==================== irq_controller_flat
irq_controller_flat, cells colored by class:
Bar = 10 um.
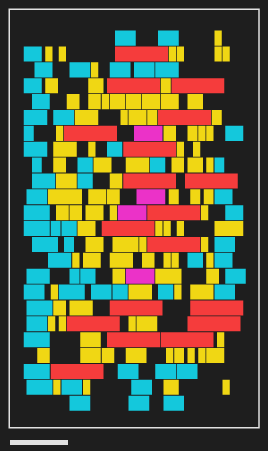
irq_controller_flat, cells by drive strength:
Bar = 10 um.
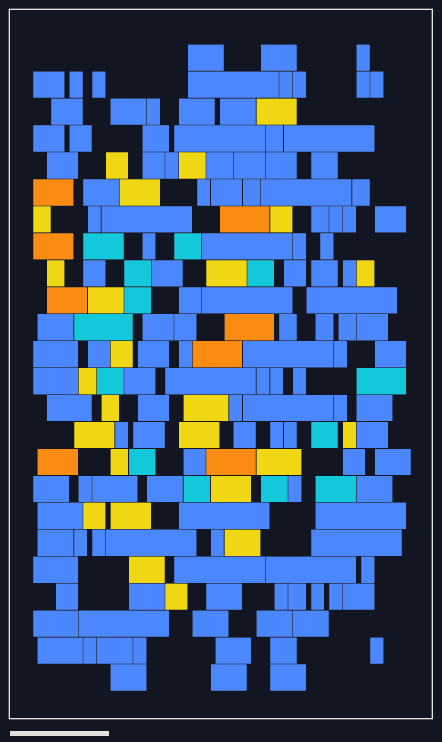
irq_controller_flat, the clock network:
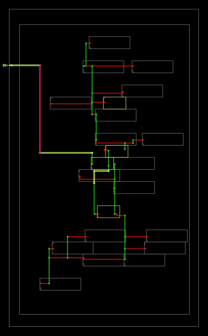
**config.mk**
```make
export PLATFORM = sky130hd
export DESIGN_NAME = irq_controller_flat
export DESIGN_NICKNAME = d
export VERILOG_FILES = /design/src/rtl/irq_pkg.sv /design/src/rtl/irq_controller_if.sv /design/src/rtl/irq_prio_enc.sv /design/src/rtl/irq_controller.sv /design/src/flat_wrapper.sv
export SDC_FILE = /design/constraint.sdc
export NUM_CORES = 1
export LEC_CHECK = 0
export CAP_MARGIN = 20
export CORE_ASPECT_RATIO = 1.75
export CORE_MARGIN = 2
export CORE_UTILIZATION = 41
export CTS_CLUSTER_SIZE = 8
export DETAILED_ROUTE_END_ITERATION = 10
export HOLD_SLACK_MARGIN = 0.08
export PLACE_DENSITY_LB_ADDON = 0.08
export SETUP_SLACK_MARGIN = 0.4
export SYNTH_ARGS = -nofsm -noshare
export SYNTH_HDL_FRONTEND = slang
export SYNTH_SLANG_ARGS = --single-unit
```
**constraint.sdc**
```tcl
create_clock -name CLK -period 2.75 [get_ports CLK]
set_clock_uncertainty 0.2 [all_clocks]
set_input_delay 0.4125 -clock CLK [delete_from_list [all_inputs] [get_ports CLK]]
set_output_delay 0.4125 -clock CLK [all_outputs]
set_load 0.02 [all_outputs]
```
**src/rtl/irq_pkg.sv**
```systemverilog
// Shared types and default constants for the interrupt controller.
package irq_pkg;

    localparam int MAX_IRQ = 8;
    localparam int IDX_W   = 3;

    localparam logic [7:0]  DEF_VEC_BASE   = 8'h40;
    localparam logic [7:0]  DEF_VEC_STRIDE = 8'h08;
    localparam logic [15:0] DEF_IE_ADDR    = 16'hFFFF;
    localparam logic [15:0] DEF_IF_ADDR    = 16'hFF0F;

    typedef enum logic [1:0] {
        IDLE = 2'd0,
        REQ  = 2'd1,
        ACKD = 2'd2
    } irq_state_e;

endpackage

```
**src/rtl/irq_controller_if.sv**
```systemverilog
// Register bus plus sequencer handshake for the interrupt controller.
interface irq_controller_if #(
    parameter int NUM_IRQ = 5
);
    logic [15:0]        A;
    logic [7:0]         DI;
    logic [7:0]         DO;
    logic               DO_EN;
    logic               RD;
    logic               WR;
    logic [NUM_IRQ-1:0] IRQ_TRIG;
    logic               IME_SET;
    logic               IME_CLR;
    logic               IRQ_REQ;
    logic               IRQ_ACK;
    logic [7:0]         VEC;
    logic [NUM_IRQ-1:0] IRQ_CLR;
    logic               WAKE;

    modport master (
        output A, DI, RD, WR, IRQ_TRIG, IME_SET, IME_CLR, IRQ_ACK,
        input  DO, DO_EN, IRQ_REQ, VEC, IRQ_CLR, WAKE
    );

    modport slave (
        input  A, DI, RD, WR, IRQ_TRIG, IME_SET, IME_CLR, IRQ_ACK,
        output DO, DO_EN, IRQ_REQ, VEC, IRQ_CLR, WAKE
    );
endinterface

```
**src/rtl/irq_prio_enc.sv**
```systemverilog
// Lowest-index-wins priority encoder: any, binary index, one-hot.
module irq_prio_enc
    import irq_pkg::*;
#(
    parameter int NUM_IRQ = 5
) (
    input  logic [NUM_IRQ-1:0] req,
    output logic               any,
    output logic [IDX_W-1:0]   index,
    output logic [NUM_IRQ-1:0] onehot
);

    // Scan downward so the lowest set bit is the last one written.
    always_comb begin
        any    = |req;
        index  = '0;
        onehot = '0;
        for (int i = NUM_IRQ - 1; i >= 0; i--) begin
            if (req[i]) begin
                index     = i[IDX_W-1:0];
                onehot    = '0;
                onehot[i] = 1'b1;
            end
        end
    end

endmodule

```
**src/rtl/irq_controller.sv**
```systemverilog
// Interrupt controller: IE/IF registers, IME with EI delay, REQ/ACK sequencer.
// Define IRQ_EDGE_DETECT_EN for rising-edge triggers (default: level).
module irq_controller
    import irq_pkg::*;
#(
    parameter int          NUM_IRQ    = 5,
    parameter logic [7:0]  VEC_BASE   = DEF_VEC_BASE,
    parameter logic [7:0]  VEC_STRIDE = DEF_VEC_STRIDE,
    parameter logic [15:0] IE_ADDR    = DEF_IE_ADDR,
    parameter logic [15:0] IF_ADDR    = DEF_IF_ADDR
) (
    input  logic             CLK,
    input  logic             RES,
    irq_controller_if.slave  bus
);

    logic [NUM_IRQ-1:0] ie_q;
    logic [NUM_IRQ-1:0] if_q;
    logic [NUM_IRQ-1:0] if_nxt;
    logic [NUM_IRQ-1:0] set_ev;
    logic [NUM_IRQ-1:0] pend;
    logic               ime;
    logic               ime_pipe;
    irq_state_e         state;
    logic [7:0]         vec_q;

    logic               win_any;
    logic [IDX_W-1:0]   win_idx;
    logic [NUM_IRQ-1:0] win_oh;
    logic [7:0]         vec_cur;
    logic               ack;
    logic               wr_ie;
    logic               wr_if;
    logic               rd_ie;
    logic               rd_if;
    logic [7:0]         ie8;
    logic [7:0]         if8;

`ifdef IRQ_EDGE_DETECT_EN
    logic [NUM_IRQ-1:0] trig_prev;

    always_ff @(posedge CLK or posedge RES) begin
        if (RES) trig_prev <= '0;
        else     trig_prev <= bus.IRQ_TRIG;
    end

    assign set_ev = bus.IRQ_TRIG & ~trig_prev;
`else
    assign set_ev = bus.IRQ_TRIG;
`endif

    assign pend = ie_q & if_q;

    irq_prio_enc #(.NUM_IRQ(NUM_IRQ)) u_enc (
        .req    (pend),
        .any    (win_any),
        .index  (win_idx),
        .onehot (win_oh)
    );

    assign vec_cur = VEC_BASE + {{(8-IDX_W){1'b0}}, win_idx} * VEC_STRIDE;
    assign ack     = (state == REQ) && bus.IRQ_ACK;

    assign wr_ie = bus.WR && (bus.A == IE_ADDR);
    assign wr_if = bus.WR && (bus.A == IF_ADDR);
    assign rd_ie = bus.RD && (bus.A == IE_ADDR);
    assign rd_if = bus.RD && (bus.A == IF_ADDR) && !rd_ie;

    always_comb begin
        ie8 = '1;
        if8 = '1;
        ie8[NUM_IRQ-1:0] = ie_q;
        if8[NUM_IRQ-1:0] = if_q;
    end

    assign bus.DO_EN = rd_ie || rd_if;
    assign bus.DO    = rd_ie ? ie8 : (rd_if ? if8 : 8'hFF);

    assign bus.IRQ_REQ = (state == REQ);
    assign bus.VEC     = (state == REQ) ? vec_cur : vec_q;
    assign bus.IRQ_CLR = ack ? win_oh : '0;
    assign bus.WAKE    = |pend;

    // A new trigger in the same cycle overrides both a write and an ack clear.
    always_comb begin
        if_nxt = if_q;
        if (wr_if) if_nxt = bus.DI[NUM_IRQ-1:0];
        if (ack)   if_nxt = if_nxt & ~win_oh;
        if_nxt = if_nxt | set_ev;
    end

    always_ff @(posedge CLK or posedge RES) begin
        if (RES) begin
            ie_q <= '0;
            if_q <= '0;
        end else begin
            if (wr_ie) ie_q <= bus.DI[NUM_IRQ-1:0];
            if_q <= if_nxt;
        end
    end

    always_ff @(posedge CLK or posedge RES) begin
        if (RES) begin
            ime      <= 1'b0;
            ime_pipe <= 1'b0;
        end else if (bus.IME_CLR || ack) begin
            ime      <= 1'b0;
            ime_pipe <= 1'b0;
        end else begin
            ime_pipe <= bus.IME_SET;
            if (ime_pipe) ime <= 1'b1;
        end
    end

    always_ff @(posedge CLK or posedge RES) begin
        if (RES) begin
            state <= IDLE;
            vec_q <= 8'h00;
        end else begin
            unique case (state)
                IDLE: begin
                    if (ime && win_any) state <= REQ;
                end
                REQ: begin
                    if (bus.IRQ_ACK) begin
                        state <= ACKD;
                        vec_q <= win_any ? vec_cur : 8'h00;
                    end else if (!ime) begin
                        state <= IDLE;
                    end
                end
                ACKD: state <= IDLE;
                default: state <= IDLE;
            endcase
        end
    end

endmodule

```
**src/flat_wrapper.sv**
```systemverilog
// flat-port wrapper written by rule: the top's interface ports become plain ports
module irq_controller_flat import irq_pkg::*;
#(
    parameter int          NUM_IRQ    = 5,
    parameter logic [7:0]  VEC_BASE   = DEF_VEC_BASE,
    parameter logic [7:0]  VEC_STRIDE = DEF_VEC_STRIDE,
    parameter logic [15:0] IE_ADDR    = DEF_IE_ADDR,
    parameter logic [15:0] IF_ADDR    = DEF_IF_ADDR
)
  (CLK, RES, bus_A, bus_DI, bus_RD, bus_WR, bus_IRQ_TRIG, bus_IME_SET, bus_IME_CLR, bus_IRQ_ACK, bus_DO, bus_DO_EN, bus_IRQ_REQ, bus_VEC, bus_IRQ_CLR, bus_WAKE);
  irq_controller_if #(.NUM_IRQ(NUM_IRQ)) bus_i ();
  input  logic CLK;
  input  logic RES;
  input wire logic [$bits(bus_i.A)-1:0] bus_A;
  input wire logic [$bits(bus_i.DI)-1:0] bus_DI;
  input wire logic [$bits(bus_i.RD)-1:0] bus_RD;
  input wire logic [$bits(bus_i.WR)-1:0] bus_WR;
  input wire logic [$bits(bus_i.IRQ_TRIG)-1:0] bus_IRQ_TRIG;
  input wire logic [$bits(bus_i.IME_SET)-1:0] bus_IME_SET;
  input wire logic [$bits(bus_i.IME_CLR)-1:0] bus_IME_CLR;
  input wire logic [$bits(bus_i.IRQ_ACK)-1:0] bus_IRQ_ACK;
  output wire logic [$bits(bus_i.DO)-1:0] bus_DO;
  output wire logic [$bits(bus_i.DO_EN)-1:0] bus_DO_EN;
  output wire logic [$bits(bus_i.IRQ_REQ)-1:0] bus_IRQ_REQ;
  output wire logic [$bits(bus_i.VEC)-1:0] bus_VEC;
  output wire logic [$bits(bus_i.IRQ_CLR)-1:0] bus_IRQ_CLR;
  output wire logic [$bits(bus_i.WAKE)-1:0] bus_WAKE;
  assign bus_i.A = bus_A;
  assign bus_i.DI = bus_DI;
  assign bus_i.RD = bus_RD;
  assign bus_i.WR = bus_WR;
  assign bus_i.IRQ_TRIG = bus_IRQ_TRIG;
  assign bus_i.IME_SET = bus_IME_SET;
  assign bus_i.IME_CLR = bus_IME_CLR;
  assign bus_i.IRQ_ACK = bus_IRQ_ACK;
  assign bus_DO = bus_i.DO;
  assign bus_DO_EN = bus_i.DO_EN;
  assign bus_IRQ_REQ = bus_i.IRQ_REQ;
  assign bus_VEC = bus_i.VEC;
  assign bus_IRQ_CLR = bus_i.IRQ_CLR;
  assign bus_WAKE = bus_i.WAKE;
  irq_controller #(.NUM_IRQ(NUM_IRQ), .VEC_BASE(VEC_BASE), .VEC_STRIDE(VEC_STRIDE), .IE_ADDR(IE_ADDR), .IF_ADDR(IF_ADDR)) u_core (.CLK(CLK), .RES(RES), .bus(bus_i));
endmodule
```
==> impl_metrics.yaml <==
# yosys + openroad results
die:
  fp.dieW_um: 42.55
  io_pins: 60
finish:
  final_cell_mix: "18 x clkdlybuf4s50_1, 18 x dfrtp_1, 16 x nand2_1"
  fin_util_pct: 67.82
  n_antenna_cell: 0
min_path:
  hold_end: "u_core.state[0]"
  hold_class: "reg2reg"
run_status:
  outcome: "finished clean"
yosys:
  synth_warnings: 0
  yosys_cells: 116
  ys_sh_simple_pct: 25.59
  synthTopLogicFamily: "simple AND/OR/NAND/NOR gates"
detailed_routing:
  drt_iter0_drc: 28
  met1_length_um: 1001
  top_layer_used: "met4"
  drc: 0
  met2_length_um: 1742
global_routing:
  grtUsageMet1_pct: 20.94
  grtUsageMet3_pct: 2.519
  grt_usage_pct: 20.20
  grt_pass1_wl_um: 4767
  antenna_found_initial: 0
  grt_max_degree: 19
  gr-max-usage-layer: "met2"
pwr:
  p_sw_share_pct: 20.82
  power.total_mw: 0.5448
  power_density_mw_per_mm2: 322.3
  power_frac_clock_pct: 39.0
  pwr-share-seq_pct: 49.0
  power_leader: "sequential cells"
critical_path:
  cp-startpoint: "u_core.if_q[1]"
  worstReg2RegEnd: "u_core.if_q[2]"
  r2r_start: "u_core.if_q[1]"
  crit_slowest_cell: "dfrtp_1"
  critical-path-max-stage-delay_ns: 0.45
  worstPathMaxFanout: 5
  path_delay_family: "buffers and inverters"
  start_kind: "flop"
  crit_cells: 5
  endpoint: "bus_VEC[4]"
timing:
  fin_crit_ns: 2.318
  rsz0062_at_grt: "true"
  post-route-period-util_pct: 84.28
  setup_viol_count_final: 0
job:
  maxCapViolCount: 0
  warning_count: 31
placed_design:
  io_buffer_count: 49
  place_area_mm2: 0.001593
clock_network:
  cts_tree: "done"
## Picture notes: 'cells colored by class' of irq_controller_flat
Key: other buffers and delay cells = cyan [cells 58, share of their area 33%]; clock drivers and dummy loads = magenta [cells 4, share of their area 3.3%]; flip-flops = red [cells 18, share of their area 27%]; all other logic = yellow [cells 96, share of their area 37%]

## Picture notes: 'cells by drive strength' of irq_controller_flat
Key: drive 2 = yellow [cells 25]; drive 3 to 4 = cyan [cells 13]; drive 6 and up = orange [cells 8]; drive 1 or less = blue [cells 130]

## Picture notes: 'the clock network' of irq_controller_flat
worst skew pair latency: 0.25 ns
CTS Buf Count: 3
CTS Sinks: 18
clk pwr: 0.212 mW

## repair_timing
| item | in CTS | in global routing |
|---|---|---|
| gates cloned | 0 | 0 |
| hold buffers | 0 | 0 |
| setup buffers | 0 | 4 |
| endpoints found under the setup margin | 15 | 11 |
| pin swaps | 6 | 9 |
| resized | 61 | 20 |
## cell type report
type | instances | area [um^2]
multi-input combinational | 83 | 558.0
clock buffer | 4 | 55.05
timing repair buffer | 58 | 545.5
tap | 26 | 32.53
fill | 206 | 802.0
inverter | 13 | 48.80
sequential | 18 | 450.4

==================== cordic_polar2rect
==> src/rtl/cordic_polar2rect.sv <==
// Iterative CORDIC polar-to-rectangular converter: one micro-rotation per clock,
// quadrant pre-rotation on operand capture, saturated x/y results with a done pulse.
module cordic_polar2rect #(
   parameter int INT_WIDTH     = 32,
   parameter int ITERATIONS    = 16,
   parameter int MAG_FRAC_BITS = 14
) (
   input  logic                        clk,
   input  logic                        rst_n,
   input  logic                        start,
   input  logic signed [INT_WIDTH-1:0] magnitude_in,
   input  logic signed [INT_WIDTH-1:0] phase_in,
   output logic                        busy,
   output logic                        done,
   output logic signed [INT_WIDTH-1:0] x_out,
   output logic signed [INT_WIDTH-1:0] y_out,
   output logic [1:0]                  state_dbg
);

   // Phase is radians scaled by 2^28, so the word must hold at least +/-pi at that scale.
   if (ITERATIONS < 8 || ITERATIONS > 24 || INT_WIDTH < 32 || MAG_FRAC_BITS >= INT_WIDTH) begin : g_bad_params
      $error("cordic_polar2rect: unsupported parameter set");
   end

   localparam int XW    = INT_WIDTH + 2;
   localparam int CNT_W = 5;

   localparam logic signed [INT_WIDTH-1:0] PI_C  = INT_WIDTH'(843314857);
   localparam logic signed [INT_WIDTH-1:0] PI2_C = INT_WIDTH'(421657428);
   localparam logic [15:0]                 KC    = 16'd39797;
   localparam logic [CNT_W-1:0]            LAST_ITER = CNT_W'(ITERATIONS - 1);

   typedef enum logic [1:0] {
      S_IDLE   = 2'd0,
      S_ROTATE = 2'd1,
      S_DONE   = 2'd2
   } state_t;

   // Handshake: start is a request that is honoured only while idle (busy=0); the
   // request is accepted on the sampling edge, busy rises the next cycle, and the
   // single-cycle done pulse marks x_out/y_out valid. busy and done are never both high.

   state_t                        state_q, state_d;
   logic [CNT_W-1:0]              iter_q, iter_d;
   logic signed [XW-1:0]          x_q, x_d;
   logic signed [XW-1:0]          y_q, y_d;
   logic signed [INT_WIDTH-1:0]   z_q, z_d;
   logic signed [INT_WIDTH-1:0]   x_out_q, x_out_d;
   logic signed [INT_WIDTH-1:0]   y_out_q, y_out_d;
   logic                          busy_q, busy_d;
   logic                          done_q, done_d;

   function automatic logic [31:0] atan_lut(input logic [CNT_W-1:0] i);
      logic [31:0] v;
      case (i)
         5'd0:    v = 32'd210828714;
         5'd1:    v = 32'd124459457;
         5'd2:    v = 32'd65760959;
         5'd3:    v = 32'd33381290;
         5'd4:    v = 32'd16755422;
         5'd5:    v = 32'd8385879;
         5'd6:    v = 32'd4193963;
         5'd7:    v = 32'd2097109;
         5'd8:    v = 32'd1048571;
         5'd9:    v = 32'd524287;
         5'd10:   v = 32'd262144;
         5'd11:   v = 32'd131072;
         5'd12:   v = 32'd65536;
         5'd13:   v = 32'd32768;
         5'd14:   v = 32'd16384;
         5'd15:   v = 32'd8192;
         5'd16:   v = 32'd4096;
         5'd17:   v = 32'd2048;
         5'd18:   v = 32'd1024;
         5'd19:   v = 32'd512;
         5'd20:   v = 32'd256;
         5'd21:   v = 32'd128;
         5'd22:   v = 32'd64;
         5'd23:   v = 32'd32;
         default: v = 32'd0;
      endcase
      return v;
   endfunction

   // The two guard bits absorb CORDIC gain overshoot; clip back to the port width.
   function automatic logic signed [INT_WIDTH-1:0] sat_w(input logic signed [XW-1:0] v);
      logic [2:0] top;
      logic signed [INT_WIDTH-1:0] r;
      top = v[XW-1:INT_WIDTH-1];
      if (top == 3'b000 || top == 3'b111) begin
         r = v[INT_WIDTH-1:0];
      end else if (v[XW-1]) begin
         r = {1'b1, {(INT_WIDTH-1){1'b0}}};
      end else begin
         r = {1'b0, {(INT_WIDTH-1){1'b1}}};
      end
      return r;
   endfunction

   // Operand conditioning and quadrant pre-rotation, evaluated on the capture edge.
   logic signed [INT_WIDTH-1:0] mag_clamp;
   logic signed [INT_WIDTH-1:0] phase_sat;
   logic [INT_WIDTH+15:0]       prod;
   logic signed [XW-1:0]        x0;
   logic signed [XW-1:0]        x_init, y_init;
   logic signed [INT_WIDTH-1:0] z_init;

   always_comb begin
      mag_clamp = magnitude_in[INT_WIDTH-1] ? '0 : magnitude_in;
      if (phase_in > PI_C) begin
         phase_sat = PI_C;
      end else if (phase_in < -PI_C) begin
         phase_sat = -PI_C;
      end else begin
         phase_sat = phase_in;
      end
      prod = (INT_WIDTH+16)'(mag_clamp) * (INT_WIDTH+16)'(KC);
      x0   = XW'(prod >> 16);
      if (phase_sat > PI2_C) begin
         x_init = '0;
         y_init = x0;
         z_init = phase_sat - PI2_C;
      end else if (phase_sat < -PI2_C) begin
         x_init = '0;
         y_init = -x0;
         z_init = phase_sat + PI2_C;
      end else begin
         x_init = x0;
         y_init = '0;
         z_init = phase_sat;
      end
   end

   // One micro-rotation, steered by the sign of the residual angle.
   logic signed [XW-1:0]        x_sh, y_sh;
   logic signed [INT_WIDTH-1:0] atan_z;
   logic signed [XW-1:0]        x_rot, y_rot;
   logic signed [INT_WIDTH-1:0] z_rot;

   always_comb begin
      x_sh   = x_q >>> iter_q;
      y_sh   = y_q >>> iter_q;
      atan_z = INT_WIDTH'(atan_lut(iter_q));
      if (!z_q[INT_WIDTH-1]) begin
         x_rot = x_q - y_sh;
         y_rot = y_q + x_sh;
         z_rot = z_q - atan_z;
      end else begin
         x_rot = x_q + y_sh;
         y_rot = y_q - x_sh;
         z_rot = z_q + atan_z;
      end
   end

   always_comb begin
      state_d = state_q;
      iter_d  = iter_q;
      x_d     = x_q;
      y_d     = y_q;
      z_d     = z_q;
      x_out_d = x_out_q;
      y_out_d = y_out_q;
      busy_d  = busy_q;
      done_d  = 1'b0;
      case (state_q)
         S_IDLE: begin
            if (start) begin
               state_d = S_ROTATE;
               iter_d  = '0;
               x_d     = x_init;
               y_d     = y_init;
               z_d     = z_init;
               busy_d  = 1'b1;
            end
         end
         S_ROTATE: begin
            x_d    = x_rot;
            y_d    = y_rot;
            z_d    = z_rot;
            iter_d = iter_q + 1'b1;
            if (iter_q == LAST_ITER) begin
               state_d = S_DONE;
               iter_d  = '0;
            end
         end
         S_DONE: begin
            x_out_d = sat_w(x_q);
            y_out_d = sat_w(y_q);
            done_d  = 1'b1;
            busy_d  = 1'b0;
            state_d = S_IDLE;
         end
         default: begin
            state_d = S_IDLE;
            busy_d  = 1'b0;
         end
      endcase
   end

   always_ff @(posedge clk or negedge rst_n) begin
      if (!rst_n) begin
         state_q <= S_IDLE;
         iter_q  <= '0;
         x_q     <= '0;
         y_q     <= '0;
         z_q     <= '0;
         x_out_q <= '0;
         y_out_q <= '0;
         busy_q  <= 1'b0;
         done_q  <= 1'b0;
      end else begin
         state_q <= state_d;
         iter_q  <= iter_d;
         x_q     <= x_d;
         y_q     <= y_d;
         z_q     <= z_d;
         x_out_q <= x_out_d;
         y_out_q <= y_out_d;
         busy_q  <= busy_d;
         done_q  <= done_d;
      end
   end

   assign busy      = busy_q;
   assign done      = done_q;
   assign x_out     = x_out_q;
   assign y_out     = y_out_q;
   assign state_dbg = state_q;

endmodule

==> config.mk <==
export PLATFORM = sky130hd
export DESIGN_NAME = cordic_polar2rect
export DESIGN_NICKNAME = d
export VERILOG_FILES = /design/src/rtl/cordic_polar2rect.sv
export SDC_FILE = /design/constraint.sdc
export NUM_CORES = 2
export LEC_CHECK = 0
export ABC_CLOCK_PERIOD_IN_PS = 9300
export CAP_MARGIN = 20
export CORE_ASPECT_RATIO = 0.9
export CORE_MARGIN = 4
export CORE_UTILIZATION = 59
export CTS_CLUSTER_DIAMETER = 30
export DETAILED_ROUTE_END_ITERATION = 10
export PLACE_DENSITY = 0.78
export REMOVE_ABC_BUFFERS = 1
export SYNTH_ARGS = -nofsm -noshare
export SYNTH_HDL_FRONTEND = slang
export SYNTH_SLANG_ARGS = --single-unit
==> constraint.sdc <==
create_clock -name clk -period 9.3 [get_ports clk]
set_input_delay 1.86 -clock clk [delete_from_list [all_inputs] [get_ports clk]]
set_output_delay 1.86 -clock clk [all_outputs]
set_load 0.02 [all_outputs]
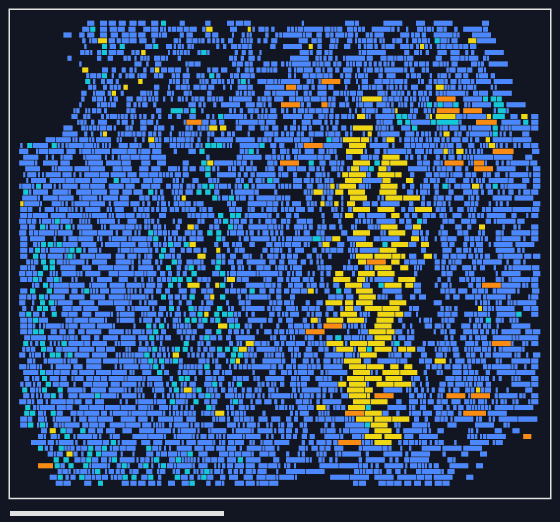
cordic_polar2rect: cells by drive strength
Bar = 100 um.
Key: drive 3 to 4 = cyan [cells 243]; drive 2 = yellow [cells 184]; drive 6 and up = orange [cells 28]; drive 1 or less = blue [cells 3676]

==> impl_metrics.yaml <==
# yosys + openroad results
run_status:
  outcome: "finished clean"
detailed_routing:
  drc: 0
global_routing:
  grt_pass1_vias: 29080
  overflow: 0
finish:
  nClkBuffers: 23
  ff_count: 173
  final_cell_mix: "363 x nand2_1, 360 x inv_1, 360 x a21oi_1"
  bufAreaShareNonClock_pct: 8.981
  final-clk-cell-share_pct: 1.700
critical_path:
  path_delay_family: "adder cells"
  cp.arrival_ns: 9.17
  r2r_start: "iter_q[0]"
die:
  chipArea_mm2: 0.05751
clock_network:
  htree_levels: 4
  post_cts_resized: 0
timing:
  slew_headroom_pct: 30.39
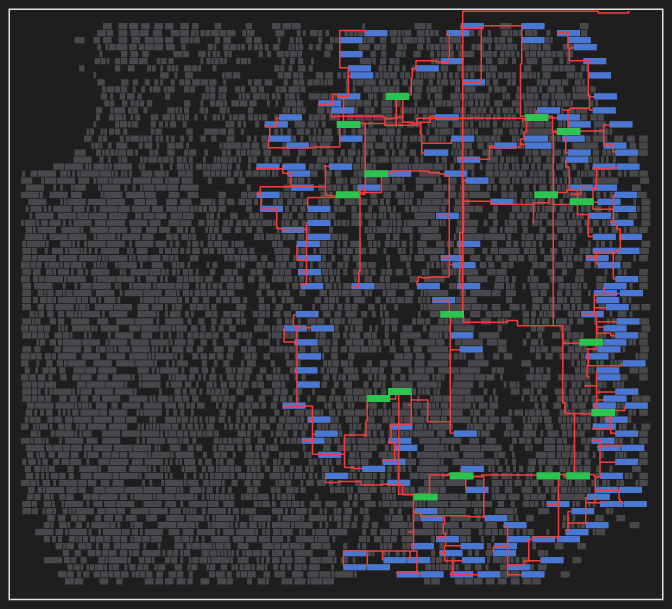
cordic_polar2rect: clock distribution
Key: cells driving clock nets = green [count 17]; clock wires = red [length 2730 um]; flip-flops = blue [count 173]
There are 18 routed clock nets.

## registers in the layout, summed over array words and instances (netlist names)
name       cells
state_dbg      2
y_q           34
x_out         32
z_q           32
iter_q         5
y_out         32
done           1
busy           1
x_q           34
## routing by layer
metal / share of wire (%) / routed length [um] / vias to the layer above / track usage (%)
li1: - / - / 14330 / -
met1: 42 / 42370 / 14530 / 48.86
met2: 43 / 42890 / 1631 / 51.21
met3: 11 / 11260 / 227 / 8.155
met4: 3.4 / 3420 / 0 / 10.74
met5: 0 / 0 / - / 0

==================== fbuff_write_arbiter_flat
--- src/rtl/fbuff_write_arbiter_if.sv ---
// Bus bundle between the framebuffer write arbiter, its writers and the framebuffer write port.
// The slave modport is the arbiter's view; master is the surrounding environment.
interface fbuff_write_arbiter_if #(
   parameter int NUM_PORTS = 4,
   parameter int ADDR_W    = 16
);
   logic [NUM_PORTS-1:0]        avs_write;
   logic [NUM_PORTS*ADDR_W-1:0] avs_address;
   logic [NUM_PORTS*32-1:0]     avs_writedata;
   logic [NUM_PORTS*4-1:0]      avs_byteenable;
   logic [NUM_PORTS-1:0]        avs_waitrequest;
   logic                        avm_fbuff_write;
   logic [ADDR_W-1:0]           avm_fbuff_address;
   logic [31:0]                 avm_fbuff_writedata;
   logic [3:0]                  avm_fbuff_byteenable;
   logic                        avm_fbuff_waitrequest;
   logic [2:0]                  grant_port;

   modport slave (
      input  avs_write, avs_address, avs_writedata, avs_byteenable, avm_fbuff_waitrequest,
      output avs_waitrequest, avm_fbuff_write, avm_fbuff_address, avm_fbuff_writedata,
             avm_fbuff_byteenable, grant_port
   );

   modport master (
      output avs_write, avs_address, avs_writedata, avs_byteenable, avm_fbuff_waitrequest,
      input  avs_waitrequest, avm_fbuff_write, avm_fbuff_address, avm_fbuff_writedata,
             avm_fbuff_byteenable, grant_port
   );
endinterface

--- src/rtl/fbuff_write_arbiter.sv ---
// Round-robin arbiter multiplexing NUM_PORTS Avalon-MM write slaves onto one
// registered framebuffer write master; one accept per clock when not stalled.
module fbuff_write_arbiter #(
   parameter int NUM_PORTS = 4,
   parameter int ADDR_W    = 16
) (
   input  logic                 clk,
   input  logic                 reset,
   fbuff_write_arbiter_if.slave bus
);
   typedef enum logic {EMPTY = 1'b0, FULL = 1'b1} state_t;

   state_t            state_r;
   state_t            state_nxt_s;
   logic [2:0]        rr_r;
   logic [2:0]        grant_r;
   logic [ADDR_W-1:0] addr_r;
   logic [31:0]       data_r;
   logic [3:0]        be_r;

   logic [7:0]        req_s;
   logic [2:0]        winner_s;
   logic              winner_valid_s;
   logic              can_accept_s;
   logic              accept_s;

   logic [ADDR_W-1:0] port_addr_s [8];
   logic [31:0]       port_data_s [8];
   logic [3:0]        port_be_s   [8];

   function automatic logic [2:0] wrap_idx(input logic [2:0] base, input logic [3:0] off);
      logic [3:0] sum;
      sum = {1'b0, base} + off;
      return (sum >= 4'(NUM_PORTS)) ? 3'(sum - 4'(NUM_PORTS)) : sum[2:0];
   endfunction

   // Unpack the flat per-port buses into fixed 8-entry tables indexed by port number.
   always_comb begin
      for (int i = 0; i < 8; i++) begin
         port_addr_s[i] = {ADDR_W{1'b0}};
         port_data_s[i] = 32'd0;
         port_be_s[i]   = 4'd0;
      end
      for (int i = 0; i < NUM_PORTS; i++) begin
         port_addr_s[i] = bus.avs_address[i*ADDR_W +: ADDR_W];
         port_data_s[i] = bus.avs_writedata[i*32 +: 32];
         port_be_s[i]   = bus.avs_byteenable[i*4 +: 4];
      end
   end

   // Round-robin search; scanning from the far end lets the port nearest rr_r win.
   always_comb begin
      req_s          = 8'(bus.avs_write);
      winner_s       = 3'd0;
      winner_valid_s = 1'b0;
      for (int k = NUM_PORTS - 1; k >= 0; k--) begin
         winner_s       = req_s[wrap_idx(rr_r, 4'(k))] ? wrap_idx(rr_r, 4'(k)) : winner_s;
         winner_valid_s = winner_valid_s | req_s[wrap_idx(rr_r, 4'(k))];
      end
   end

   assign can_accept_s = (state_r == EMPTY) || !bus.avm_fbuff_waitrequest;
   assign accept_s     = can_accept_s && winner_valid_s;

   // Output-register occupancy state.
   always_ff @(posedge clk or posedge reset) begin
      if (reset) begin
         state_r <= EMPTY;
      end else begin
         state_r <= state_nxt_s;
      end
   end

   // Next state: a new accept keeps the register full, an unstalled drain empties it.
   always_comb begin
      state_nxt_s = state_r;
      case (state_r)
         EMPTY: begin
            if (accept_s) state_nxt_s = FULL;
            else          state_nxt_s = EMPTY;
         end
         FULL: begin
            if (accept_s)                        state_nxt_s = FULL;
            else if (!bus.avm_fbuff_waitrequest) state_nxt_s = EMPTY;
            else                                 state_nxt_s = FULL;
         end
         default: state_nxt_s = EMPTY;
      endcase
   end

   // Per-port stall: only the winning port is released, and nobody while in reset.
   always_comb begin
      bus.avs_waitrequest = {NUM_PORTS{1'b1}};
      for (int i = 0; i < NUM_PORTS; i++) begin
         bus.avs_waitrequest[i] = reset || !(accept_s && (winner_s == 3'(i)));
      end
   end

   // Output payload, grant index and rr pointer load together on every accept.
   always_ff @(posedge clk or posedge reset) begin
      if (reset) begin
         addr_r  <= {ADDR_W{1'b0}};
         data_r  <= 32'd0;
         be_r    <= 4'd0;
         grant_r <= 3'd0;
         rr_r    <= 3'd0;
      end else if (accept_s) begin
         addr_r  <= port_addr_s[winner_s];
         data_r  <= port_data_s[winner_s];
         be_r    <= port_be_s[winner_s];
         grant_r <= winner_s;
         rr_r    <= wrap_idx(winner_s, 4'd1);
      end else begin
         addr_r  <= addr_r;
         data_r  <= data_r;
         be_r    <= be_r;
         grant_r <= grant_r;
         rr_r    <= rr_r;
      end
   end

   assign bus.avm_fbuff_write      = (state_r == FULL);
   assign bus.avm_fbuff_address    = addr_r;
   assign bus.avm_fbuff_writedata  = data_r;
   assign bus.avm_fbuff_byteenable = be_r;
   assign bus.grant_port           = grant_r;
endmodule

--- src/flat_wrapper.sv ---
// flat-port wrapper written by rule: the top's interface ports become plain ports
module fbuff_write_arbiter_flat 
#(
   parameter int NUM_PORTS = 4,
   parameter int ADDR_W    = 16
)
  (clk, reset, bus_avs_write, bus_avs_address, bus_avs_writedata, bus_avs_byteenable, bus_avm_fbuff_waitrequest, bus_avs_waitrequest, bus_avm_fbuff_write, bus_avm_fbuff_address, bus_avm_fbuff_writedata, bus_avm_fbuff_byteenable, bus_grant_port);
  fbuff_write_arbiter_if #(.NUM_PORTS(NUM_PORTS), .ADDR_W(ADDR_W)) bus_i ();
  input  logic clk;
  input  logic reset;
  input wire logic [$bits(bus_i.avs_write)-1:0] bus_avs_write;
  input wire logic [$bits(bus_i.avs_address)-1:0] bus_avs_address;
  input wire logic [$bits(bus_i.avs_writedata)-1:0] bus_avs_writedata;
  input wire logic [$bits(bus_i.avs_byteenable)-1:0] bus_avs_byteenable;
  input wire logic [$bits(bus_i.avm_fbuff_waitrequest)-1:0] bus_avm_fbuff_waitrequest;
  output wire logic [$bits(bus_i.avs_waitrequest)-1:0] bus_avs_waitrequest;
  output wire logic [$bits(bus_i.avm_fbuff_write)-1:0] bus_avm_fbuff_write;
  output wire logic [$bits(bus_i.avm_fbuff_address)-1:0] bus_avm_fbuff_address;
  output wire logic [$bits(bus_i.avm_fbuff_writedata)-1:0] bus_avm_fbuff_writedata;
  output wire logic [$bits(bus_i.avm_fbuff_byteenable)-1:0] bus_avm_fbuff_byteenable;
  output wire logic [$bits(bus_i.grant_port)-1:0] bus_grant_port;
  assign bus_i.avs_write = bus_avs_write;
  assign bus_i.avs_address = bus_avs_address;
  assign bus_i.avs_writedata = bus_avs_writedata;
  assign bus_i.avs_byteenable = bus_avs_byteenable;
  assign bus_i.avm_fbuff_waitrequest = bus_avm_fbuff_waitrequest;
  assign bus_avs_waitrequest = bus_i.avs_waitrequest;
  assign bus_avm_fbuff_write = bus_i.avm_fbuff_write;
  assign bus_avm_fbuff_address = bus_i.avm_fbuff_address;
  assign bus_avm_fbuff_writedata = bus_i.avm_fbuff_writedata;
  assign bus_avm_fbuff_byteenable = bus_i.avm_fbuff_byteenable;
  assign bus_grant_port = bus_i.grant_port;
  fbuff_write_arbiter #(.NUM_PORTS(NUM_PORTS), .ADDR_W(ADDR_W)) u_core (.clk(clk), .reset(reset), .bus(bus_i));
endmodule
--- config.mk ---
export PLATFORM = sky130hd
export DESIGN_NAME = fbuff_write_arbiter_flat
export DESIGN_NICKNAME = d
export VERILOG_FILES = /design/src/rtl/fbuff_write_arbiter_if.sv /design/src/rtl/fbuff_write_arbiter.sv /design/src/flat_wrapper.sv
export SDC_FILE = /design/constraint.sdc
export NUM_CORES = 1
export LEC_CHECK = 0
export ABC_AREA = 0
export CAP_MARGIN = 20
export CORE_MARGIN = 3
export CORE_UTILIZATION = 35
export CTS_CLUSTER_DIAMETER = 40
export DETAILED_ROUTE_END_ITERATION = 10
export PLACE_DENSITY = 0.88
export REMOVE_ABC_BUFFERS = 1
export SLEW_MARGIN = 20
export SYNTH_ARGS = -nofsm -noshare
export SYNTH_HDL_FRONTEND = slang
export SYNTH_SLANG_ARGS = --single-unit
--- constraint.sdc ---
create_clock -name clk -period 3.1 [get_ports clk]
set_input_delay 0.31 -clock clk [delete_from_list [all_inputs] [get_ports clk]]
set_output_delay 0.31 -clock clk [all_outputs]
set_load 0.1 [all_outputs]
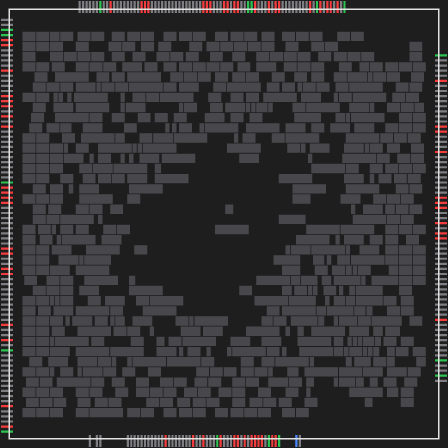
fbuff_write_arbiter_flat: pin map
Pins as bars across the die edge, other pins in gray.
Key: bus_avs_address = red [pins 64, direction input, edge 20 top, 20 left, 13 bottom, 11 right]; bus_avm_fbuff_waitrequest = blue [pins 1, direction input, edge bottom]; bus_avm_fbuff_address = green [pins 16, direction output, edge 5 top, 5 left, 3 bottom, 3 right]
All pins by edge: 82 left, 78 top, 65 right, 50 bottom.

==> impl_metrics.yaml <==
# yosys + openroad results
critical_path:
  crit_type: "reg2out"
  cp.arrival_ns: 2.70
  start_kind: "flop"
  crit_slowest_cell: "a221o_1"
global_routing:
  gr-max-usage-layer: "met2"
  grt_pass1_vias: 4441
  grt_usage_pct: 21.33
  overflow: 0
yosys:
  synth_top_cell_by_area: "dfrtp_1"
  ys_async_sr_fraction_pct: 100.0
  most_common_cell: "mux2i_1"
  top_area_share_pct: 35.84
  yosys_register_bits: 59
  syn_area_per_cell_um2: 11.51
  synth_warnings: 0
  ys_sh_adder_pct: 0.9113
  edf_count: 0
  xor_share_pct: 0.2126
  synthAoiAreaFrac_pct: 20.99
  top_cells_by_area: "dfrtp_1 36%, mux2i_1 26%, o221ai_2 18%"
  ys_sh_mux_pct: 27.43
finish:
  comb_area_share_pct: 33.33
  buffers: 288
  final_common_cell: "clkdlybuf4s50_1"
  seq_share_pct: 20.11
  layout.cells.non_filler: 770
  syn_to_final_growth_pct: 78.28
  ff_count: 59
  final-clk-cell-share_pct: 3.714
pwr:
  p_switching_mw: 5.529
  powerSeq_mw: 1.39
  irDropWorstVdd_mv: 1.010
die:
  io_pins: 275
  rows: 38
placed_design:
  io_buffer_count: 274
  gp_congestion: 0.8980
  place_area_mm2: 0.007029
clock_network:
  post_cts_resized: 5
  cts_setup_buffers: 0
  clk_pin_slew_worst_paths_ns: 0.05
  htree_levels: 3
timing:
  fmax_mhz: 332.0
  rsz0062_at_grt: "false"
  fin_hold_ws_ns: 0.4784
  tightest_slew_ns: 1.015
  finalSetupTns_ns: 0
  fin_ws_ns: 0.08827
run_status:
  outcome: "finished clean"
detailed_routing:
  met1_length_um: 5394
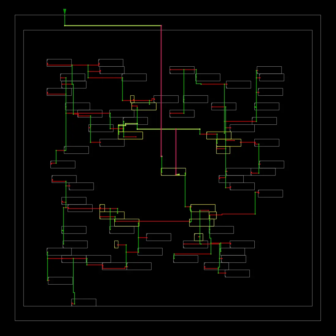
fbuff_write_arbiter_flat: the clock network
CTS Sinks: 59
CTS Buf Count: 9
clkbuf count: 12

==> worst paths after layout <==
path                                                   start                                 to  cells past startpoint
hold / removal                                         reset                     u_core.rr_r[0]                      2
setup / recovery                              u_core.rr_r[0]             bus_avs_waitrequest[3]                      9
max in group asynchronous                              reset  u_core.bus.avm_fbuff_writedata[2]                      3
hold reg to reg            u_core.bus.avm_fbuff_writedata[9]  u_core.bus.avm_fbuff_writedata[9]                      2
setup reg to reg                              u_core.rr_r[0]   u_core.bus.avm_fbuff_address[12]                      7
min in group clk           u_core.bus.avm_fbuff_writedata[9]  u_core.bus.avm_fbuff_writedata[9]                      2

==================== row_buffer_writer
File: config.mk
export PLATFORM = sky130hd
export DESIGN_NAME = row_buffer_writer
export DESIGN_NICKNAME = d
export VERILOG_FILES = /design/src/rtl/row_buffer_writer.sv
export SDC_FILE = /design/constraint.sdc
export NUM_CORES = 1
export LEC_CHECK = 0
export CORE_AREA = 2 2 300 302
export DETAILED_ROUTE_END_ITERATION = 10
export DIE_AREA = 0 0 302 304
export RECOVER_POWER = 50
export SLEW_MARGIN = 10
export SYNTH_ARGS = -nofsm -noshare
export SYNTH_HDL_FRONTEND = slang
export SYNTH_SLANG_ARGS = --single-unit
File: constraint.sdc
create_clock -name clk -period 4.2 [get_ports clk]
set_input_delay 0.63 -clock clk [delete_from_list [all_inputs] [get_ports clk]]
set_output_delay 0.63 -clock clk [all_outputs]
set_load 0.05 [all_outputs]
File: src/rtl/row_buffer_writer.sv
// Writes one full input-feature-map row (LAST_N channels x BUFFER_RAM_COUNT groups) into a row buffer.
// Optional `ROW_WRITER_RELU_EN clamps negative real pixels to zero on the way in.
module row_buffer_writer #(
  parameter int unsigned DATA_WIDTH = 8,
  parameter int unsigned REAL_HINT  = 56,
  parameter int unsigned LAST_Iw    = 7,
  parameter int unsigned LAST_N     = 256,
  parameter int unsigned ADDR_WIDTH = 32,
  localparam int unsigned HINT             = ((REAL_HINT + LAST_Iw - 1) / LAST_Iw) * LAST_Iw,
  localparam int unsigned BUFFER_RAM_COUNT = HINT / LAST_Iw,
  localparam int unsigned BEAT_W           = LAST_Iw * DATA_WIDTH
) (
  input  logic                                   clk,
  input  logic                                   rst,
  input  logic                                   buffer_writer_en,
  output logic                                   buffer_writer_done,
  output logic                                   busy,
  input  logic                                   in_valid,
  output logic                                   in_ready,
  input  logic [BEAT_W-1:0]                      in_data,
  output logic [BUFFER_RAM_COUNT-1:0]            buffer_writer_ram_wren,
  output logic [BUFFER_RAM_COUNT*ADDR_WIDTH-1:0] buffer_writer_ram_wr_addr,
  output logic [BUFFER_RAM_COUNT*BEAT_W-1:0]     buffer_writer_ram_wr_data
);

  localparam int unsigned G_W = (BUFFER_RAM_COUNT > 1) ? $clog2(BUFFER_RAM_COUNT) : 1;
  localparam int unsigned C_W = (LAST_N > 1) ? $clog2(LAST_N) : 1;

  typedef enum logic [1:0] {StIdle, StWrite, StFlush, StDone} state_e;

  state_e state_q, state_d;
  logic [G_W-1:0] g_q, g_d;
  logic [C_W-1:0] c_q, c_d;

  logic                                   accept, last_g, last_c;
  logic [BEAT_W-1:0]                      beat;
  logic [BUFFER_RAM_COUNT-1:0]            wren_d;
  logic [BUFFER_RAM_COUNT*ADDR_WIDTH-1:0] addr_d;
  logic [BUFFER_RAM_COUNT*BEAT_W-1:0]     data_d;
  logic                                   done_d, busy_d;

  assign in_ready = (state_q == StWrite);
  assign accept   = in_valid && in_ready;
  assign last_g   = (g_q == G_W'(BUFFER_RAM_COUNT - 1));
  assign last_c   = (c_q == C_W'(LAST_N - 1));

  always_ff @(posedge clk) begin
    if (rst) begin
      state_q <= StIdle;
      g_q     <= '0;
      c_q     <= '0;
    end else begin
      state_q <= state_d;
      g_q     <= g_d;
      c_q     <= c_d;
    end
  end

  always_comb begin
    state_d = state_q;
    unique case (state_q)
      StIdle:  if (buffer_writer_en) state_d = StWrite;
      StWrite: if (accept && last_g && last_c) state_d = StFlush;
      StFlush: state_d = StDone;
      StDone:  state_d = StIdle;
      default: state_d = StIdle;
    endcase
  end

  // Channel-major walk: groups of one channel first, then the next channel.
  always_comb begin
    g_d = g_q;
    c_d = c_q;
    if (state_q == StIdle) begin
      g_d = '0;
      c_d = '0;
    end else if (accept) begin
      if (last_g) begin
        g_d = '0;
        c_d = last_c ? '0 : c_q + 1'b1;
      end else begin
        g_d = g_q + 1'b1;
      end
    end
  end

  always_comb begin
    logic [DATA_WIDTH-1:0] px;
    beat   = '0;
    wren_d = '0;
    addr_d = '0;
    data_d = '0;
    for (int unsigned k = 0; k < LAST_Iw; k++) begin
      px = in_data[k*DATA_WIDTH +: DATA_WIDTH];
`ifdef ROW_WRITER_RELU_EN
      if (px[DATA_WIDTH-1]) px = '0;
`endif
      // Lanes past the real row width are padding columns.
      if (32'(g_q) * LAST_Iw + k >= REAL_HINT) px = '0;
      beat[k*DATA_WIDTH +: DATA_WIDTH] = px;
    end
    for (int unsigned i = 0; i < BUFFER_RAM_COUNT; i++) begin
      if (accept && (32'(g_q) == i)) begin
        wren_d[i]                           = 1'b1;
        addr_d[i*ADDR_WIDTH +: ADDR_WIDTH] = ADDR_WIDTH'(c_q);
        data_d[i*BEAT_W +: BEAT_W]         = beat;
      end
    end
    done_d = (state_d == StDone);
    busy_d = (state_d == StWrite) || (state_d == StFlush);
  end

  always_ff @(posedge clk) begin
    if (rst) begin
      buffer_writer_ram_wren    <= '0;
      buffer_writer_ram_wr_addr <= '0;
      buffer_writer_ram_wr_data <= '0;
      buffer_writer_done        <= 1'b0;
      busy                      <= 1'b0;
    end else begin
      buffer_writer_ram_wren    <= wren_d;
      buffer_writer_ram_wr_addr <= addr_d;
      buffer_writer_ram_wr_data <= data_d;
      buffer_writer_done        <= done_d;
      busy                      <= busy_d;
    end
  end

endmodule

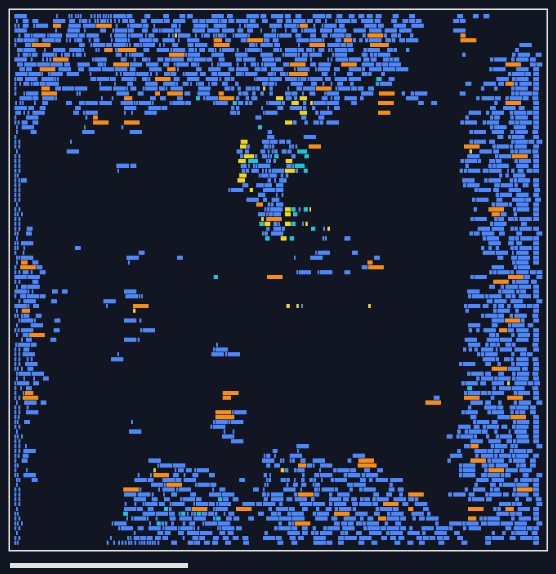
row_buffer_writer: cells by drive strength
Bar = 100 um.
Key: drive 6 and up = orange [cells 93]; drive 2 = yellow [cells 34]; drive 1 or less = blue [cells 1997]; drive 3 to 4 = cyan [cells 27]

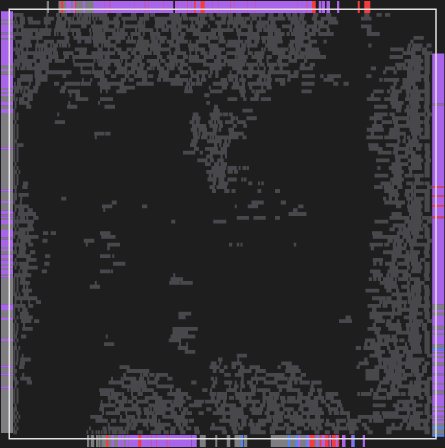
row_buffer_writer: pin map
Pins as bars across the die edge, other pins in gray.
Key: buffer_writer_ram_wr_data = purple [pins 448, direction output, edge 165 right, 153 top, 71 left, 59 bottom]; buffer_writer_ram_wren = blue [pins 8, direction output, edge 5 bottom, 3 right]; in_data = red [pins 56, direction input, edge 33 top, 19 bottom, 4 right]
All pins by edge: 220 left, 208 top, 200 right, 147 bottom.

==> impl_metrics.yaml <==
# yosys + openroad results
run_status:
  outcome: "finished, violations left"
  violations: "capacitance limit, slew limit"
finish:
  bufAreaShareNonClock_pct: 24.19
  drive_gt1_share_pct: 7.159
  seq_share_pct: 42.86
  comb_area_share_pct: 18.46
critical_path:
  cp.arrival_ns: 4.20
  crit_slowest_cell: "a31oi_2"
  r2r_start: "g_q[0]"
die:
  die_h_um: 304
clock_network:
  clock_tree.buffer_depth: 3
  clock_latency_ns: 0.65
  root_buffer: "clkbuf_16"
pwr:
  leakagePower_nw: 12.42
placed_design:
  place_ws_ns: 0.4582
  place_area_mm2: 0.02293
timing:
  drv_slew: 34
  skew_ns: 0.02041
  tightest_slew_ns: 1.940
yosys:
  top_area_share_pct: 65.29
  yosys_area_mm2: 0.01640
global_routing:
  overflow: 0
job:
  maxCapViolCount: 1
==> power breakdown <==
group	internal (mW)	switching (mW)	total, mW
combinational	0.101	0.576	0.677
sequential	5.09	0.00839	5.10
clock	3.21	2.20	5.41
total	8.40	2.78	11.2
==> flip-flops by register name, summed over array words and instances, names as in the netlist <==
| signal | cells |
|---|---|
| g_q | 3 |
| buffer_writer_ram_wr_addr | 64 |
| state_q | 2 |
| c_q | 8 |
| busy | 1 |
| buffer_writer_done | 1 |
| buffer_writer_ram_wren | 8 |
| buffer_writer_ram_wr_data | 448 |

==================== sh4a_mul_ctrl
sh4a_mul_ctrl, cells by drive strength:
Bar = 100 um.
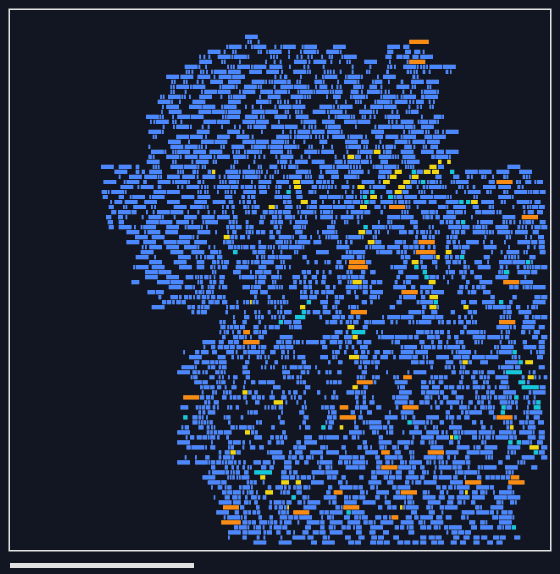
sh4a_mul_ctrl, pin map:
Pins as bars across the die edge, other pins in gray.
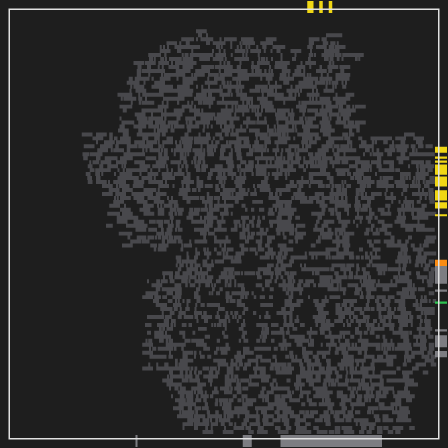
===== src/rtl/sh4a_mul_ctrl.sv =====
// Multiply sequencer and MACH/MACL owner: one shared 17x17 signed multiplier is
// stepped over 16-bit partial products, with a signed-high correction for dmuls.l.
module sh4a_mul_ctrl (
  input  logic        clk,
  input  logic        rst,
  input  logic        issue_valid,
  output logic        issue_ready,
  input  logic [2:0]  issue_op,
  input  logic [31:0] issue_src1,
  input  logic [31:0] issue_src2,
  input  logic        abort,
  output logic        busy,
  output logic        done,
  output logic [31:0] macl,
  output logic [31:0] mach
);

  typedef enum logic [1:0] {
    ST_IDLE = 2'd0,
    ST_MUL  = 2'd1,
    ST_CORR = 2'd2,
    ST_WB   = 2'd3
  } state_t;

  localparam logic [2:0] OP_MULL     = 3'd0;
  localparam logic [2:0] OP_MULSW    = 3'd1;
  localparam logic [2:0] OP_MULUW    = 3'd2;
  localparam logic [2:0] OP_DMULSL   = 3'd3;
  localparam logic [2:0] OP_DMULUL   = 3'd4;
  localparam logic [2:0] OP_CLRMAC   = 3'd5;
  localparam logic [2:0] OP_LDS_MACL = 3'd6;
  localparam logic [2:0] OP_LDS_MACH = 3'd7;

  state_t      state_r;
  logic [2:0]  op_r;
  logic [31:0] a_r;
  logic [31:0] b_r;
  logic [63:0] acc_r;
  logic [1:0]  idx_r;
  logic [1:0]  last_idx_r;
  logic        busy_r;
  logic        wb_r;
  logic [31:0] macl_r;
  logic [31:0] mach_r;

  logic               accept_s;
  logic               word_op_s;
  logic signed [16:0] mul_x_s;
  logic signed [16:0] mul_y_s;
  logic signed [33:0] prod_s;
  logic [63:0]        prod64_s;
  logic [63:0]        pp_s;
  logic [31:0]        corr_s;
  logic [1:0]         first_last_idx_s;

  assign accept_s    = issue_valid & ~busy_r;
  assign word_op_s   = (op_r == OP_MULSW) || (op_r == OP_MULUW);
  assign issue_ready = ~busy_r;
  assign busy        = busy_r;
  assign done        = wb_r & ~abort;
  assign macl        = macl_r;
  assign mach        = mach_r;

  // Operand selection for the shared multiplier: word ops use one signed product,
  // long ops walk LL, LH, HL, HH as zero-extended 16-bit halves.
  always_comb begin
    mul_x_s = 17'sd0;
    mul_y_s = 17'sd0;
    if (word_op_s) begin
      if (op_r == OP_MULSW) begin
        mul_x_s = {a_r[15], a_r[15:0]};
        mul_y_s = {b_r[15], b_r[15:0]};
      end else begin
        mul_x_s = {1'b0, a_r[15:0]};
        mul_y_s = {1'b0, b_r[15:0]};
      end
    end else begin
      case (idx_r)
        2'd0: begin mul_x_s = {1'b0, a_r[15:0]};  mul_y_s = {1'b0, b_r[15:0]};  end
        2'd1: begin mul_x_s = {1'b0, a_r[15:0]};  mul_y_s = {1'b0, b_r[31:16]}; end
        2'd2: begin mul_x_s = {1'b0, a_r[31:16]}; mul_y_s = {1'b0, b_r[15:0]};  end
        2'd3: begin mul_x_s = {1'b0, a_r[31:16]}; mul_y_s = {1'b0, b_r[31:16]}; end
        default: begin mul_x_s = 17'sd0; mul_y_s = 17'sd0; end
      endcase
    end
  end

  assign prod_s   = {{17{mul_x_s[16]}}, mul_x_s} * {{17{mul_y_s[16]}}, mul_y_s};
  assign prod64_s = {{30{prod_s[33]}}, prod_s};

  // Align the partial product to its weight in the 64-bit accumulator.
  always_comb begin
    pp_s = 64'd0;
    case (idx_r)
      2'd0:    pp_s = prod64_s;
      2'd1:    pp_s = prod64_s << 16;
      2'd2:    pp_s = prod64_s << 16;
      2'd3:    pp_s = prod64_s << 32;
      default: pp_s = 64'd0;
    endcase
  end

  // Unsigned-to-signed high-word fixup for dmuls.l.
  assign corr_s = (a_r[31] ? b_r : 32'd0) + (b_r[31] ? a_r : 32'd0);

  // Number of partial products minus one for the op being accepted.
  always_comb begin
    first_last_idx_s = 2'd0;
    case (issue_op)
      OP_MULL:   first_last_idx_s = 2'd2;
      OP_DMULSL: first_last_idx_s = 2'd3;
      OP_DMULUL: first_last_idx_s = 2'd3;
      default:   first_last_idx_s = 2'd0;
    endcase
  end

  // Sequencer FSM, accumulator and MAC register updates.
  always_ff @(posedge clk) begin
    if (rst) begin
      state_r    <= ST_IDLE;
      op_r       <= 3'd0;
      a_r        <= 32'd0;
      b_r        <= 32'd0;
      acc_r      <= 64'd0;
      idx_r      <= 2'd0;
      last_idx_r <= 2'd0;
      busy_r     <= 1'b0;
      wb_r       <= 1'b0;
      macl_r     <= 32'd0;
      mach_r     <= 32'd0;
    end else begin
      case (state_r)
        ST_IDLE: begin
          if (accept_s) begin
            case (issue_op)
              OP_CLRMAC: begin
                macl_r <= 32'd0;
                mach_r <= 32'd0;
              end
              OP_LDS_MACL: macl_r <= issue_src1;
              OP_LDS_MACH: mach_r <= issue_src1;
              default: begin
                op_r       <= issue_op;
                a_r        <= issue_src1;
                b_r        <= issue_src2;
                acc_r      <= 64'd0;
                idx_r      <= 2'd0;
                last_idx_r <= first_last_idx_s;
                busy_r     <= 1'b1;
                state_r    <= ST_MUL;
              end
            endcase
          end
        end
        ST_MUL: begin
          if (abort) begin
            state_r <= ST_IDLE;
            busy_r  <= 1'b0;
          end else begin
            acc_r <= acc_r + pp_s;
            idx_r <= idx_r + 2'd1;
            if (idx_r == last_idx_r) begin
              if (op_r == OP_DMULSL) begin
                state_r <= ST_CORR;
              end else begin
                state_r <= ST_WB;
                wb_r    <= 1'b1;
              end
            end
          end
        end
        ST_CORR: begin
          if (abort) begin
            state_r <= ST_IDLE;
            busy_r  <= 1'b0;
          end else begin
            acc_r[63:32] <= acc_r[63:32] - corr_s;
            state_r      <= ST_WB;
            wb_r         <= 1'b1;
          end
        end
        ST_WB: begin
          state_r <= ST_IDLE;
          busy_r  <= 1'b0;
          wb_r    <= 1'b0;
          if (!abort) begin
            macl_r <= acc_r[31:0];
            if ((op_r == OP_DMULSL) || (op_r == OP_DMULUL)) begin
              mach_r <= acc_r[63:32];
            end
          end
        end
        default: begin
          state_r <= ST_IDLE;
          busy_r  <= 1'b0;
          wb_r    <= 1'b0;
        end
      endcase
    end
  end

endmodule


===== config.mk =====
export PLATFORM = sky130hd
export DESIGN_NAME = sh4a_mul_ctrl
export DESIGN_NICKNAME = d
export VERILOG_FILES = /design/src/rtl/sh4a_mul_ctrl.sv
export SDC_FILE = /design/constraint.sdc
export NUM_CORES = 2
export LEC_CHECK = 0
export CAP_MARGIN = 10
export CORE_UTILIZATION = 30
export DETAILED_ROUTE_END_ITERATION = 12
export SYNTH_ARGS = -nofsm -noshare
export SYNTH_HDL_FRONTEND = slang
export SYNTH_SLANG_ARGS = --single-unit

===== constraint.sdc =====
create_clock -name clk -period 19.86 [get_ports clk]
set_clock_uncertainty 0.2 [all_clocks]
set_input_delay 3.972 -clock clk [delete_from_list [all_inputs] [get_ports clk]]
set_output_delay 3.972 -clock clk [all_outputs]
set_load 0.01 [all_outputs]

==> impl_metrics.yaml <==
# yosys + openroad results
yosys:
  ys_seq_share_pct: 15.96
  xor_share_pct: 4.127
  ys_top_cells_by_count: "424 x nand2_1, 348 x nor2_1, 329 x inv_1, 328 x fa_1, 221 x a21oi_1"
  most_common_cell: "nand2_1"
  syn_nets: 3676
  ys_async_sr_fraction_pct: 0
  top_area_share_pct: 25.79
  synth_top_cell_by_area: "fa_1"
  syn_area_per_cell_um2: 8.257
  synthTopLogicFamily: "adder cells"
  synth_area_mm2: 0.02546
  yosys_register_bits: 203
clock_network:
  root_buffer: "clkbuf_16"
  cts.sinks: 203
  clk_pin_slew_worst_paths_ns: 0.06
  ctsHoldBuffers: 0
detailed_routing:
  wl_um: 95280
  vias: 22690
  top_layer_used: "met4"
  met1_length_um: 40900
  drt.antenna.violating_nets: 0
  vias_per_cell: 5.297
pwr:
  p_sw_share_pct: 40.71
  powerSeq_mw: 0.503
  pwr-share-seq_pct: 29.7
  power_frac_clock_pct: 28.6
  powerComb_mw: 0.706
die:
  floorplan.core_util_pct: 30.38
  rows: 106
  chipArea_mm2: 0.08605
  die_h_um: 293.3
global_routing:
  antenna_found_initial: 1
  overflow: 0
  grt_usage_pct: 22.06
critical_path:
  endpoint_kind: "flop"
  crit_type: "reg2reg"
  cp-startpoint: "idx_r[0]"
  critical-path-max-stage-delay_ns: 0.93
  start_kind: "flop"
  worstReg2RegEnd: "acc_r[60]"
placed_design:
  hpwl_um: 77230
  io_buffer_count: 137
  gp_congestion: 0.9956
timing:
  tightest_slew_ns: 1.226
  fmax_mhz: 86.07
  rsz0062_at_grt: "false"
  hold_viol: 0
  setup_viol_count_final: 0
finish:
  logic_gates: 2400
  top_register: "acc_r"
  n_antenna_cell: 0
  dominant_cells: "combinational gates"
  largest_reg_flops: 64
job:
  maxCapViolCount: 0
run_status:
  outcome: "finished clean"
About 'cells by drive strength' of sh4a_mul_ctrl:
Key: drive 2 = yellow [cells 58]; drive 1 or less = blue [cells 3009]; drive 3 to 4 = cyan [cells 47]; drive 6 and up = orange [cells 35]

About 'pin map' of sh4a_mul_ctrl:
Key: issue_op = orange [pins 3, direction input, edge right]; issue_src2 = yellow [pins 32, direction input, edge 24 right, 8 top]; abort = green [pins 1, direction input, edge right]

worst max-delay path: cells and delay by family, from the launching register on:
| kind | cells | cell delay [ns] |
|---|---|---|
| AOI/OAI and AO/OA | 10 | 2.05 |
| and+or+nand+nor | 10 | 2.52 |
| xor gates and xnor gates | 2 | 0.46 |
| DFF | 1 | 0.38 |
| muxes | 1 | 0.93 |
| buffers and inverters | 5 | 0.67 |
| adders and majority gates | 9 | 4.28 |

==================== ssd13xx_cmd_engine_flat
--- config.mk ---
export PLATFORM = sky130hd
export DESIGN_NAME = ssd13xx_cmd_engine_flat
export DESIGN_NICKNAME = d
export VERILOG_FILES = /design/src/rtl/ssd13xx_cmd_engine_if.sv /design/src/rtl/ssd13xx_cmd_engine.sv /design/src/flat_wrapper.sv
export SDC_FILE = /design/constraint.sdc
export NUM_CORES = 1
export LEC_CHECK = 0
export ABC_AREA = 1
export CORE_MARGIN = 2
export CORE_UTILIZATION = 51
export DETAILED_ROUTE_END_ITERATION = 16
export PLACE_DENSITY = 0.85
export REMOVE_ABC_BUFFERS = 1
export SLEW_MARGIN = 20
export SYNTH_ARGS = -nofsm -noshare
export SYNTH_HDL_FRONTEND = slang
export SYNTH_SLANG_ARGS = --single-unit
--- constraint.sdc ---
create_clock -name clk_i -period 2.8 [get_ports clk_i]
set_input_delay 0.56 -clock clk_i [delete_from_list [all_inputs] [get_ports clk_i]]
set_output_delay 0.56 -clock clk_i [all_outputs]
set_load 0.02 [all_outputs]
--- src/rtl/ssd13xx_cmd_engine_if.sv ---
// Byte-stream / framebuffer-write bundle for the SSD13xx command engine.
// Latency: none, wires only.
// Backpressure: none; bytes are strobes and the engine always accepts them.
// Ports: byte_valid_i/byte_i/dc_i carry received SPI bytes toward the engine;
//        mem_we_o/mem_addr_o/mem_data_o carry framebuffer writes away from it.
interface ssd13xx_cmd_engine_if #(
  parameter int ADDR_W = 10
);
  logic              byte_valid_i;
  logic [7:0]        byte_i;
  logic              dc_i;
  logic              mem_we_o;
  logic [ADDR_W-1:0] mem_addr_o;
  logic [7:0]        mem_data_o;

  // Byte source / framebuffer sink side.
  modport master (
    output byte_valid_i, byte_i, dc_i,
    input  mem_we_o, mem_addr_o, mem_data_o
  );

  // Command engine side.
  modport slave (
    input  byte_valid_i, byte_i, dc_i,
    output mem_we_o, mem_addr_o, mem_data_o
  );
endinterface

--- src/rtl/ssd13xx_cmd_engine.sv ---
// SSD13xx-style command parser and framebuffer address generator.
// Latency: command effects, framebuffer writes and abort pulses appear one cycle after the final byte.
// Backpressure: none; one byte per cycle is always accepted.
// Ports: clk_i, rst_i (async, active-high); bus (slave) carries the byte stream in
//        and framebuffer writes out; display flags, contrast_o, start_line_o,
//        addr_mode_o are registered state; cmd_abort_o pulses when a data byte
//        cuts off a command that was still collecting arguments.
module ssd13xx_cmd_engine #(
  parameter int COLS  = 128,
  parameter int PAGES = 8
) (
  input  logic                clk_i,
  input  logic                rst_i,
  ssd13xx_cmd_engine_if.slave bus,
  output logic                disp_on_o,
  output logic                invert_o,
  output logic                all_on_o,
  output logic                seg_remap_o,
  output logic                com_dec_o,
  output logic [7:0]          contrast_o,
  output logic [5:0]          start_line_o,
  output logic [1:0]          addr_mode_o,
  output logic                cmd_abort_o
);

  localparam int CA_W = $clog2(COLS);
  localparam int PA_W = $clog2(PAGES);

  localparam logic [1:0] MODE_HORZ = 2'd0;
  localparam logic [1:0] MODE_VERT = 2'd1;
  localparam logic [1:0] MODE_PAGE = 2'd2;

  typedef enum logic {ST_OPCODE, ST_ARGS} state_t;

  function automatic logic [2:0] arg_count(input logic [7:0] op);
    case (op)
      8'h20, 8'h81, 8'h8D, 8'hA8, 8'hD3,
      8'hD5, 8'hD9, 8'hDA, 8'hDB:         return 3'd1;
      8'h21, 8'h22, 8'hA3:                return 3'd2;
      8'h29, 8'h2A:                       return 3'd5;
      8'h26, 8'h27:                       return 3'd6;
      default:                            return 3'd0;
    endcase
  endfunction

  state_t           state_q, state_d;
  logic [2:0]       arg_cnt_q, arg_cnt_d;
  logic [7:0]       cmd_q, cmd_d;
  logic [7:0]       arg_prev_q;   // previous argument byte; first arg of 2-arg commands
  logic             fire;         // a complete command takes effect at this edge
  logic [7:0]       fire_op;
  logic             abort;
  logic             wr;

  logic [CA_W-1:0]  col_start_q, col_end_q, col_ptr_q, col_nx, col_step;
  logic [PA_W-1:0]  page_start_q, page_end_q, page_ptr_q, page_nx, page_step;
  logic             col_at_end, page_at_end;

  assign wr = bus.byte_valid_i & bus.dc_i;

  // ---------------- parser FSM ----------------
  always_ff @(posedge clk_i or posedge rst_i) begin
    if (rst_i) begin
      state_q   <= ST_OPCODE;
      arg_cnt_q <= 3'd0;
      cmd_q     <= 8'h00;
    end else begin
      state_q   <= state_d;
      arg_cnt_q <= arg_cnt_d;
      cmd_q     <= cmd_d;
    end
  end

  always_comb begin
    state_d   = state_q;
    arg_cnt_d = arg_cnt_q;
    cmd_d     = cmd_q;
    fire      = 1'b0;
    fire_op   = 8'h00;
    abort     = 1'b0;
    if (bus.byte_valid_i) begin
      if (bus.dc_i) begin
        // Data always wins: any half-received command is dropped.
        abort     = (state_q == ST_ARGS);
        state_d   = ST_OPCODE;
        arg_cnt_d = 3'd0;
      end else begin
        case (state_q)
          ST_OPCODE: begin
            if (arg_count(bus.byte_i) == 3'd0) begin
              fire    = 1'b1;
              fire_op = bus.byte_i;
            end else begin
              state_d   = ST_ARGS;
              arg_cnt_d = arg_count(bus.byte_i);
              cmd_d     = bus.byte_i;
            end
          end
          ST_ARGS: begin
            arg_cnt_d = arg_cnt_q - 3'd1;
            if (arg_cnt_q == 3'd1) begin
              fire    = 1'b1;
              fire_op = cmd_q;
              state_d = ST_OPCODE;
            end
          end
          default: state_d = ST_OPCODE;
        endcase
      end
    end
  end

  // ---------------- pointer advance ----------------
  assign col_at_end  = (col_ptr_q == col_end_q);
  assign page_at_end = (page_ptr_q == page_end_q);
  // Increment wraps naturally at the power-of-two size; the window end wraps to its start.
  assign col_step    = col_at_end  ? col_start_q  : col_ptr_q  + CA_W'(1);
  assign page_step   = page_at_end ? page_start_q : page_ptr_q + PA_W'(1);

  always_comb begin
    col_nx  = col_ptr_q;
    page_nx = page_ptr_q;
    case (addr_mode_o)
      MODE_HORZ: begin
        col_nx = col_step;
        if (col_at_end) page_nx = page_step;
      end
      MODE_VERT: begin
        page_nx = page_step;
        if (page_at_end) col_nx = col_step;
      end
      default: col_nx = col_ptr_q + CA_W'(1);
    endcase
  end

  // ---------------- state registers and effects ----------------
  always_ff @(posedge clk_i or posedge rst_i) begin
    if (rst_i) begin
      arg_prev_q     <= 8'h00;
      bus.mem_we_o   <= 1'b0;
      bus.mem_addr_o <= '0;
      bus.mem_data_o <= 8'h00;
      cmd_abort_o    <= 1'b0;
      disp_on_o      <= 1'b0;
      invert_o       <= 1'b0;
      all_on_o       <= 1'b0;
      seg_remap_o    <= 1'b0;
      com_dec_o      <= 1'b0;
      contrast_o     <= 8'h7F;
      start_line_o   <= 6'd0;
      addr_mode_o    <= MODE_PAGE;
      col_start_q    <= '0;
      col_end_q      <= CA_W'(COLS - 1);
      page_start_q   <= '0;
      page_end_q     <= PA_W'(PAGES - 1);
      col_ptr_q      <= '0;
      page_ptr_q     <= '0;
    end else begin
      bus.mem_we_o <= wr;
      cmd_abort_o  <= abort;
      if (bus.byte_valid_i && !bus.dc_i && state_q == ST_ARGS)
        arg_prev_q <= bus.byte_i;

      if (wr) begin
        bus.mem_addr_o <= {page_ptr_q, col_ptr_q};
        bus.mem_data_o <= bus.byte_i;
        col_ptr_q      <= col_nx;
        page_ptr_q     <= page_nx;
      end else if (fire) begin
        // For argument commands bus.byte_i is the last argument here.
        casez (fire_op)
          8'hAE: disp_on_o   <= 1'b0;
          8'hAF: disp_on_o   <= 1'b1;
          8'hA6: invert_o    <= 1'b0;
          8'hA7: invert_o    <= 1'b1;
          8'hA4: all_on_o    <= 1'b0;
          8'hA5: all_on_o    <= 1'b1;
          8'hA0: seg_remap_o <= 1'b0;
          8'hA1: seg_remap_o <= 1'b1;
          8'hC0: com_dec_o   <= 1'b0;
          8'hC8: com_dec_o   <= 1'b1;
          8'b01??_????: start_line_o <= fire_op[5:0];
          8'h81: contrast_o <= bus.byte_i;
          8'h20: if (bus.byte_i[1:0] != 2'b11) addr_mode_o <= bus.byte_i[1:0];
          8'h21: begin
            col_start_q <= CA_W'(arg_prev_q);
            col_end_q   <= CA_W'(bus.byte_i);
            col_ptr_q   <= CA_W'(arg_prev_q);
          end
          8'h22: begin
            page_start_q <= PA_W'(arg_prev_q);
            page_end_q   <= PA_W'(bus.byte_i);
            page_ptr_q   <= PA_W'(arg_prev_q);
          end
          // Page-mode pointer shortcuts; zero-arg so bus.byte_i is the opcode.
          8'b0000_????: if (addr_mode_o == MODE_PAGE)
                          col_ptr_q <= {col_ptr_q[CA_W-1:4], bus.byte_i[3:0]};
          8'b0001_????: if (addr_mode_o == MODE_PAGE)
                          col_ptr_q <= CA_W'({bus.byte_i[3:0], col_ptr_q[3:0]});
          8'b1011_????: if (addr_mode_o == MODE_PAGE)
                          page_ptr_q <= PA_W'(bus.byte_i[3:0]);
          default: ;
        endcase
      end
    end
  end

endmodule

--- src/flat_wrapper.sv ---
// flat-port wrapper written by rule: the top's interface ports become plain ports
module ssd13xx_cmd_engine_flat 
#(
  parameter int COLS  = 128,
  parameter int PAGES = 8
)
  (clk_i, rst_i, disp_on_o, invert_o, all_on_o, seg_remap_o, com_dec_o, contrast_o, start_line_o, addr_mode_o, cmd_abort_o, bus_byte_valid_i, bus_byte_i, bus_dc_i, bus_mem_we_o, bus_mem_addr_o, bus_mem_data_o);
  ssd13xx_cmd_engine_if #(.ADDR_W((10))) bus_i ();
  input  logic clk_i;
  input  logic rst_i;
  output logic disp_on_o;
  output logic invert_o;
  output logic all_on_o;
  output logic seg_remap_o;
  output logic com_dec_o;
  output logic [7:0] contrast_o;
  output logic [5:0] start_line_o;
  output logic [1:0] addr_mode_o;
  output logic cmd_abort_o;
  input wire logic [$bits(bus_i.byte_valid_i)-1:0] bus_byte_valid_i;
  input wire logic [$bits(bus_i.byte_i)-1:0] bus_byte_i;
  input wire logic [$bits(bus_i.dc_i)-1:0] bus_dc_i;
  output wire logic [$bits(bus_i.mem_we_o)-1:0] bus_mem_we_o;
  output wire logic [$bits(bus_i.mem_addr_o)-1:0] bus_mem_addr_o;
  output wire logic [$bits(bus_i.mem_data_o)-1:0] bus_mem_data_o;
  assign bus_i.byte_valid_i = bus_byte_valid_i;
  assign bus_i.byte_i = bus_byte_i;
  assign bus_i.dc_i = bus_dc_i;
  assign bus_mem_we_o = bus_i.mem_we_o;
  assign bus_mem_addr_o = bus_i.mem_addr_o;
  assign bus_mem_data_o = bus_i.mem_data_o;
  ssd13xx_cmd_engine #(.COLS(COLS), .PAGES(PAGES)) u_core (.clk_i(clk_i), .rst_i(rst_i), .bus(bus_i), .disp_on_o(disp_on_o), .invert_o(invert_o), .all_on_o(all_on_o), .seg_remap_o(seg_remap_o), .com_dec_o(com_dec_o), .contrast_o(contrast_o), .start_line_o(start_line_o), .addr_mode_o(addr_mode_o), .cmd_abort_o(cmd_abort_o));
endmodule
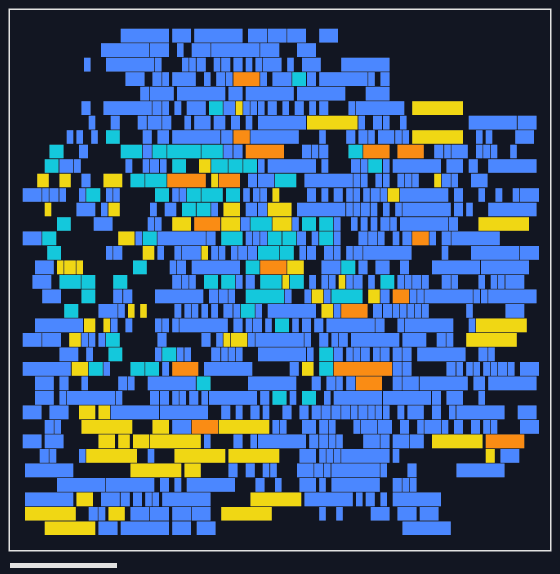
ssd13xx_cmd_engine_flat: cells by drive strength
Bar = 20 um.
Key: drive 2 = yellow [cells 65]; drive 3 to 4 = cyan [cells 66]; drive 6 and up = orange [cells 17]; drive 1 or less = blue [cells 543]

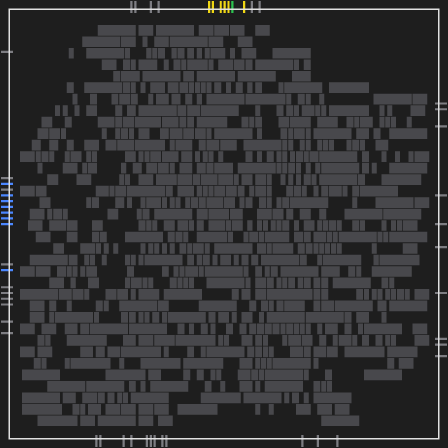
ssd13xx_cmd_engine_flat: pin map
Pins as bars across the die edge, other pins in gray.
Key: seg_remap_o = green [pins 1, direction output, edge top]; bus_byte_i = blue [pins 8, direction input, edge left]; start_line_o = yellow [pins 6, direction output, edge top]

==> impl_metrics.yaml <==
# yosys + openroad results
timing:
  fin_crit_ns: 2.500
  drv_slew: 0
  tightest_slew_ns: 0.5458
  hold_viol: 0
  fmax_mhz: 400.0
  fin_hold_ws_ns: 0.4828
clock_network:
  clock_tree.buffer_depth: 2
  root_buffer: "clkbuf_8"
  ctsHoldBuffers: 0
critical_path:
  crit_chain: "clkdlybuf4s50_1, nor2_2, nand3_1, a21oi_2, nor2_4, nand3_4, nand2_8, o21ai_2, inv_2, nor2_8, nand3b_4, nand2_1, o21ai_2"
  r2r_start: "u_core.state_q"
  critical-path-max-stage-delay_ns: 0.55
  cp-startpoint: "bus_byte_i[2]"
  cp_common_cell: "o21ai_2"
  worstReg2RegEnd: "u_core.page_ptr_q[1]"
  path_delay_family: "simple AND/OR/NAND/NOR gates"
finish:
  logic_area_mm2: 0.002233
  ff_count: 90
  dominant_cells: "registers"
  largest_reg_flops: 10
  nFillCells: 741
  seq_share_pct: 37.88
  top_register: "u_core.bus.mem_addr_o"
  design_area_mm2: 0.006005
  layout.cells.non_filler: 820
  nClkBuffers: 9
  nNetsFinal: 702
  comb_area_share_pct: 37.20
  logic_gates: 427
yosys:
  syn_inst: 590
  ys_top_cells_by_count: "170 x nand2_1, 72 x dfrtp_1, 46 x o21ai_0, 43 x nand3_1, 40 x inv_1"
  top_area_share_pct: 37.27
  ys_types: 44
  synth_warnings: 0
detailed_routing:
  drt.antenna.violating_nets: 0
  wl_um: 12250
  vias_per_cell: 5.232
  top_layer_used: "met4"
global_routing:
  grt_max_degree: 91
  grt_usage_pct: 25.75
  grt_pass1_wl_um: 20730
  grt_pass1_vias: 4252
pwr:
  irDropWorstVdd_mv: 0.3993
  p_sw_share_pct: 37.94
  p_comb_share_pct: 33.6
  internal-power_mw: 2.718
  leakagePower_nw: 2.859
die:
  fp.dieW_um: 101.4
  chipArea_mm2: 0.01027
  floorplan.core_util_pct: 52.32
  io_pins: 53
placed_design:
  place_area_mm2: 0.005796
  place_inst: 804
  place_ws_ns: -0.1810
min_path:
  hold_depth: 2
run_status:
  outcome: "finished clean"
## worst min-delay path: stages, from the launching register on
cell and delay [ns]:
dfrtp_1 0.35, nand2_1 0.05, nand2_1 0.05
## logic make-up after synthesis
kind of cell | share of synthesized area [%]
compound gates | 12.99
xor+xnor | 2.536
fa+ha+maj | 1.035
buf+inv | 6.806
flops | 47.05
simple gates | 29.58
## timing repair
action                                  4_1_cts  5_1_grt
resized                                       0        1
endpoints found under the setup margin        0        4
buffers inserted                              0        0

==================== equ_36_inv
equ_36_inv, the clock network:
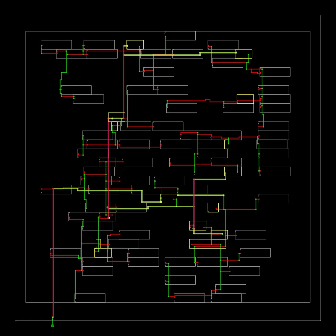
<file path="src/rtl/equ_36_inv.sv">
// Sequential restoring divider recovering G-RB from a weighted derivative: (RB_deriv << gradBitWidth) / grad.
// Define EQU36_INV_SAT_EN for saturated output; otherwise the quotient wraps to dataBitWidth bits.
module equ_36_inv #(
    parameter int dataBitWidth = 14,
    parameter int gradBitWidth = 8
) (
    input  logic                                 clk,
    input  logic                                 rst,
    input  logic                                 in_valid,
    output logic                                 in_ready,
    input  logic [dataBitWidth+gradBitWidth-1:0] RB_deriv,
    input  logic [gradBitWidth-1:0]              grad,
    output logic                                 out_valid,
    input  logic                                 out_ready,
    output logic [dataBitWidth-1:0]              G_m_RB,
    output logic                                 div_zero
);

    localparam int IW = dataBitWidth + gradBitWidth;
    localparam int QW = dataBitWidth + 2 * gradBitWidth;
    localparam int CW = $clog2(QW);
    localparam logic [CW-1:0] LAST_ITER = CW'(QW - 1);
    localparam logic [dataBitWidth-1:0] RES_MAX = {1'b0, {(dataBitWidth-1){1'b1}}};
    localparam logic [dataBitWidth-1:0] RES_MIN = {1'b1, {(dataBitWidth-1){1'b0}}};

    typedef enum logic [1:0] {IDLE, DIV, DONE} state_t;

    state_t                  state_q, state_d;
    logic [CW-1:0]           cnt_q, cnt_d;
    logic [QW-1:0]           work_q, work_d;
    logic [gradBitWidth-1:0] rem_q, rem_d;
    logic [gradBitWidth-1:0] div_q, div_d;
    logic                    neg_q, neg_d;
    logic [dataBitWidth-1:0] g_q, g_d;
    logic                    dz_q, dz_d;

    logic                    accept;
    logic [IW-1:0]           mag_in;
    logic [gradBitWidth:0]   rem_shift;
    logic                    ge;
    logic [gradBitWidth-1:0] rem_next;
    logic [dataBitWidth-1:0] div_res;
    logic [dataBitWidth-1:0] zero_res;

    assign accept = in_valid && in_ready;
    assign mag_in = RB_deriv[IW-1] ? (~RB_deriv + IW'(1)) : RB_deriv;

    // work_q shifts the dividend out of its MSB while quotient bits enter at its LSB.
    assign rem_shift = {rem_q, work_q[QW-1]};
    assign ge        = rem_shift >= {1'b0, div_q};
    assign rem_next  = ge ? (rem_shift[gradBitWidth-1:0] - div_q) : rem_shift[gradBitWidth-1:0];

`ifdef EQU36_INV_SAT_EN
    localparam int SW = QW + 1;
    localparam logic signed [QW:0] Q_MAX = SW'(2 ** (dataBitWidth - 1) - 1);
    localparam logic signed [QW:0] Q_MIN = SW'(-(2 ** (dataBitWidth - 1)));
    logic [QW:0]        q_mag;
    logic signed [QW:0] q_s;

    assign q_mag    = {1'b0, work_q[QW-2:0], ge};
    assign q_s      = neg_q ? $signed(~q_mag + SW'(1)) : $signed(q_mag);
    assign div_res  = (q_s > Q_MAX) ? RES_MAX :
                      (q_s < Q_MIN) ? RES_MIN : q_s[dataBitWidth-1:0];
    assign zero_res = RB_deriv[IW-1] ? RES_MIN : RES_MAX;
`else
    // Low bits of a two's-complement negation depend only on the low bits of the magnitude.
    logic [dataBitWidth-1:0] q_lo;

    assign q_lo     = {work_q[dataBitWidth-2:0], ge};
    assign div_res  = neg_q ? (~q_lo + dataBitWidth'(1)) : q_lo;
    assign zero_res = '0;
`endif

    always_ff @(posedge clk or negedge rst) begin
        if (!rst) begin
            state_q <= IDLE;
        end else begin
            state_q <= state_d;
        end
    end

    always_comb begin
        state_d = state_q;
        case (state_q)
            IDLE:    if (accept) state_d = (grad == '0) ? DONE : DIV;
            DIV:     if (cnt_q == LAST_ITER) state_d = DONE;
            DONE:    if (out_ready) state_d = IDLE;
            default: state_d = IDLE;
        endcase
    end

    always_comb begin
        in_ready  = (state_q == IDLE);
        out_valid = (state_q == DONE);
        G_m_RB    = g_q;
        div_zero  = dz_q;
    end

    always_ff @(posedge clk or negedge rst) begin
        if (!rst) begin
            cnt_q  <= '0;
            work_q <= '0;
            rem_q  <= '0;
            div_q  <= '0;
            neg_q  <= 1'b0;
            g_q    <= '0;
            dz_q   <= 1'b0;
        end else begin
            cnt_q  <= cnt_d;
            work_q <= work_d;
            rem_q  <= rem_d;
            div_q  <= div_d;
            neg_q  <= neg_d;
            g_q    <= g_d;
            dz_q   <= dz_d;
        end
    end

    always_comb begin
        cnt_d  = cnt_q;
        work_d = work_q;
        rem_d  = rem_q;
        div_d  = div_q;
        neg_d  = neg_q;
        g_d    = g_q;
        dz_d   = dz_q;
        case (state_q)
            IDLE: begin
                if (accept) begin
                    work_d = {mag_in, {gradBitWidth{1'b0}}};
                    rem_d  = '0;
                    div_d  = grad;
                    neg_d  = RB_deriv[IW-1];
                    cnt_d  = '0;
                    dz_d   = (grad == '0);
                    if (grad == '0) g_d = zero_res;
                end
            end
            DIV: begin
                work_d = {work_q[QW-2:0], ge};
                rem_d  = rem_next;
                cnt_d  = cnt_q + CW'(1);
                if (cnt_q == LAST_ITER) begin
                    g_d   = div_res;
                    cnt_d = '0;
                end
            end
            default: ;
        endcase
    end

endmodule

</file>
<file path="config.mk">
export PLATFORM = sky130hd
export DESIGN_NAME = equ_36_inv
export DESIGN_NICKNAME = d
export VERILOG_FILES = /design/src/rtl/equ_36_inv.sv
export SDC_FILE = /design/constraint.sdc
export NUM_CORES = 1
export LEC_CHECK = 0
export ABC_AREA = 1
export CAP_MARGIN = 20
export CORE_MARGIN = 3
export CORE_UTILIZATION = 55
export DETAILED_ROUTE_END_ITERATION = 10
export PLACE_DENSITY = 0.91
export SYNTH_ARGS = -nofsm -noshare
export SYNTH_HDL_FRONTEND = slang
export SYNTH_SLANG_ARGS = --single-unit
</file>
<file path="constraint.sdc">
create_clock -name clk -period 3.2 [get_ports clk]
set_clock_uncertainty 0.15 [all_clocks]
set_input_delay 0.64 -clock clk [delete_from_list [all_inputs] [get_ports clk]]
set_output_delay 0.64 -clock clk [all_outputs]
set_load 0.02 [all_outputs]
</file>
==> impl_metrics.yaml <==
# yosys + openroad results
job:
  warning_count: 27
critical_path:
  worstReg2RegEnd: "G_m_RB[12]"
  cp-startpoint: "rem_q[3]"
  cp_common_cell: "nand2_1"
  endpoint: "G_m_RB[12]"
  critical-path-max-stage-delay_ns: 0.42
  start_kind: "flop"
  critPathRequiredTime_ns: 3.30
pwr:
  p_comb_share_pct: 53.2
  pwr-share-seq_pct: 31.5
  power.total_mw: 4.795
  power_density_mw_per_mm2: 992.9
  power_frac_clock_pct: 15.3
  internal-power_mw: 2.562
  power_leader: "combinational cells"
timing:
  drv_slew: 0
  fmax_mhz: 341.7
  post-route-period-util_pct: 91.44
finish:
  n_antenna_cell: 0
die:
  floorplan.core_util_pct: 58.17
  die_h_um: 91.93
yosys:
  synth_area_mm2: 0.004061
  yosys_register_bits: 69
  synth_warnings: 0
  syn_inst: 515
  top_area_share_pct: 42.51
  ys_sh_mux_pct: 0
global_routing:
  grtUsageMet3_pct: 4.758
  grt_usage_pct: 24.46
  overflow: 0
  grtUsageMet1_pct: 29.16
run_status:
  outcome: "finished clean"
clock_network:
  ctsHoldBuffers: 0
  post_cts_resized: 0
detailed_routing:
  drt_iter0_drc: 300
## Picture notes: 'the clock network' of equ_36_inv
flip-flops: 69
clk pwr: 0.735 mW
worst skew pair latency: 0.35 ns
CTS Buf Count: 9

## cell type report
type | instances | area, um^2
clock buffers | 13 | 158.9
clock inverters | 3 | 43.79
fillers | 565 | 2152
inverters | 61 | 229.0
multi-input cells | 367 | 2003
flip-flops and latches | 69 | 1727
well taps | 96 | 120.1
repair buffers | 57 | 548.0
## state kept, by name (all words and copies together) (netlist names)
signal,count
work_q,30
G_m_RB,14
div_q,8
rem_q,8
cnt_q,5
state_q,2
div_zero,1
neg_q,1

==================== button_debouncer_flat
button_debouncer_flat, clock distribution:
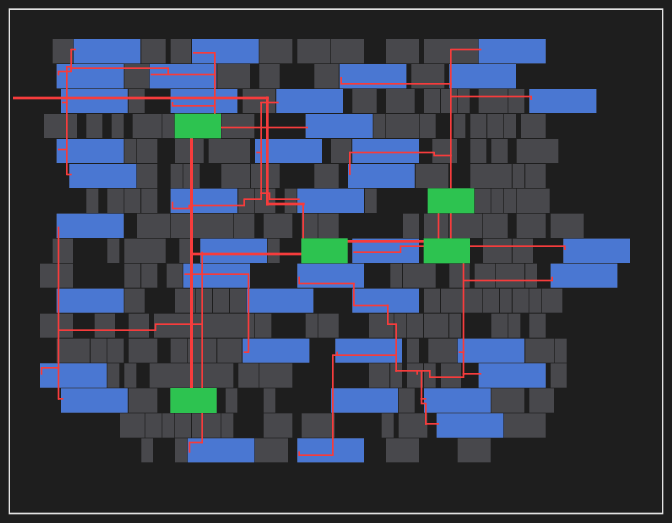
button_debouncer_flat, cells by drive strength:
Bar = 20 um.
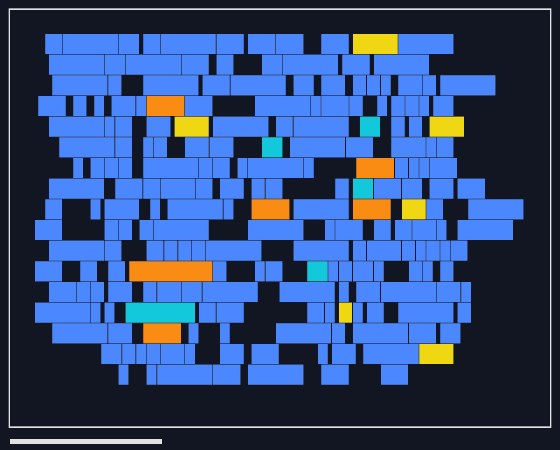
`src/rtl/button_debouncer_if.sv`:
```
// button_debouncer_if: CE/raw-button inputs and debounced level/strobe outputs.
// The master modport drives the button inputs. The slave modport is the debouncer.
// O_REPEAT is present only when BUTTON_DEBOUNCER_REPEAT_EN is defined.
interface button_debouncer_if #(
   parameter int P_CH = 4
);
   logic            I_CE;
   logic [P_CH-1:0] I_BTN;
   logic [P_CH-1:0] O_LEVEL;
   logic [P_CH-1:0] O_PRESS;
   logic [P_CH-1:0] O_RELEASE;
`ifdef BUTTON_DEBOUNCER_REPEAT_EN
   logic [P_CH-1:0] O_REPEAT;
`endif

   modport master (
      output I_CE, I_BTN,
`ifdef BUTTON_DEBOUNCER_REPEAT_EN
      input  O_REPEAT,
`endif
      input  O_LEVEL, O_PRESS, O_RELEASE
   );

   modport slave (
      input  I_CE, I_BTN,
`ifdef BUTTON_DEBOUNCER_REPEAT_EN
      output O_REPEAT,
`endif
      output O_LEVEL, O_PRESS, O_RELEASE
   );
endinterface

```
`src/rtl/button_debouncer.sv`:
```
// button_debouncer: multi-channel debouncer with a 2-FF synchroniser and a CE-sampled stable-count filter.
// Latency: 2 I_CLK of synchronisation, then acceptance on the P_STABLE-th CE sample at the new value; strobes last 1 I_CLK.
// Backpressure: none. Outputs are free-running registered levels and strobes. Optional auto-repeat: BUTTON_DEBOUNCER_REPEAT_EN.
module button_debouncer #(
   parameter int   P_CH         = 4,
   parameter int   P_STABLE     = 20,
   parameter int   P_CNT_W      = 5,
   parameter logic P_ACTIVE_LOW = 1'b0
`ifdef BUTTON_DEBOUNCER_REPEAT_EN
   ,
   parameter int   P_REPEAT_DLY = 500,
   parameter int   P_REPEAT_PER = 100,
   parameter int   P_REP_W      = 10
`endif
) (
   input  logic               I_CLK,
   input  logic               I_RST,
   button_debouncer_if.slave  bus
);

   localparam logic [P_CNT_W-1:0] CNT_LAST = P_CNT_W'(P_STABLE - 1);

   logic [P_CH-1:0]    btn_pol;
   logic [P_CH-1:0]    sync1_q;
   logic [P_CH-1:0]    sync2_q;
   logic [P_CNT_W-1:0] cnt_q [P_CH];
   logic [P_CNT_W-1:0] cnt_d [P_CH];
   logic [P_CH-1:0]    level_q, level_d;
   logic [P_CH-1:0]    press_q, press_d;
   logic [P_CH-1:0]    rel_q, rel_d;

   // Polarity is normalised before the synchroniser so everything downstream sees 1 = pressed.
   assign btn_pol = P_ACTIVE_LOW ? ~bus.I_BTN : bus.I_BTN;

   // Two-flop synchroniser runs every clock and ignores CE, so sampled data is always settled.
   always_ff @(posedge I_CLK) begin
      if (I_RST) begin
         sync1_q <= '0;
         sync2_q <= '0;
      end else begin
         sync1_q <= btn_pol;
         sync2_q <= sync1_q;
      end
   end

   // Stable-count filter: any sample equal to the current level restarts the count. The new level is taken on the last count.
   always_comb begin
      cnt_d   = cnt_q;
      level_d = level_q;
      press_d = '0;
      rel_d   = '0;
      if (bus.I_CE) begin
         for (int i = 0; i < P_CH; i++) begin
            if (sync2_q[i] == level_q[i]) begin
               cnt_d[i] = '0;
            end else if (cnt_q[i] == CNT_LAST) begin
               cnt_d[i]   = '0;
               level_d[i] = sync2_q[i];
               press_d[i] = sync2_q[i];
               rel_d[i]   = ~sync2_q[i];
            end else begin
               cnt_d[i] = cnt_q[i] + P_CNT_W'(1);
            end
         end
      end
   end

   // Filter state and strobes. A strobe is registered with its level change and cleared on the next clock.
   always_ff @(posedge I_CLK) begin
      if (I_RST) begin
         for (int i = 0; i < P_CH; i++) begin
            cnt_q[i] <= '0;
         end
         level_q <= '0;
         press_q <= '0;
         rel_q   <= '0;
      end else begin
         cnt_q   <= cnt_d;
         level_q <= level_d;
         press_q <= press_d;
         rel_q   <= rel_d;
      end
   end

   assign bus.O_LEVEL   = level_q;
   assign bus.O_PRESS   = press_q;
   assign bus.O_RELEASE = rel_q;

`ifdef BUTTON_DEBOUNCER_REPEAT_EN
   localparam logic [P_REP_W-1:0] DLY_LAST = P_REP_W'(P_REPEAT_DLY - 1);
   localparam logic [P_REP_W-1:0] PER_LAST = P_REP_W'(P_REPEAT_PER - 1);

   logic [P_REP_W-1:0] rep_cnt_q [P_CH];
   logic [P_REP_W-1:0] rep_cnt_d [P_CH];
   // rep_phase_q: 0 while waiting out the initial delay, 1 once periodic repeats have started.
   logic [P_CH-1:0]    rep_phase_q, rep_phase_d;
   logic [P_CH-1:0]    rep_q, rep_d;

   // Auto-repeat: restarted by a press, held at zero while released, counts CE ticks while held.
   always_comb begin
      rep_cnt_d   = rep_cnt_q;
      rep_phase_d = rep_phase_q;
      rep_d       = '0;
      for (int i = 0; i < P_CH; i++) begin
         if (!level_d[i] || press_d[i]) begin
            rep_cnt_d[i]   = '0;
            rep_phase_d[i] = 1'b0;
         end else if (bus.I_CE) begin
            if (rep_cnt_q[i] == (rep_phase_q[i] ? PER_LAST : DLY_LAST)) begin
               rep_d[i]       = 1'b1;
               rep_cnt_d[i]   = '0;
               rep_phase_d[i] = 1'b1;
            end else begin
               rep_cnt_d[i] = rep_cnt_q[i] + P_REP_W'(1);
            end
         end
      end
   end

   // Repeat counters and the one-clock repeat strobe.
   always_ff @(posedge I_CLK) begin
      if (I_RST) begin
         for (int i = 0; i < P_CH; i++) begin
            rep_cnt_q[i] <= '0;
         end
         rep_phase_q <= '0;
         rep_q       <= '0;
      end else begin
         rep_cnt_q   <= rep_cnt_d;
         rep_phase_q <= rep_phase_d;
         rep_q       <= rep_d;
      end
   end

   assign bus.O_REPEAT = rep_q;
`endif

endmodule

```
`src/flat_wrapper.sv`:
```
// flat-port wrapper written by rule: the top's interface ports become plain ports
module button_debouncer_flat 
#(
   parameter int   P_CH         = 4,
   parameter int   P_STABLE     = 20,
   parameter int   P_CNT_W      = 5,
   parameter logic P_ACTIVE_LOW = 1'b0

)
  (I_CLK, I_RST, bus_I_CE, bus_I_BTN, bus_O_LEVEL, bus_O_PRESS, bus_O_RELEASE);
  button_debouncer_if #(.P_CH(P_CH)) bus_i ();
  input  logic I_CLK;
  input  logic I_RST;
  input wire logic [$bits(bus_i.I_CE)-1:0] bus_I_CE;
  input wire logic [$bits(bus_i.I_BTN)-1:0] bus_I_BTN;
  output wire logic [$bits(bus_i.O_LEVEL)-1:0] bus_O_LEVEL;
  output wire logic [$bits(bus_i.O_PRESS)-1:0] bus_O_PRESS;
  output wire logic [$bits(bus_i.O_RELEASE)-1:0] bus_O_RELEASE;
  assign bus_i.I_CE = bus_I_CE;
  assign bus_i.I_BTN = bus_I_BTN;
  assign bus_O_LEVEL = bus_i.O_LEVEL;
  assign bus_O_PRESS = bus_i.O_PRESS;
  assign bus_O_RELEASE = bus_i.O_RELEASE;
  button_debouncer #(.P_CH(P_CH), .P_STABLE(P_STABLE), .P_CNT_W(P_CNT_W), .P_ACTIVE_LOW(P_ACTIVE_LOW)) u_core (.I_CLK(I_CLK), .I_RST(I_RST), .bus(bus_i));
endmodule
```
`config.mk`:
```
export PLATFORM = sky130hd
export DESIGN_NAME = button_debouncer_flat
export DESIGN_NICKNAME = d
export VERILOG_FILES = /design/src/rtl/button_debouncer_if.sv /design/src/rtl/button_debouncer.sv /design/src/flat_wrapper.sv
export SDC_FILE = /design/constraint.sdc
export NUM_CORES = 1
export LEC_CHECK = 0
export CORE_ASPECT_RATIO = 0.75
export CORE_MARGIN = 3
export CORE_UTILIZATION = 55
export CTS_BUF_LIST = sky130_fd_sc_hd__clkbuf_8
export DETAILED_ROUTE_END_ITERATION = 12
export PLACE_DENSITY = 0.78
export SLEW_MARGIN = 20
export SYNTH_ARGS = -nofsm -noshare
export SYNTH_HDL_FRONTEND = slang
export SYNTH_SLANG_ARGS = --single-unit
```
`constraint.sdc`:
```
create_clock -name I_CLK -period 2.9 [get_ports I_CLK]
set_clock_uncertainty 0.15 [all_clocks]
set_input_delay 0.58 -clock I_CLK [delete_from_list [all_inputs] [get_ports I_CLK]]
set_output_delay 0.58 -clock I_CLK [all_outputs]
set_load 0.05 [all_outputs]
```
==> impl_metrics.yaml <==
# yosys + openroad results
critical_path:
  r2r_slack_ns: 1.24
  crit_cells: 1
  r2r_start: "u_core.cnt_q[15]"
  crit_slowest_cell: "clkdlybuf4s50_1"
  crit_type: "reg2out"
  cp-startpoint: "u_core.bus.O_LEVEL[3]"
  critical-path-max-stage-delay_ns: 0.86
  crit_chain: "clkdlybuf4s50_1"
  path_delay_family: "buffers and inverters"
yosys:
  yosys_area_mm2: 0.001747
  top_area_share_pct: 45.85
  most_common_cell: "dfxtp_1"
  edf_count: 0
  xor_share_pct: 3.438
  synth_warnings: 0
  syn_area_per_cell_um2: 9.145
  ys_sh_mux_pct: 2.292
  ys_types: 34
  ys_sh_adder_pct: 2.865
  synthTopLogicFamily: "simple AND/OR/NAND/NOR gates"
timing:
  finalSetupTns_ns: 0
  post-route-period-util_pct: 81.36
  fmax_mhz: 423.8
  tightest_slew_ns: 0.5114
  fin_crit_ns: 2.359
  slew_headroom_pct: 65.80
die:
  chipArea_mm2: 0.003895
  fp.dieW_um: 71.07
  rows: 17
  core_mm2: 0.002978
global_routing:
  antenna_found_initial: 0
  grt_max_degree: 22
  grt_pass1_wl_um: 5671
  grt_usage_pct: 18.67
pwr:
  pwr-share-seq_pct: 52.8
  power.total_mw: 1.061
  power_density_mw_per_mm2: 510.7
  powerComb_mw: 0.0496
  internal-power_mw: 0.8320
finish:
  logic_gates: 139
  seq_area_um2: 800.8
  drive_gt1_share_pct: 7.981
  bufAreaShareNonClock_pct: 9.759
  nClkBuffers: 5
  buffers: 21
  logic_area_um2: 895.9
  ff_count: 40
detailed_routing:
  vias: 1428
  vias_per_cell: 5.689
clock_network:
  clock_tree.buffer_depth: 2
  cts_tree: "done"
  ctsHoldBuffers: 0
  root_buffer: "clkbuf_8"
min_path:
  hold_depth: 1
  min_from: "u_core.sync1_q[2]"
  hold_class: "reg2reg"
placed_design:
  place_ws_ns: 0.6142
  gp_congestion: 0.8127
  io_buffer_count: 18
  hpwl_um: 2412
  place_inst: 243
job:
  warning_count: 26
  maxCapViolCount: 0
run_status:
  outcome: "finished clean"
About 'clock distribution' of button_debouncer_flat:
Key: clock wires = red [length 456 um]; flip-flops = blue [count 40]; cells driving clock nets = green [count 5]
Position of the flops: widely spread. There are 6 routed clock nets.

About 'cells by drive strength' of button_debouncer_flat:
Key: drive 2 = yellow [cells 6]; drive 6 and up = orange [cells 6]; drive 1 or less = blue [cells 196]; drive 3 to 4 = cyan [cells 5]

==> per-layer routing <==
| metal | vias up | share of wire [%] | GRT usage [%] |
|---|---|---|---|
| li1 | 716 | - | - |
| met2 | 41 | 47 | 30.92 |
| met1 | 664 | 47 | 23.94 |
| met5 | - | 0 | 0 |
| met3 | 7 | 4.2 | 4.404 |
| met4 | 0 | 1.6 | 7.500 |
==> state kept, by name (all words and copies together) (netlist names) <==
register              cells
u_core.bus.O_LEVEL        4
u_core.cnt_q             20
u_core.bus.O_PRESS        4
u_core.bus.O_RELEASE      4
u_core.sync2_q            4
u_core.sync1_q            4

==================== add_sub_seq_ctrl_flat
add_sub_seq_ctrl_flat, clock distribution:
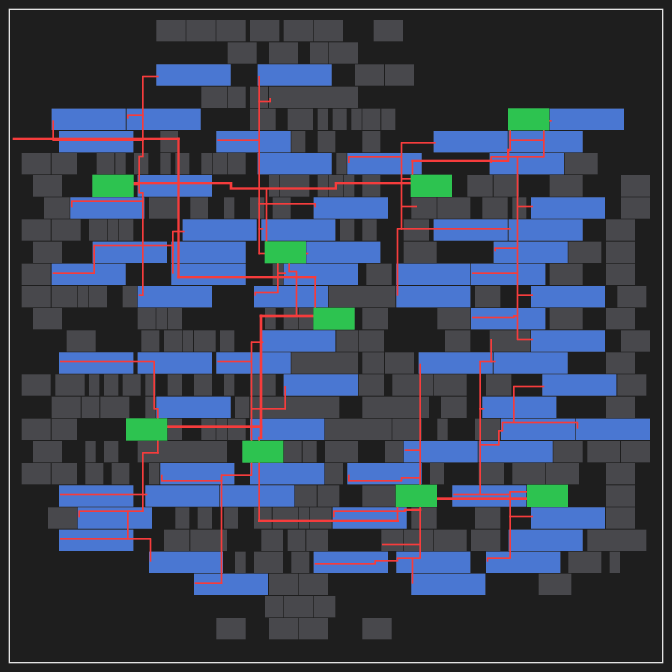
add_sub_seq_ctrl_flat, the clock network:
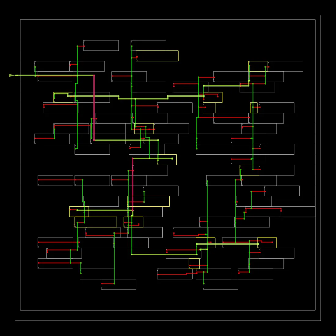
===== src/rtl/add_sub_seq_ctrl_pkg.sv =====
// Shared types and constants for the nibble-serial add/subtract controller.
package add_sub_pkg;

  // Width of the shared arithmetic slice.
  localparam int NIBBLE_W = 4;

  // Operation encoding on the op input.
  localparam logic OP_ADD = 1'b0;
  localparam logic OP_SUB = 1'b1;

  // Controller states.
  typedef enum logic [1:0] {
    IDLE = 2'd0,
    RUN  = 2'd1,
    DONE = 2'd2
  } state_t;

endpackage


===== src/rtl/add_sub_seq_ctrl_if.sv =====
// Issuer-side bus of the add/subtract controller.
//
// Handshake: the issuer raises start with op/a/b stable for one clock. It is
// taken on a rising edge only while busy is low (IDLE or the DONE cycle); a
// start seen while busy is dropped, not queued. done pulses for exactly one
// cycle when result/cout/overflow become valid. Those outputs then hold until
// the next accepted start has run to completion.
interface add_sub_seq_ctrl_if #(
  parameter int WIDTH = 16
);
  logic             start;
  logic             op;
  logic [WIDTH-1:0] a;
  logic [WIDTH-1:0] b;
  logic             busy;
  logic             done;
  logic [WIDTH-1:0] result;
  logic             cout;
  logic             overflow;

  // Issuer side.
  modport master (
    output start, op, a, b,
    input  busy, done, result, cout, overflow
  );

  // Controller side.
  modport slave (
    input  start, op, a, b,
    output busy, done, result, cout, overflow
  );
endinterface


===== src/rtl/add_sub_seq_ctrl_slice.sv =====
// 4-bit ripple-carry slice with explicit carry-in, built from full adders.
// Any B inversion for subtraction is done by the caller, so the carry chain
// stays continuous from one nibble to the next.
module fulladder (
  input  logic a,
  input  logic b,
  input  logic ci,
  output logic s,
  output logic co
);
  assign s  = a ^ b ^ ci;
  assign co = (a & b) | (ci & (a ^ b));
endmodule

module nibble_add_slice (
  input  logic [3:0] x,
  input  logic [3:0] y,
  input  logic       cin,
  output logic [3:0] sum,
  output logic       cout
);
  logic [4:0] c;

  assign c[0] = cin;

  for (genvar i = 0; i < 4; i++) begin : g_fa
    fulladder u_fa (
      .a  (x[i]),
      .b  (y[i]),
      .ci (c[i]),
      .s  (sum[i]),
      .co (c[i+1])
    );
  end

  assign cout = c[4];
endmodule


===== src/rtl/add_sub_seq_ctrl.sv =====
// Nibble-serial WIDTH-bit adder/subtractor. One 4-bit slice is reused for
// WIDTH/4 cycles, least significant nibble first, with the inter-nibble carry
// held in carry_q. Subtraction is A + ~B + 1: B is inverted per nibble and
// the initial carry is 1.
module add_sub_seq_ctrl
  import add_sub_pkg::*;
#(
  parameter int WIDTH = 16
) (
  input  logic               clk,
  input  logic               rst,
  add_sub_seq_ctrl_if.slave  bus,
  output state_t             state_o
);

  localparam int NIBBLES = WIDTH / NIBBLE_W;
  localparam int CNT_W   = (NIBBLES > 1) ? $clog2(NIBBLES) : 1;
  localparam logic [CNT_W-1:0] LAST_CNT = CNT_W'(NIBBLES - 1);

  if (((WIDTH % NIBBLE_W) != 0) || (WIDTH < NIBBLE_W)) begin : g_bad_width
    $error("add_sub_seq_ctrl: WIDTH must be a multiple of 4 and >= 4");
  end

  state_t           state_q, state_d;
  logic [WIDTH-1:0] a_q, a_d;
  logic [WIDTH-1:0] b_q, b_d;
  logic             op_q, op_d;
  logic             carry_q, carry_d;
  logic [CNT_W-1:0] cnt_q, cnt_d;
  logic [WIDTH-1:0] acc_q, acc_d;
  logic [WIDTH-1:0] result_q, result_d;
  logic             cout_q, cout_d;
  logic             ovf_q, ovf_d;

  logic [3:0]       x, y, sum;
  logic             s_cout;
  logic [WIDTH-1:0] acc_shift;

  // Current nibble operands; y is the effective (possibly inverted) B nibble.
  assign x = a_q[3:0];
  assign y = b_q[3:0] ^ {4{op_q}};

  nibble_add_slice u_slice (
    .x    (x),
    .y    (y),
    .cin  (carry_q),
    .sum  (sum),
    .cout (s_cout)
  );

  // Accumulator after inserting this nibble's sum at the top.
  if (WIDTH == NIBBLE_W) begin : g_acc_single
    assign acc_shift = sum;
  end else begin : g_acc_multi
    assign acc_shift = {sum, acc_q[WIDTH-1:NIBBLE_W]};
  end

  // State and datapath registers; reset clears everything immediately.
  always_ff @(posedge clk or posedge rst) begin
    if (rst) begin
      state_q  <= IDLE;
      a_q      <= '0;
      b_q      <= '0;
      op_q     <= 1'b0;
      carry_q  <= 1'b0;
      cnt_q    <= '0;
      acc_q    <= '0;
      result_q <= '0;
      cout_q   <= 1'b0;
      ovf_q    <= 1'b0;
    end else begin
      state_q  <= state_d;
      a_q      <= a_d;
      b_q      <= b_d;
      op_q     <= op_d;
      carry_q  <= carry_d;
      cnt_q    <= cnt_d;
      acc_q    <= acc_d;
      result_q <= result_d;
      cout_q   <= cout_d;
      ovf_q    <= ovf_d;
    end
  end

  // Next-state and datapath sequencing.
  always_comb begin
    state_d  = state_q;
    a_d      = a_q;
    b_d      = b_q;
    op_d     = op_q;
    carry_d  = carry_q;
    cnt_d    = cnt_q;
    acc_d    = acc_q;
    result_d = result_q;
    cout_d   = cout_q;
    ovf_d    = ovf_q;

    case (state_q)
      IDLE, DONE: begin
        if (bus.start) begin
          a_d     = bus.a;
          b_d     = bus.b;
          op_d    = bus.op;
          carry_d = (bus.op == OP_SUB);
          cnt_d   = '0;
          acc_d   = '0;
          state_d = RUN;
        end else if (state_q == DONE) begin
          state_d = IDLE;
        end
      end
      RUN: begin
        acc_d   = acc_shift;
        a_d     = a_q >> NIBBLE_W;
        b_d     = b_q >> NIBBLE_W;
        carry_d = s_cout;
        cnt_d   = cnt_q + 1'b1;
        if (cnt_q == LAST_CNT) begin
          // Last nibble: publish the full result and MSB flags together.
          result_d = acc_shift;
          cout_d   = s_cout;
          ovf_d    = (x[3] == y[3]) && (sum[3] != x[3]);
          state_d  = DONE;
        end
      end
      default: state_d = IDLE;
    endcase
  end

  assign bus.busy     = (state_q == RUN);
  assign bus.done     = (state_q == DONE);
  assign bus.result   = result_q;
  assign bus.cout     = cout_q;
  assign bus.overflow = ovf_q;
  assign state_o      = state_q;

endmodule


===== src/flat_wrapper.sv =====
// flat-port wrapper written by rule: the top's interface ports become plain ports
module add_sub_seq_ctrl_flat import add_sub_pkg::*;
#(
  parameter int WIDTH = 16
)
  (clk, rst, state_o, bus_start, bus_op, bus_a, bus_b, bus_busy, bus_done, bus_result, bus_cout, bus_overflow);
  add_sub_seq_ctrl_if #(.WIDTH(WIDTH)) bus_i ();
  input  logic clk;
  input  logic rst;
  output state_t state_o;
  input wire logic [$bits(bus_i.start)-1:0] bus_start;
  input wire logic [$bits(bus_i.op)-1:0] bus_op;
  input wire logic [$bits(bus_i.a)-1:0] bus_a;
  input wire logic [$bits(bus_i.b)-1:0] bus_b;
  output wire logic [$bits(bus_i.busy)-1:0] bus_busy;
  output wire logic [$bits(bus_i.done)-1:0] bus_done;
  output wire logic [$bits(bus_i.result)-1:0] bus_result;
  output wire logic [$bits(bus_i.cout)-1:0] bus_cout;
  output wire logic [$bits(bus_i.overflow)-1:0] bus_overflow;
  assign bus_i.start = bus_start;
  assign bus_i.op = bus_op;
  assign bus_i.a = bus_a;
  assign bus_i.b = bus_b;
  assign bus_busy = bus_i.busy;
  assign bus_done = bus_i.done;
  assign bus_result = bus_i.result;
  assign bus_cout = bus_i.cout;
  assign bus_overflow = bus_i.overflow;
  add_sub_seq_ctrl #(.WIDTH(WIDTH)) u_core (.clk(clk), .rst(rst), .bus(bus_i), .state_o(state_o));
endmodule

===== config.mk =====
export PLATFORM = sky130hd
export DESIGN_NAME = add_sub_seq_ctrl_flat
export DESIGN_NICKNAME = d
export VERILOG_FILES = /design/src/rtl/add_sub_seq_ctrl_pkg.sv /design/src/rtl/add_sub_seq_ctrl_if.sv /design/src/rtl/add_sub_seq_ctrl_slice.sv /design/src/rtl/add_sub_seq_ctrl.sv /design/src/flat_wrapper.sv
export SDC_FILE = /design/constraint.sdc
export NUM_CORES = 1
export LEC_CHECK = 0
export CAP_MARGIN = 0
export CORE_UTILIZATION = 46
export DETAILED_ROUTE_END_ITERATION = 8
export HOLD_SLACK_MARGIN = 0.02
export PLACE_DENSITY = 0.87
export SYNTH_ARGS = -nofsm -noshare
export SYNTH_HDL_FRONTEND = slang
export SYNTH_HIERARCHICAL = 1
export SYNTH_SLANG_ARGS = --single-unit

===== constraint.sdc =====
create_clock -name clk -period 2.65 [get_ports clk]
set_input_delay 0.53 -clock clk [delete_from_list [all_inputs] [get_ports clk]]
set_output_delay 0.53 -clock clk [all_outputs]
set_load 0.005 [all_outputs]

==> impl_metrics.yaml <==
# yosys + openroad results
finish:
  final_cell_mix: "68 x dfrtp_1, 57 x clkdlybuf4s50_1, 24 x o22ai_1, 24 x nor3_1, 24 x nor2_1"
  final-clk-cell-share_pct: 6.746
  seq_share_pct: 46.10
  n_antenna_cell: 0
  nFillCells: 447
  logic_area_um2: 992.2
  syn_to_final_growth_pct: 31.64
  nNetsFinal: 324
  logic_gates: 136
die:
  fp.dieW_um: 80.08
  rows: 28
  num_tap_cells: 75
  core_mm2: 0.005886
  die_h_um: 80.08
  chipArea_mm2: 0.006412
  floorplan.core_util_pct: 47.64
clock_network:
  clk_pin_slew_worst_paths_ns: 0.07
  htree_levels: 3
  cts_tree: "done"
  cts_setup_buffers: 0
  numCtsBuffers: 9
  cts.sinks: 68
yosys:
  xor_share_pct: 1.249
  syn_area_per_cell_um2: 12.41
  ys_sh_adder_pct: 3.302
  edf_count: 0
  synthAoiAreaFrac_pct: 13.07
  synth_warnings: 6
  synth_area_mm2: 0.002804
  ys_async_sr_fraction_pct: 100.0
  syn_inst: 226
  ys_types: 25
  yosys_cells: 226
timing:
  post-route-period-util_pct: 98.72
  setup_viol_count_final: 0
  finalSetupTns_ns: 0
placed_design:
  gp_congestion: 0.7642
  io_buffer_count: 57
critical_path:
  worstReg2RegEnd: "u_core/bus.overflow"
  path_delay_family: "adder cells"
  start_kind: "flop"
  cp-startpoint: "u_core/op_q"
  critical-path-max-stage-delay_ns: 0.57
  critPathRequiredTime_ns: 2.92
  cp.arrival_ns: 2.89
  crit_buf_inv: 0
  r2r_start: "u_core/op_q"
  crit_cells: 8
pwr:
  power.total_mw: 5.112
  powerComb_mw: 2.22
  power_density_mw_per_mm2: 1385
  leakagePower_nw: 1.608
  powerSeq_mw: 1.86
  internal-power_mw: 3.385
run_status:
  outcome: "finished clean"
global_routing:
  grtUsageMet1_pct: 24.24
  overflow: 0
  grt_util_met2_pct: 32.48
  grt_max_degree: 36
  antenna_found_initial: 0
  grt_pass1_vias: 2026
min_path:
  hold_depth: 1
detailed_routing:
  dr.pass1.iters: 5
  met2_length_um: 2784
  vias: 2002
Notes on 'clock distribution' of add_sub_seq_ctrl_flat above:
Key: flip-flops = blue [count 68]; cells driving clock nets = green [count 9]; clock wires = red [length 745 um]
There are 10 routed clock nets.

Notes on 'the clock network' of add_sub_seq_ctrl_flat above:
flip-flops: 68
worst skew pair latency: 0.34 ns
clkbuf count: 10
clock skew: 0.006441 ns

==> synthesized netlist by cell type, drive strengths merged (2+ instances only) <==
cell type  instances  area (um^2)
o22ai             24        150.1
buf               19        118.9
inv                3        11.26
nand2b             2        12.51
fa                 4        80.08
nor2b              4        25.02
dfrtp             68         1702
nor2              25        96.35
o21ai              3        15.01
a22o              21        183.9
mux2              17        191.4
xor2               4        35.03
nor3              24        120.1
==> worst register-to-register path, delay by kind of cell (launching register included) <==
kind            cells  cell delay [ns]
fa+ha+maj           4             1.65
flops               1             0.39
xor+xnor            1             0.18
simple gates        1             0.14
compound gates      1             0.13
mux                 1             0.07

==================== project_controller
project_controller, cells by drive strength:
Bar = 20 um.
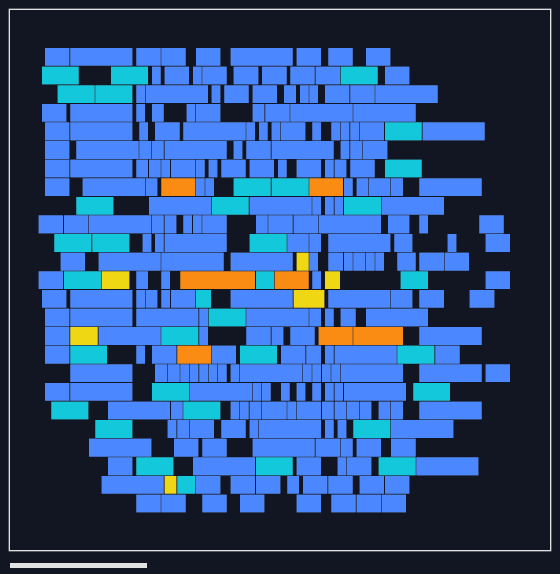
project_controller, the clock network:
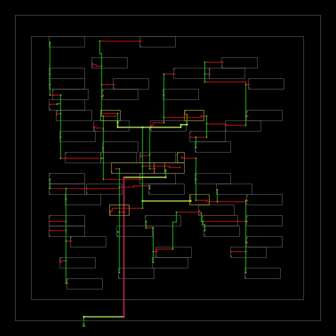
project_controller, cells colored by class:
Bar = 20 um.
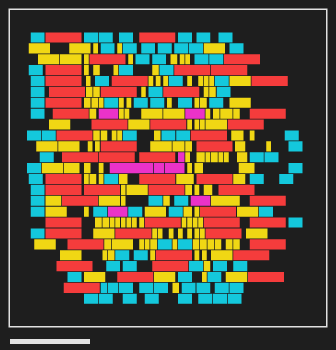
**src/rtl/project_controller.sv**
```systemverilog
// Control FSM for the 16-bit seed/mix datapath: loads seed and count, then emits
// one chained sample per count step over a valid/ready output stage.
module project_controller (
  input  logic        clk,
  input  logic        rst_n,
  input  logic        start,
  input  logic [15:0] seed_in,
  input  logic [15:0] count_in,
  output logic        busy,
  output logic [15:0] bus_data,
  output logic        lda,
  output logic        ldb,
  output logic        decb,
  input  logic        eq,
  input  logic [15:0] z,
  output logic [15:0] out_data,
  output logic        out_valid,
  input  logic        out_ready,
  output logic        done
);

  typedef enum logic [2:0] {
    S_IDLE,
    S_LOAD_A,
    S_LOAD_B,
    S_CHECK,
    S_EMIT,
    S_WAIT,
    S_DONE
  } state_t;

  state_t      state_reg;
  state_t      state_next;
  logic [15:0] seed_q;
  logic [15:0] cnt_q;
  logic [15:0] out_data_reg;
  logic        out_valid_reg;

  assign out_data  = out_data_reg;
  assign out_valid = out_valid_reg;

  always_ff @(posedge clk or negedge rst_n) begin
    if (!rst_n) begin
      state_reg     <= S_IDLE;
      seed_q        <= 16'h0000;
      cnt_q         <= 16'h0000;
      out_data_reg  <= 16'h0000;
      out_valid_reg <= 1'b0;
    end else begin
      state_reg <= state_next;
      if (state_reg == S_IDLE && start) begin
        seed_q <= seed_in;
        cnt_q  <= count_in;
      end
      // The output stage is only written in EMIT and only released by a handshake in WAIT.
      if (state_reg == S_EMIT) begin
        out_data_reg  <= z;
        out_valid_reg <= 1'b1;
      end else if (state_reg == S_WAIT && out_valid_reg && out_ready) begin
        out_valid_reg <= 1'b0;
      end
    end
  end

  always_comb begin
    state_next = state_reg;
    busy       = 1'b1;
    bus_data   = 16'h0000;
    lda        = 1'b0;
    ldb        = 1'b0;
    decb       = 1'b0;
    done       = 1'b0;
    case (state_reg)
      S_IDLE: begin
        busy = 1'b0;
        if (start) state_next = S_LOAD_A;
      end
      S_LOAD_A: begin
        bus_data   = seed_q;
        lda        = 1'b1;
        state_next = S_LOAD_B;
      end
      S_LOAD_B: begin
        bus_data   = cnt_q;
        ldb        = 1'b1;
        state_next = S_CHECK;
      end
      S_CHECK: begin
        state_next = eq ? S_DONE : S_EMIT;
      end
      S_EMIT: begin
        // Feed the result straight back as the next seed while counting down.
        bus_data   = z;
        lda        = 1'b1;
        decb       = 1'b1;
        state_next = S_WAIT;
      end
      S_WAIT: begin
        if (out_valid_reg && out_ready) state_next = S_CHECK;
      end
      S_DONE: begin
        done       = 1'b1;
        state_next = S_IDLE;
      end
      default: begin
        state_next = S_IDLE;
      end
    endcase
  end

endmodule

```
**config.mk**
```make
export PLATFORM = sky130hd
export DESIGN_NAME = project_controller
export DESIGN_NICKNAME = d
export VERILOG_FILES = /design/src/rtl/project_controller.sv
export SDC_FILE = /design/constraint.sdc
export NUM_CORES = 1
export LEC_CHECK = 0
export CORE_MARGIN = 4
export CORE_UTILIZATION = 49
export CTS_BUF_LIST = sky130_fd_sc_hd__clkbuf_2 sky130_fd_sc_hd__clkbuf_4 sky130_fd_sc_hd__clkbuf_8
export CTS_CLUSTER_DIAMETER = 150
export DETAILED_ROUTE_END_ITERATION = 6
export PLACE_DENSITY = 0.93
export SETUP_SLACK_MARGIN = 0.02
export SLEW_MARGIN = 20
export SYNTH_ARGS = -nofsm -noshare
export SYNTH_HDL_FRONTEND = slang
export SYNTH_SLANG_ARGS = --single-unit
```
**constraint.sdc**
```tcl
create_clock -name clk -period 5 [get_ports clk]
set_clock_uncertainty 0.1 [all_clocks]
set_input_delay 1 -clock clk [delete_from_list [all_inputs] [get_ports clk]]
set_output_delay 1 -clock clk [all_outputs]
set_load 0.01 [all_outputs]
```
==> impl_metrics.yaml <==
# yosys + openroad results
die:
  io_pins: 91
  rows: 25
  num_tap_cells: 67
  core_mm2: 0.004786
  fp.dieW_um: 78.94
finish:
  buffers: 91
  n_antenna_cell: 0
  logic_gates: 149
  seq_area_mm2: 0.001301
  inv_count: 4
  nFillCells: 301
  seq_share_pct: 37.80
  dominant_cells: "registers"
  nNetsFinal: 356
  final-clk-cell-share_pct: 3.235
  syn_to_final_growth_pct: 39.57
timing:
  drv_slew: 0
  setup_viol_count_final: 0
  finalSetupTns_ns: 0
  fin_ws_ns: 1.022
  post-route-period-util_pct: 79.55
  hold_viol: 0
yosys:
  syn_nets: 271
  syn_area_per_cell_um2: 11.31
  synthFlopType: "dfrtp_1"
  most_common_cell: "nand2_1"
  synthAoiAreaFrac_pct: 1.319
  ys_sh_mux_pct: 19.18
  edf_count: 0
  syn_inst: 218
  ys_types: 26
  synth_top_cell_by_area: "dfrtp_1"
  synth_warnings: 0
  yosys_cells: 218
  synth_area_mm2: 0.002466
critical_path:
  start_kind: "flop"
  crit_type: "reg2out"
  crit_chain: "nor3b_2, nand2_1, nand3_1, clkdlybuf4s50_1"
  r2r_start: "state_reg[1]"
  crit_cells: 4
  endpoint: "bus_data[6]"
  cp.arrival_ns: 2.88
  worstReg2RegEnd: "cnt_q[15]"
  crit_slowest_cell: "nor3b_2"
clock_network:
  clk_pin_slew_worst_paths_ns: 0.09
  cts_tree: "done"
  cts.sinks: 52
pwr:
  leakagePower_nw: 1.591
global_routing:
  grtUsageMet3_pct: 4.082
  grt_max_degree: 53
  grt_usage_pct: 20.38
  antenna_found_initial: 0
  grtUsageMet1_pct: 23.81
placed_design:
  place_area_mm2: 0.003328
  hpwl_um: 4542
  place_ws_ns: 1.350
job:
  warning_count: 26
  maxCapViolCount: 0
detailed_routing:
  vias_per_cell: 5.040
  met3_length_um: 254
  top_layer_used: "met4"
  met2_length_um: 3439
min_path:
  hold_depth: 2
  hold_end: "out_data[1]"
run_status:
  outcome: "finished clean"
About 'cells by drive strength' of project_controller:
Key: drive 3 to 4 = cyan [cells 34]; drive 2 = yellow [cells 6]; drive 1 or less = blue [cells 257]; drive 6 and up = orange [cells 7]

About 'the clock network' of project_controller:
clkbuf count: 5
worst skew pair latency: 0.30 ns
flip-flops: 52
CTS Buf Count: 5

About 'cells colored by class' of project_controller:
Key: all other logic = yellow [cells 153, share of their area 31%]; other buffers and delay cells = cyan [cells 91, share of their area 27%]; clock drivers and dummy loads = magenta [cells 8, share of their area 3.3%]; flip-flops = red [cells 52, share of their area 39%]

where the power goes:
part	internal [mW]	total, mW	leakage [nW]	switching, mW
sequential	0.635	0.812	0.621	0.177
combinational	0.653	1.10	0.916	0.450
clock	0.148	0.284	0.0541	0.136
total	1.44	2.20	1.59	0.764
stage by stage:
| step | util [%] | total power, mW | cells |
|---|---|---|---|
| finish | 71.92 | 2.200 | 371 |
| global placement | 69.54 | 1.877 | 363 |
| global route | 71.92 | 2.332 | 371 |
| CTS | 71.87 | 2.209 | 371 |
| floorplan | - | 1.439 | 218 |
| detailed placement | 69.54 | 1.919 | 363 |


==> layout pictures side by side <==
Signal wires on met4.
Plate I
Bar = 100 um.
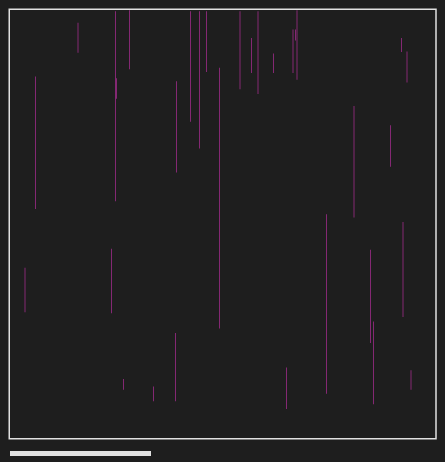
Plate II
Bar = 20 um.
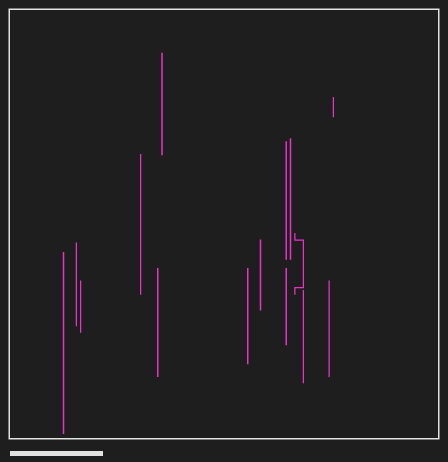
Plate III
Bar = 100 um.
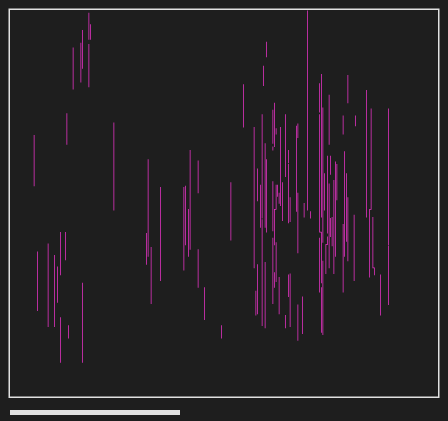
Plate IV
Bar = 20 um.
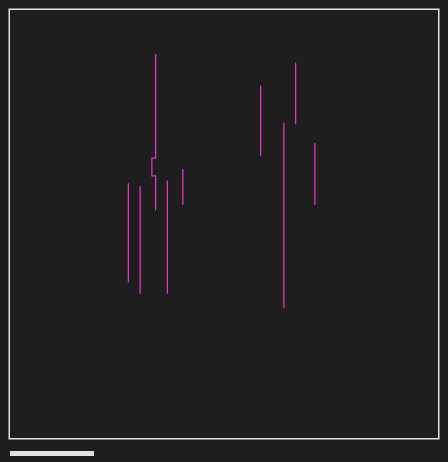
Plate V
Bar = 100 um.
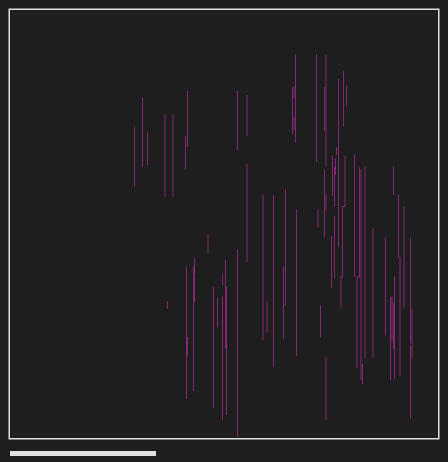
row_buffer_writer is Plate I.
equ_36_inv is Plate II.
sh4a_mul_ctrl is Plate V.
ssd13xx_cmd_engine_flat is Plate IV.
cordic_polar2rect is Plate III.

Key to Plate V:
The longest straight run is 144 um. The layer carries 3660 um of wire. The layer holds 3.8% of the routed length. 61 nets have wire on it. The wires run mostly vertical.


==> screenshots <==
The clock network.
shot_01.png
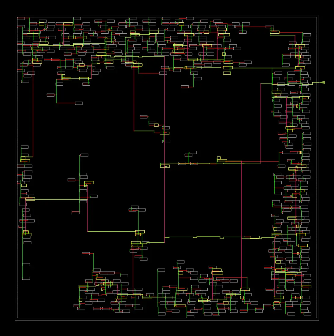
shot_02.png
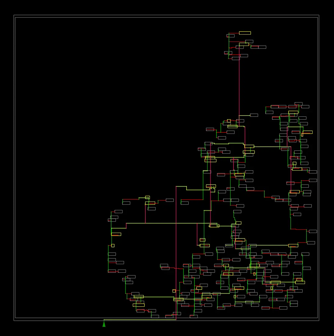
shot_03.png
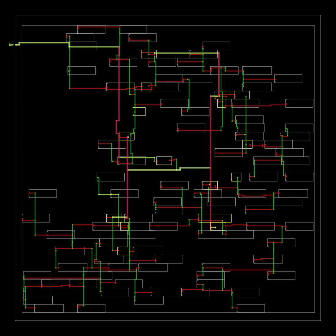
shot_04.png
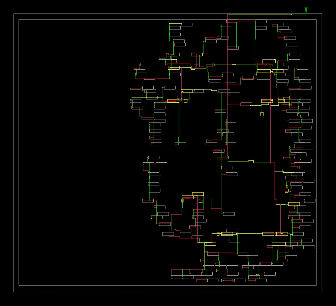
shot_03.png -> ssd13xx_cmd_engine_flat
shot_01.png -> row_buffer_writer
shot_04.png -> cordic_polar2rect
shot_02.png -> sh4a_mul_ctrl
Of these, fewest sequential cells: shot_03.png
Of these, most clock buffers: shot_01.png

Power and IR drop assume default switching activity.
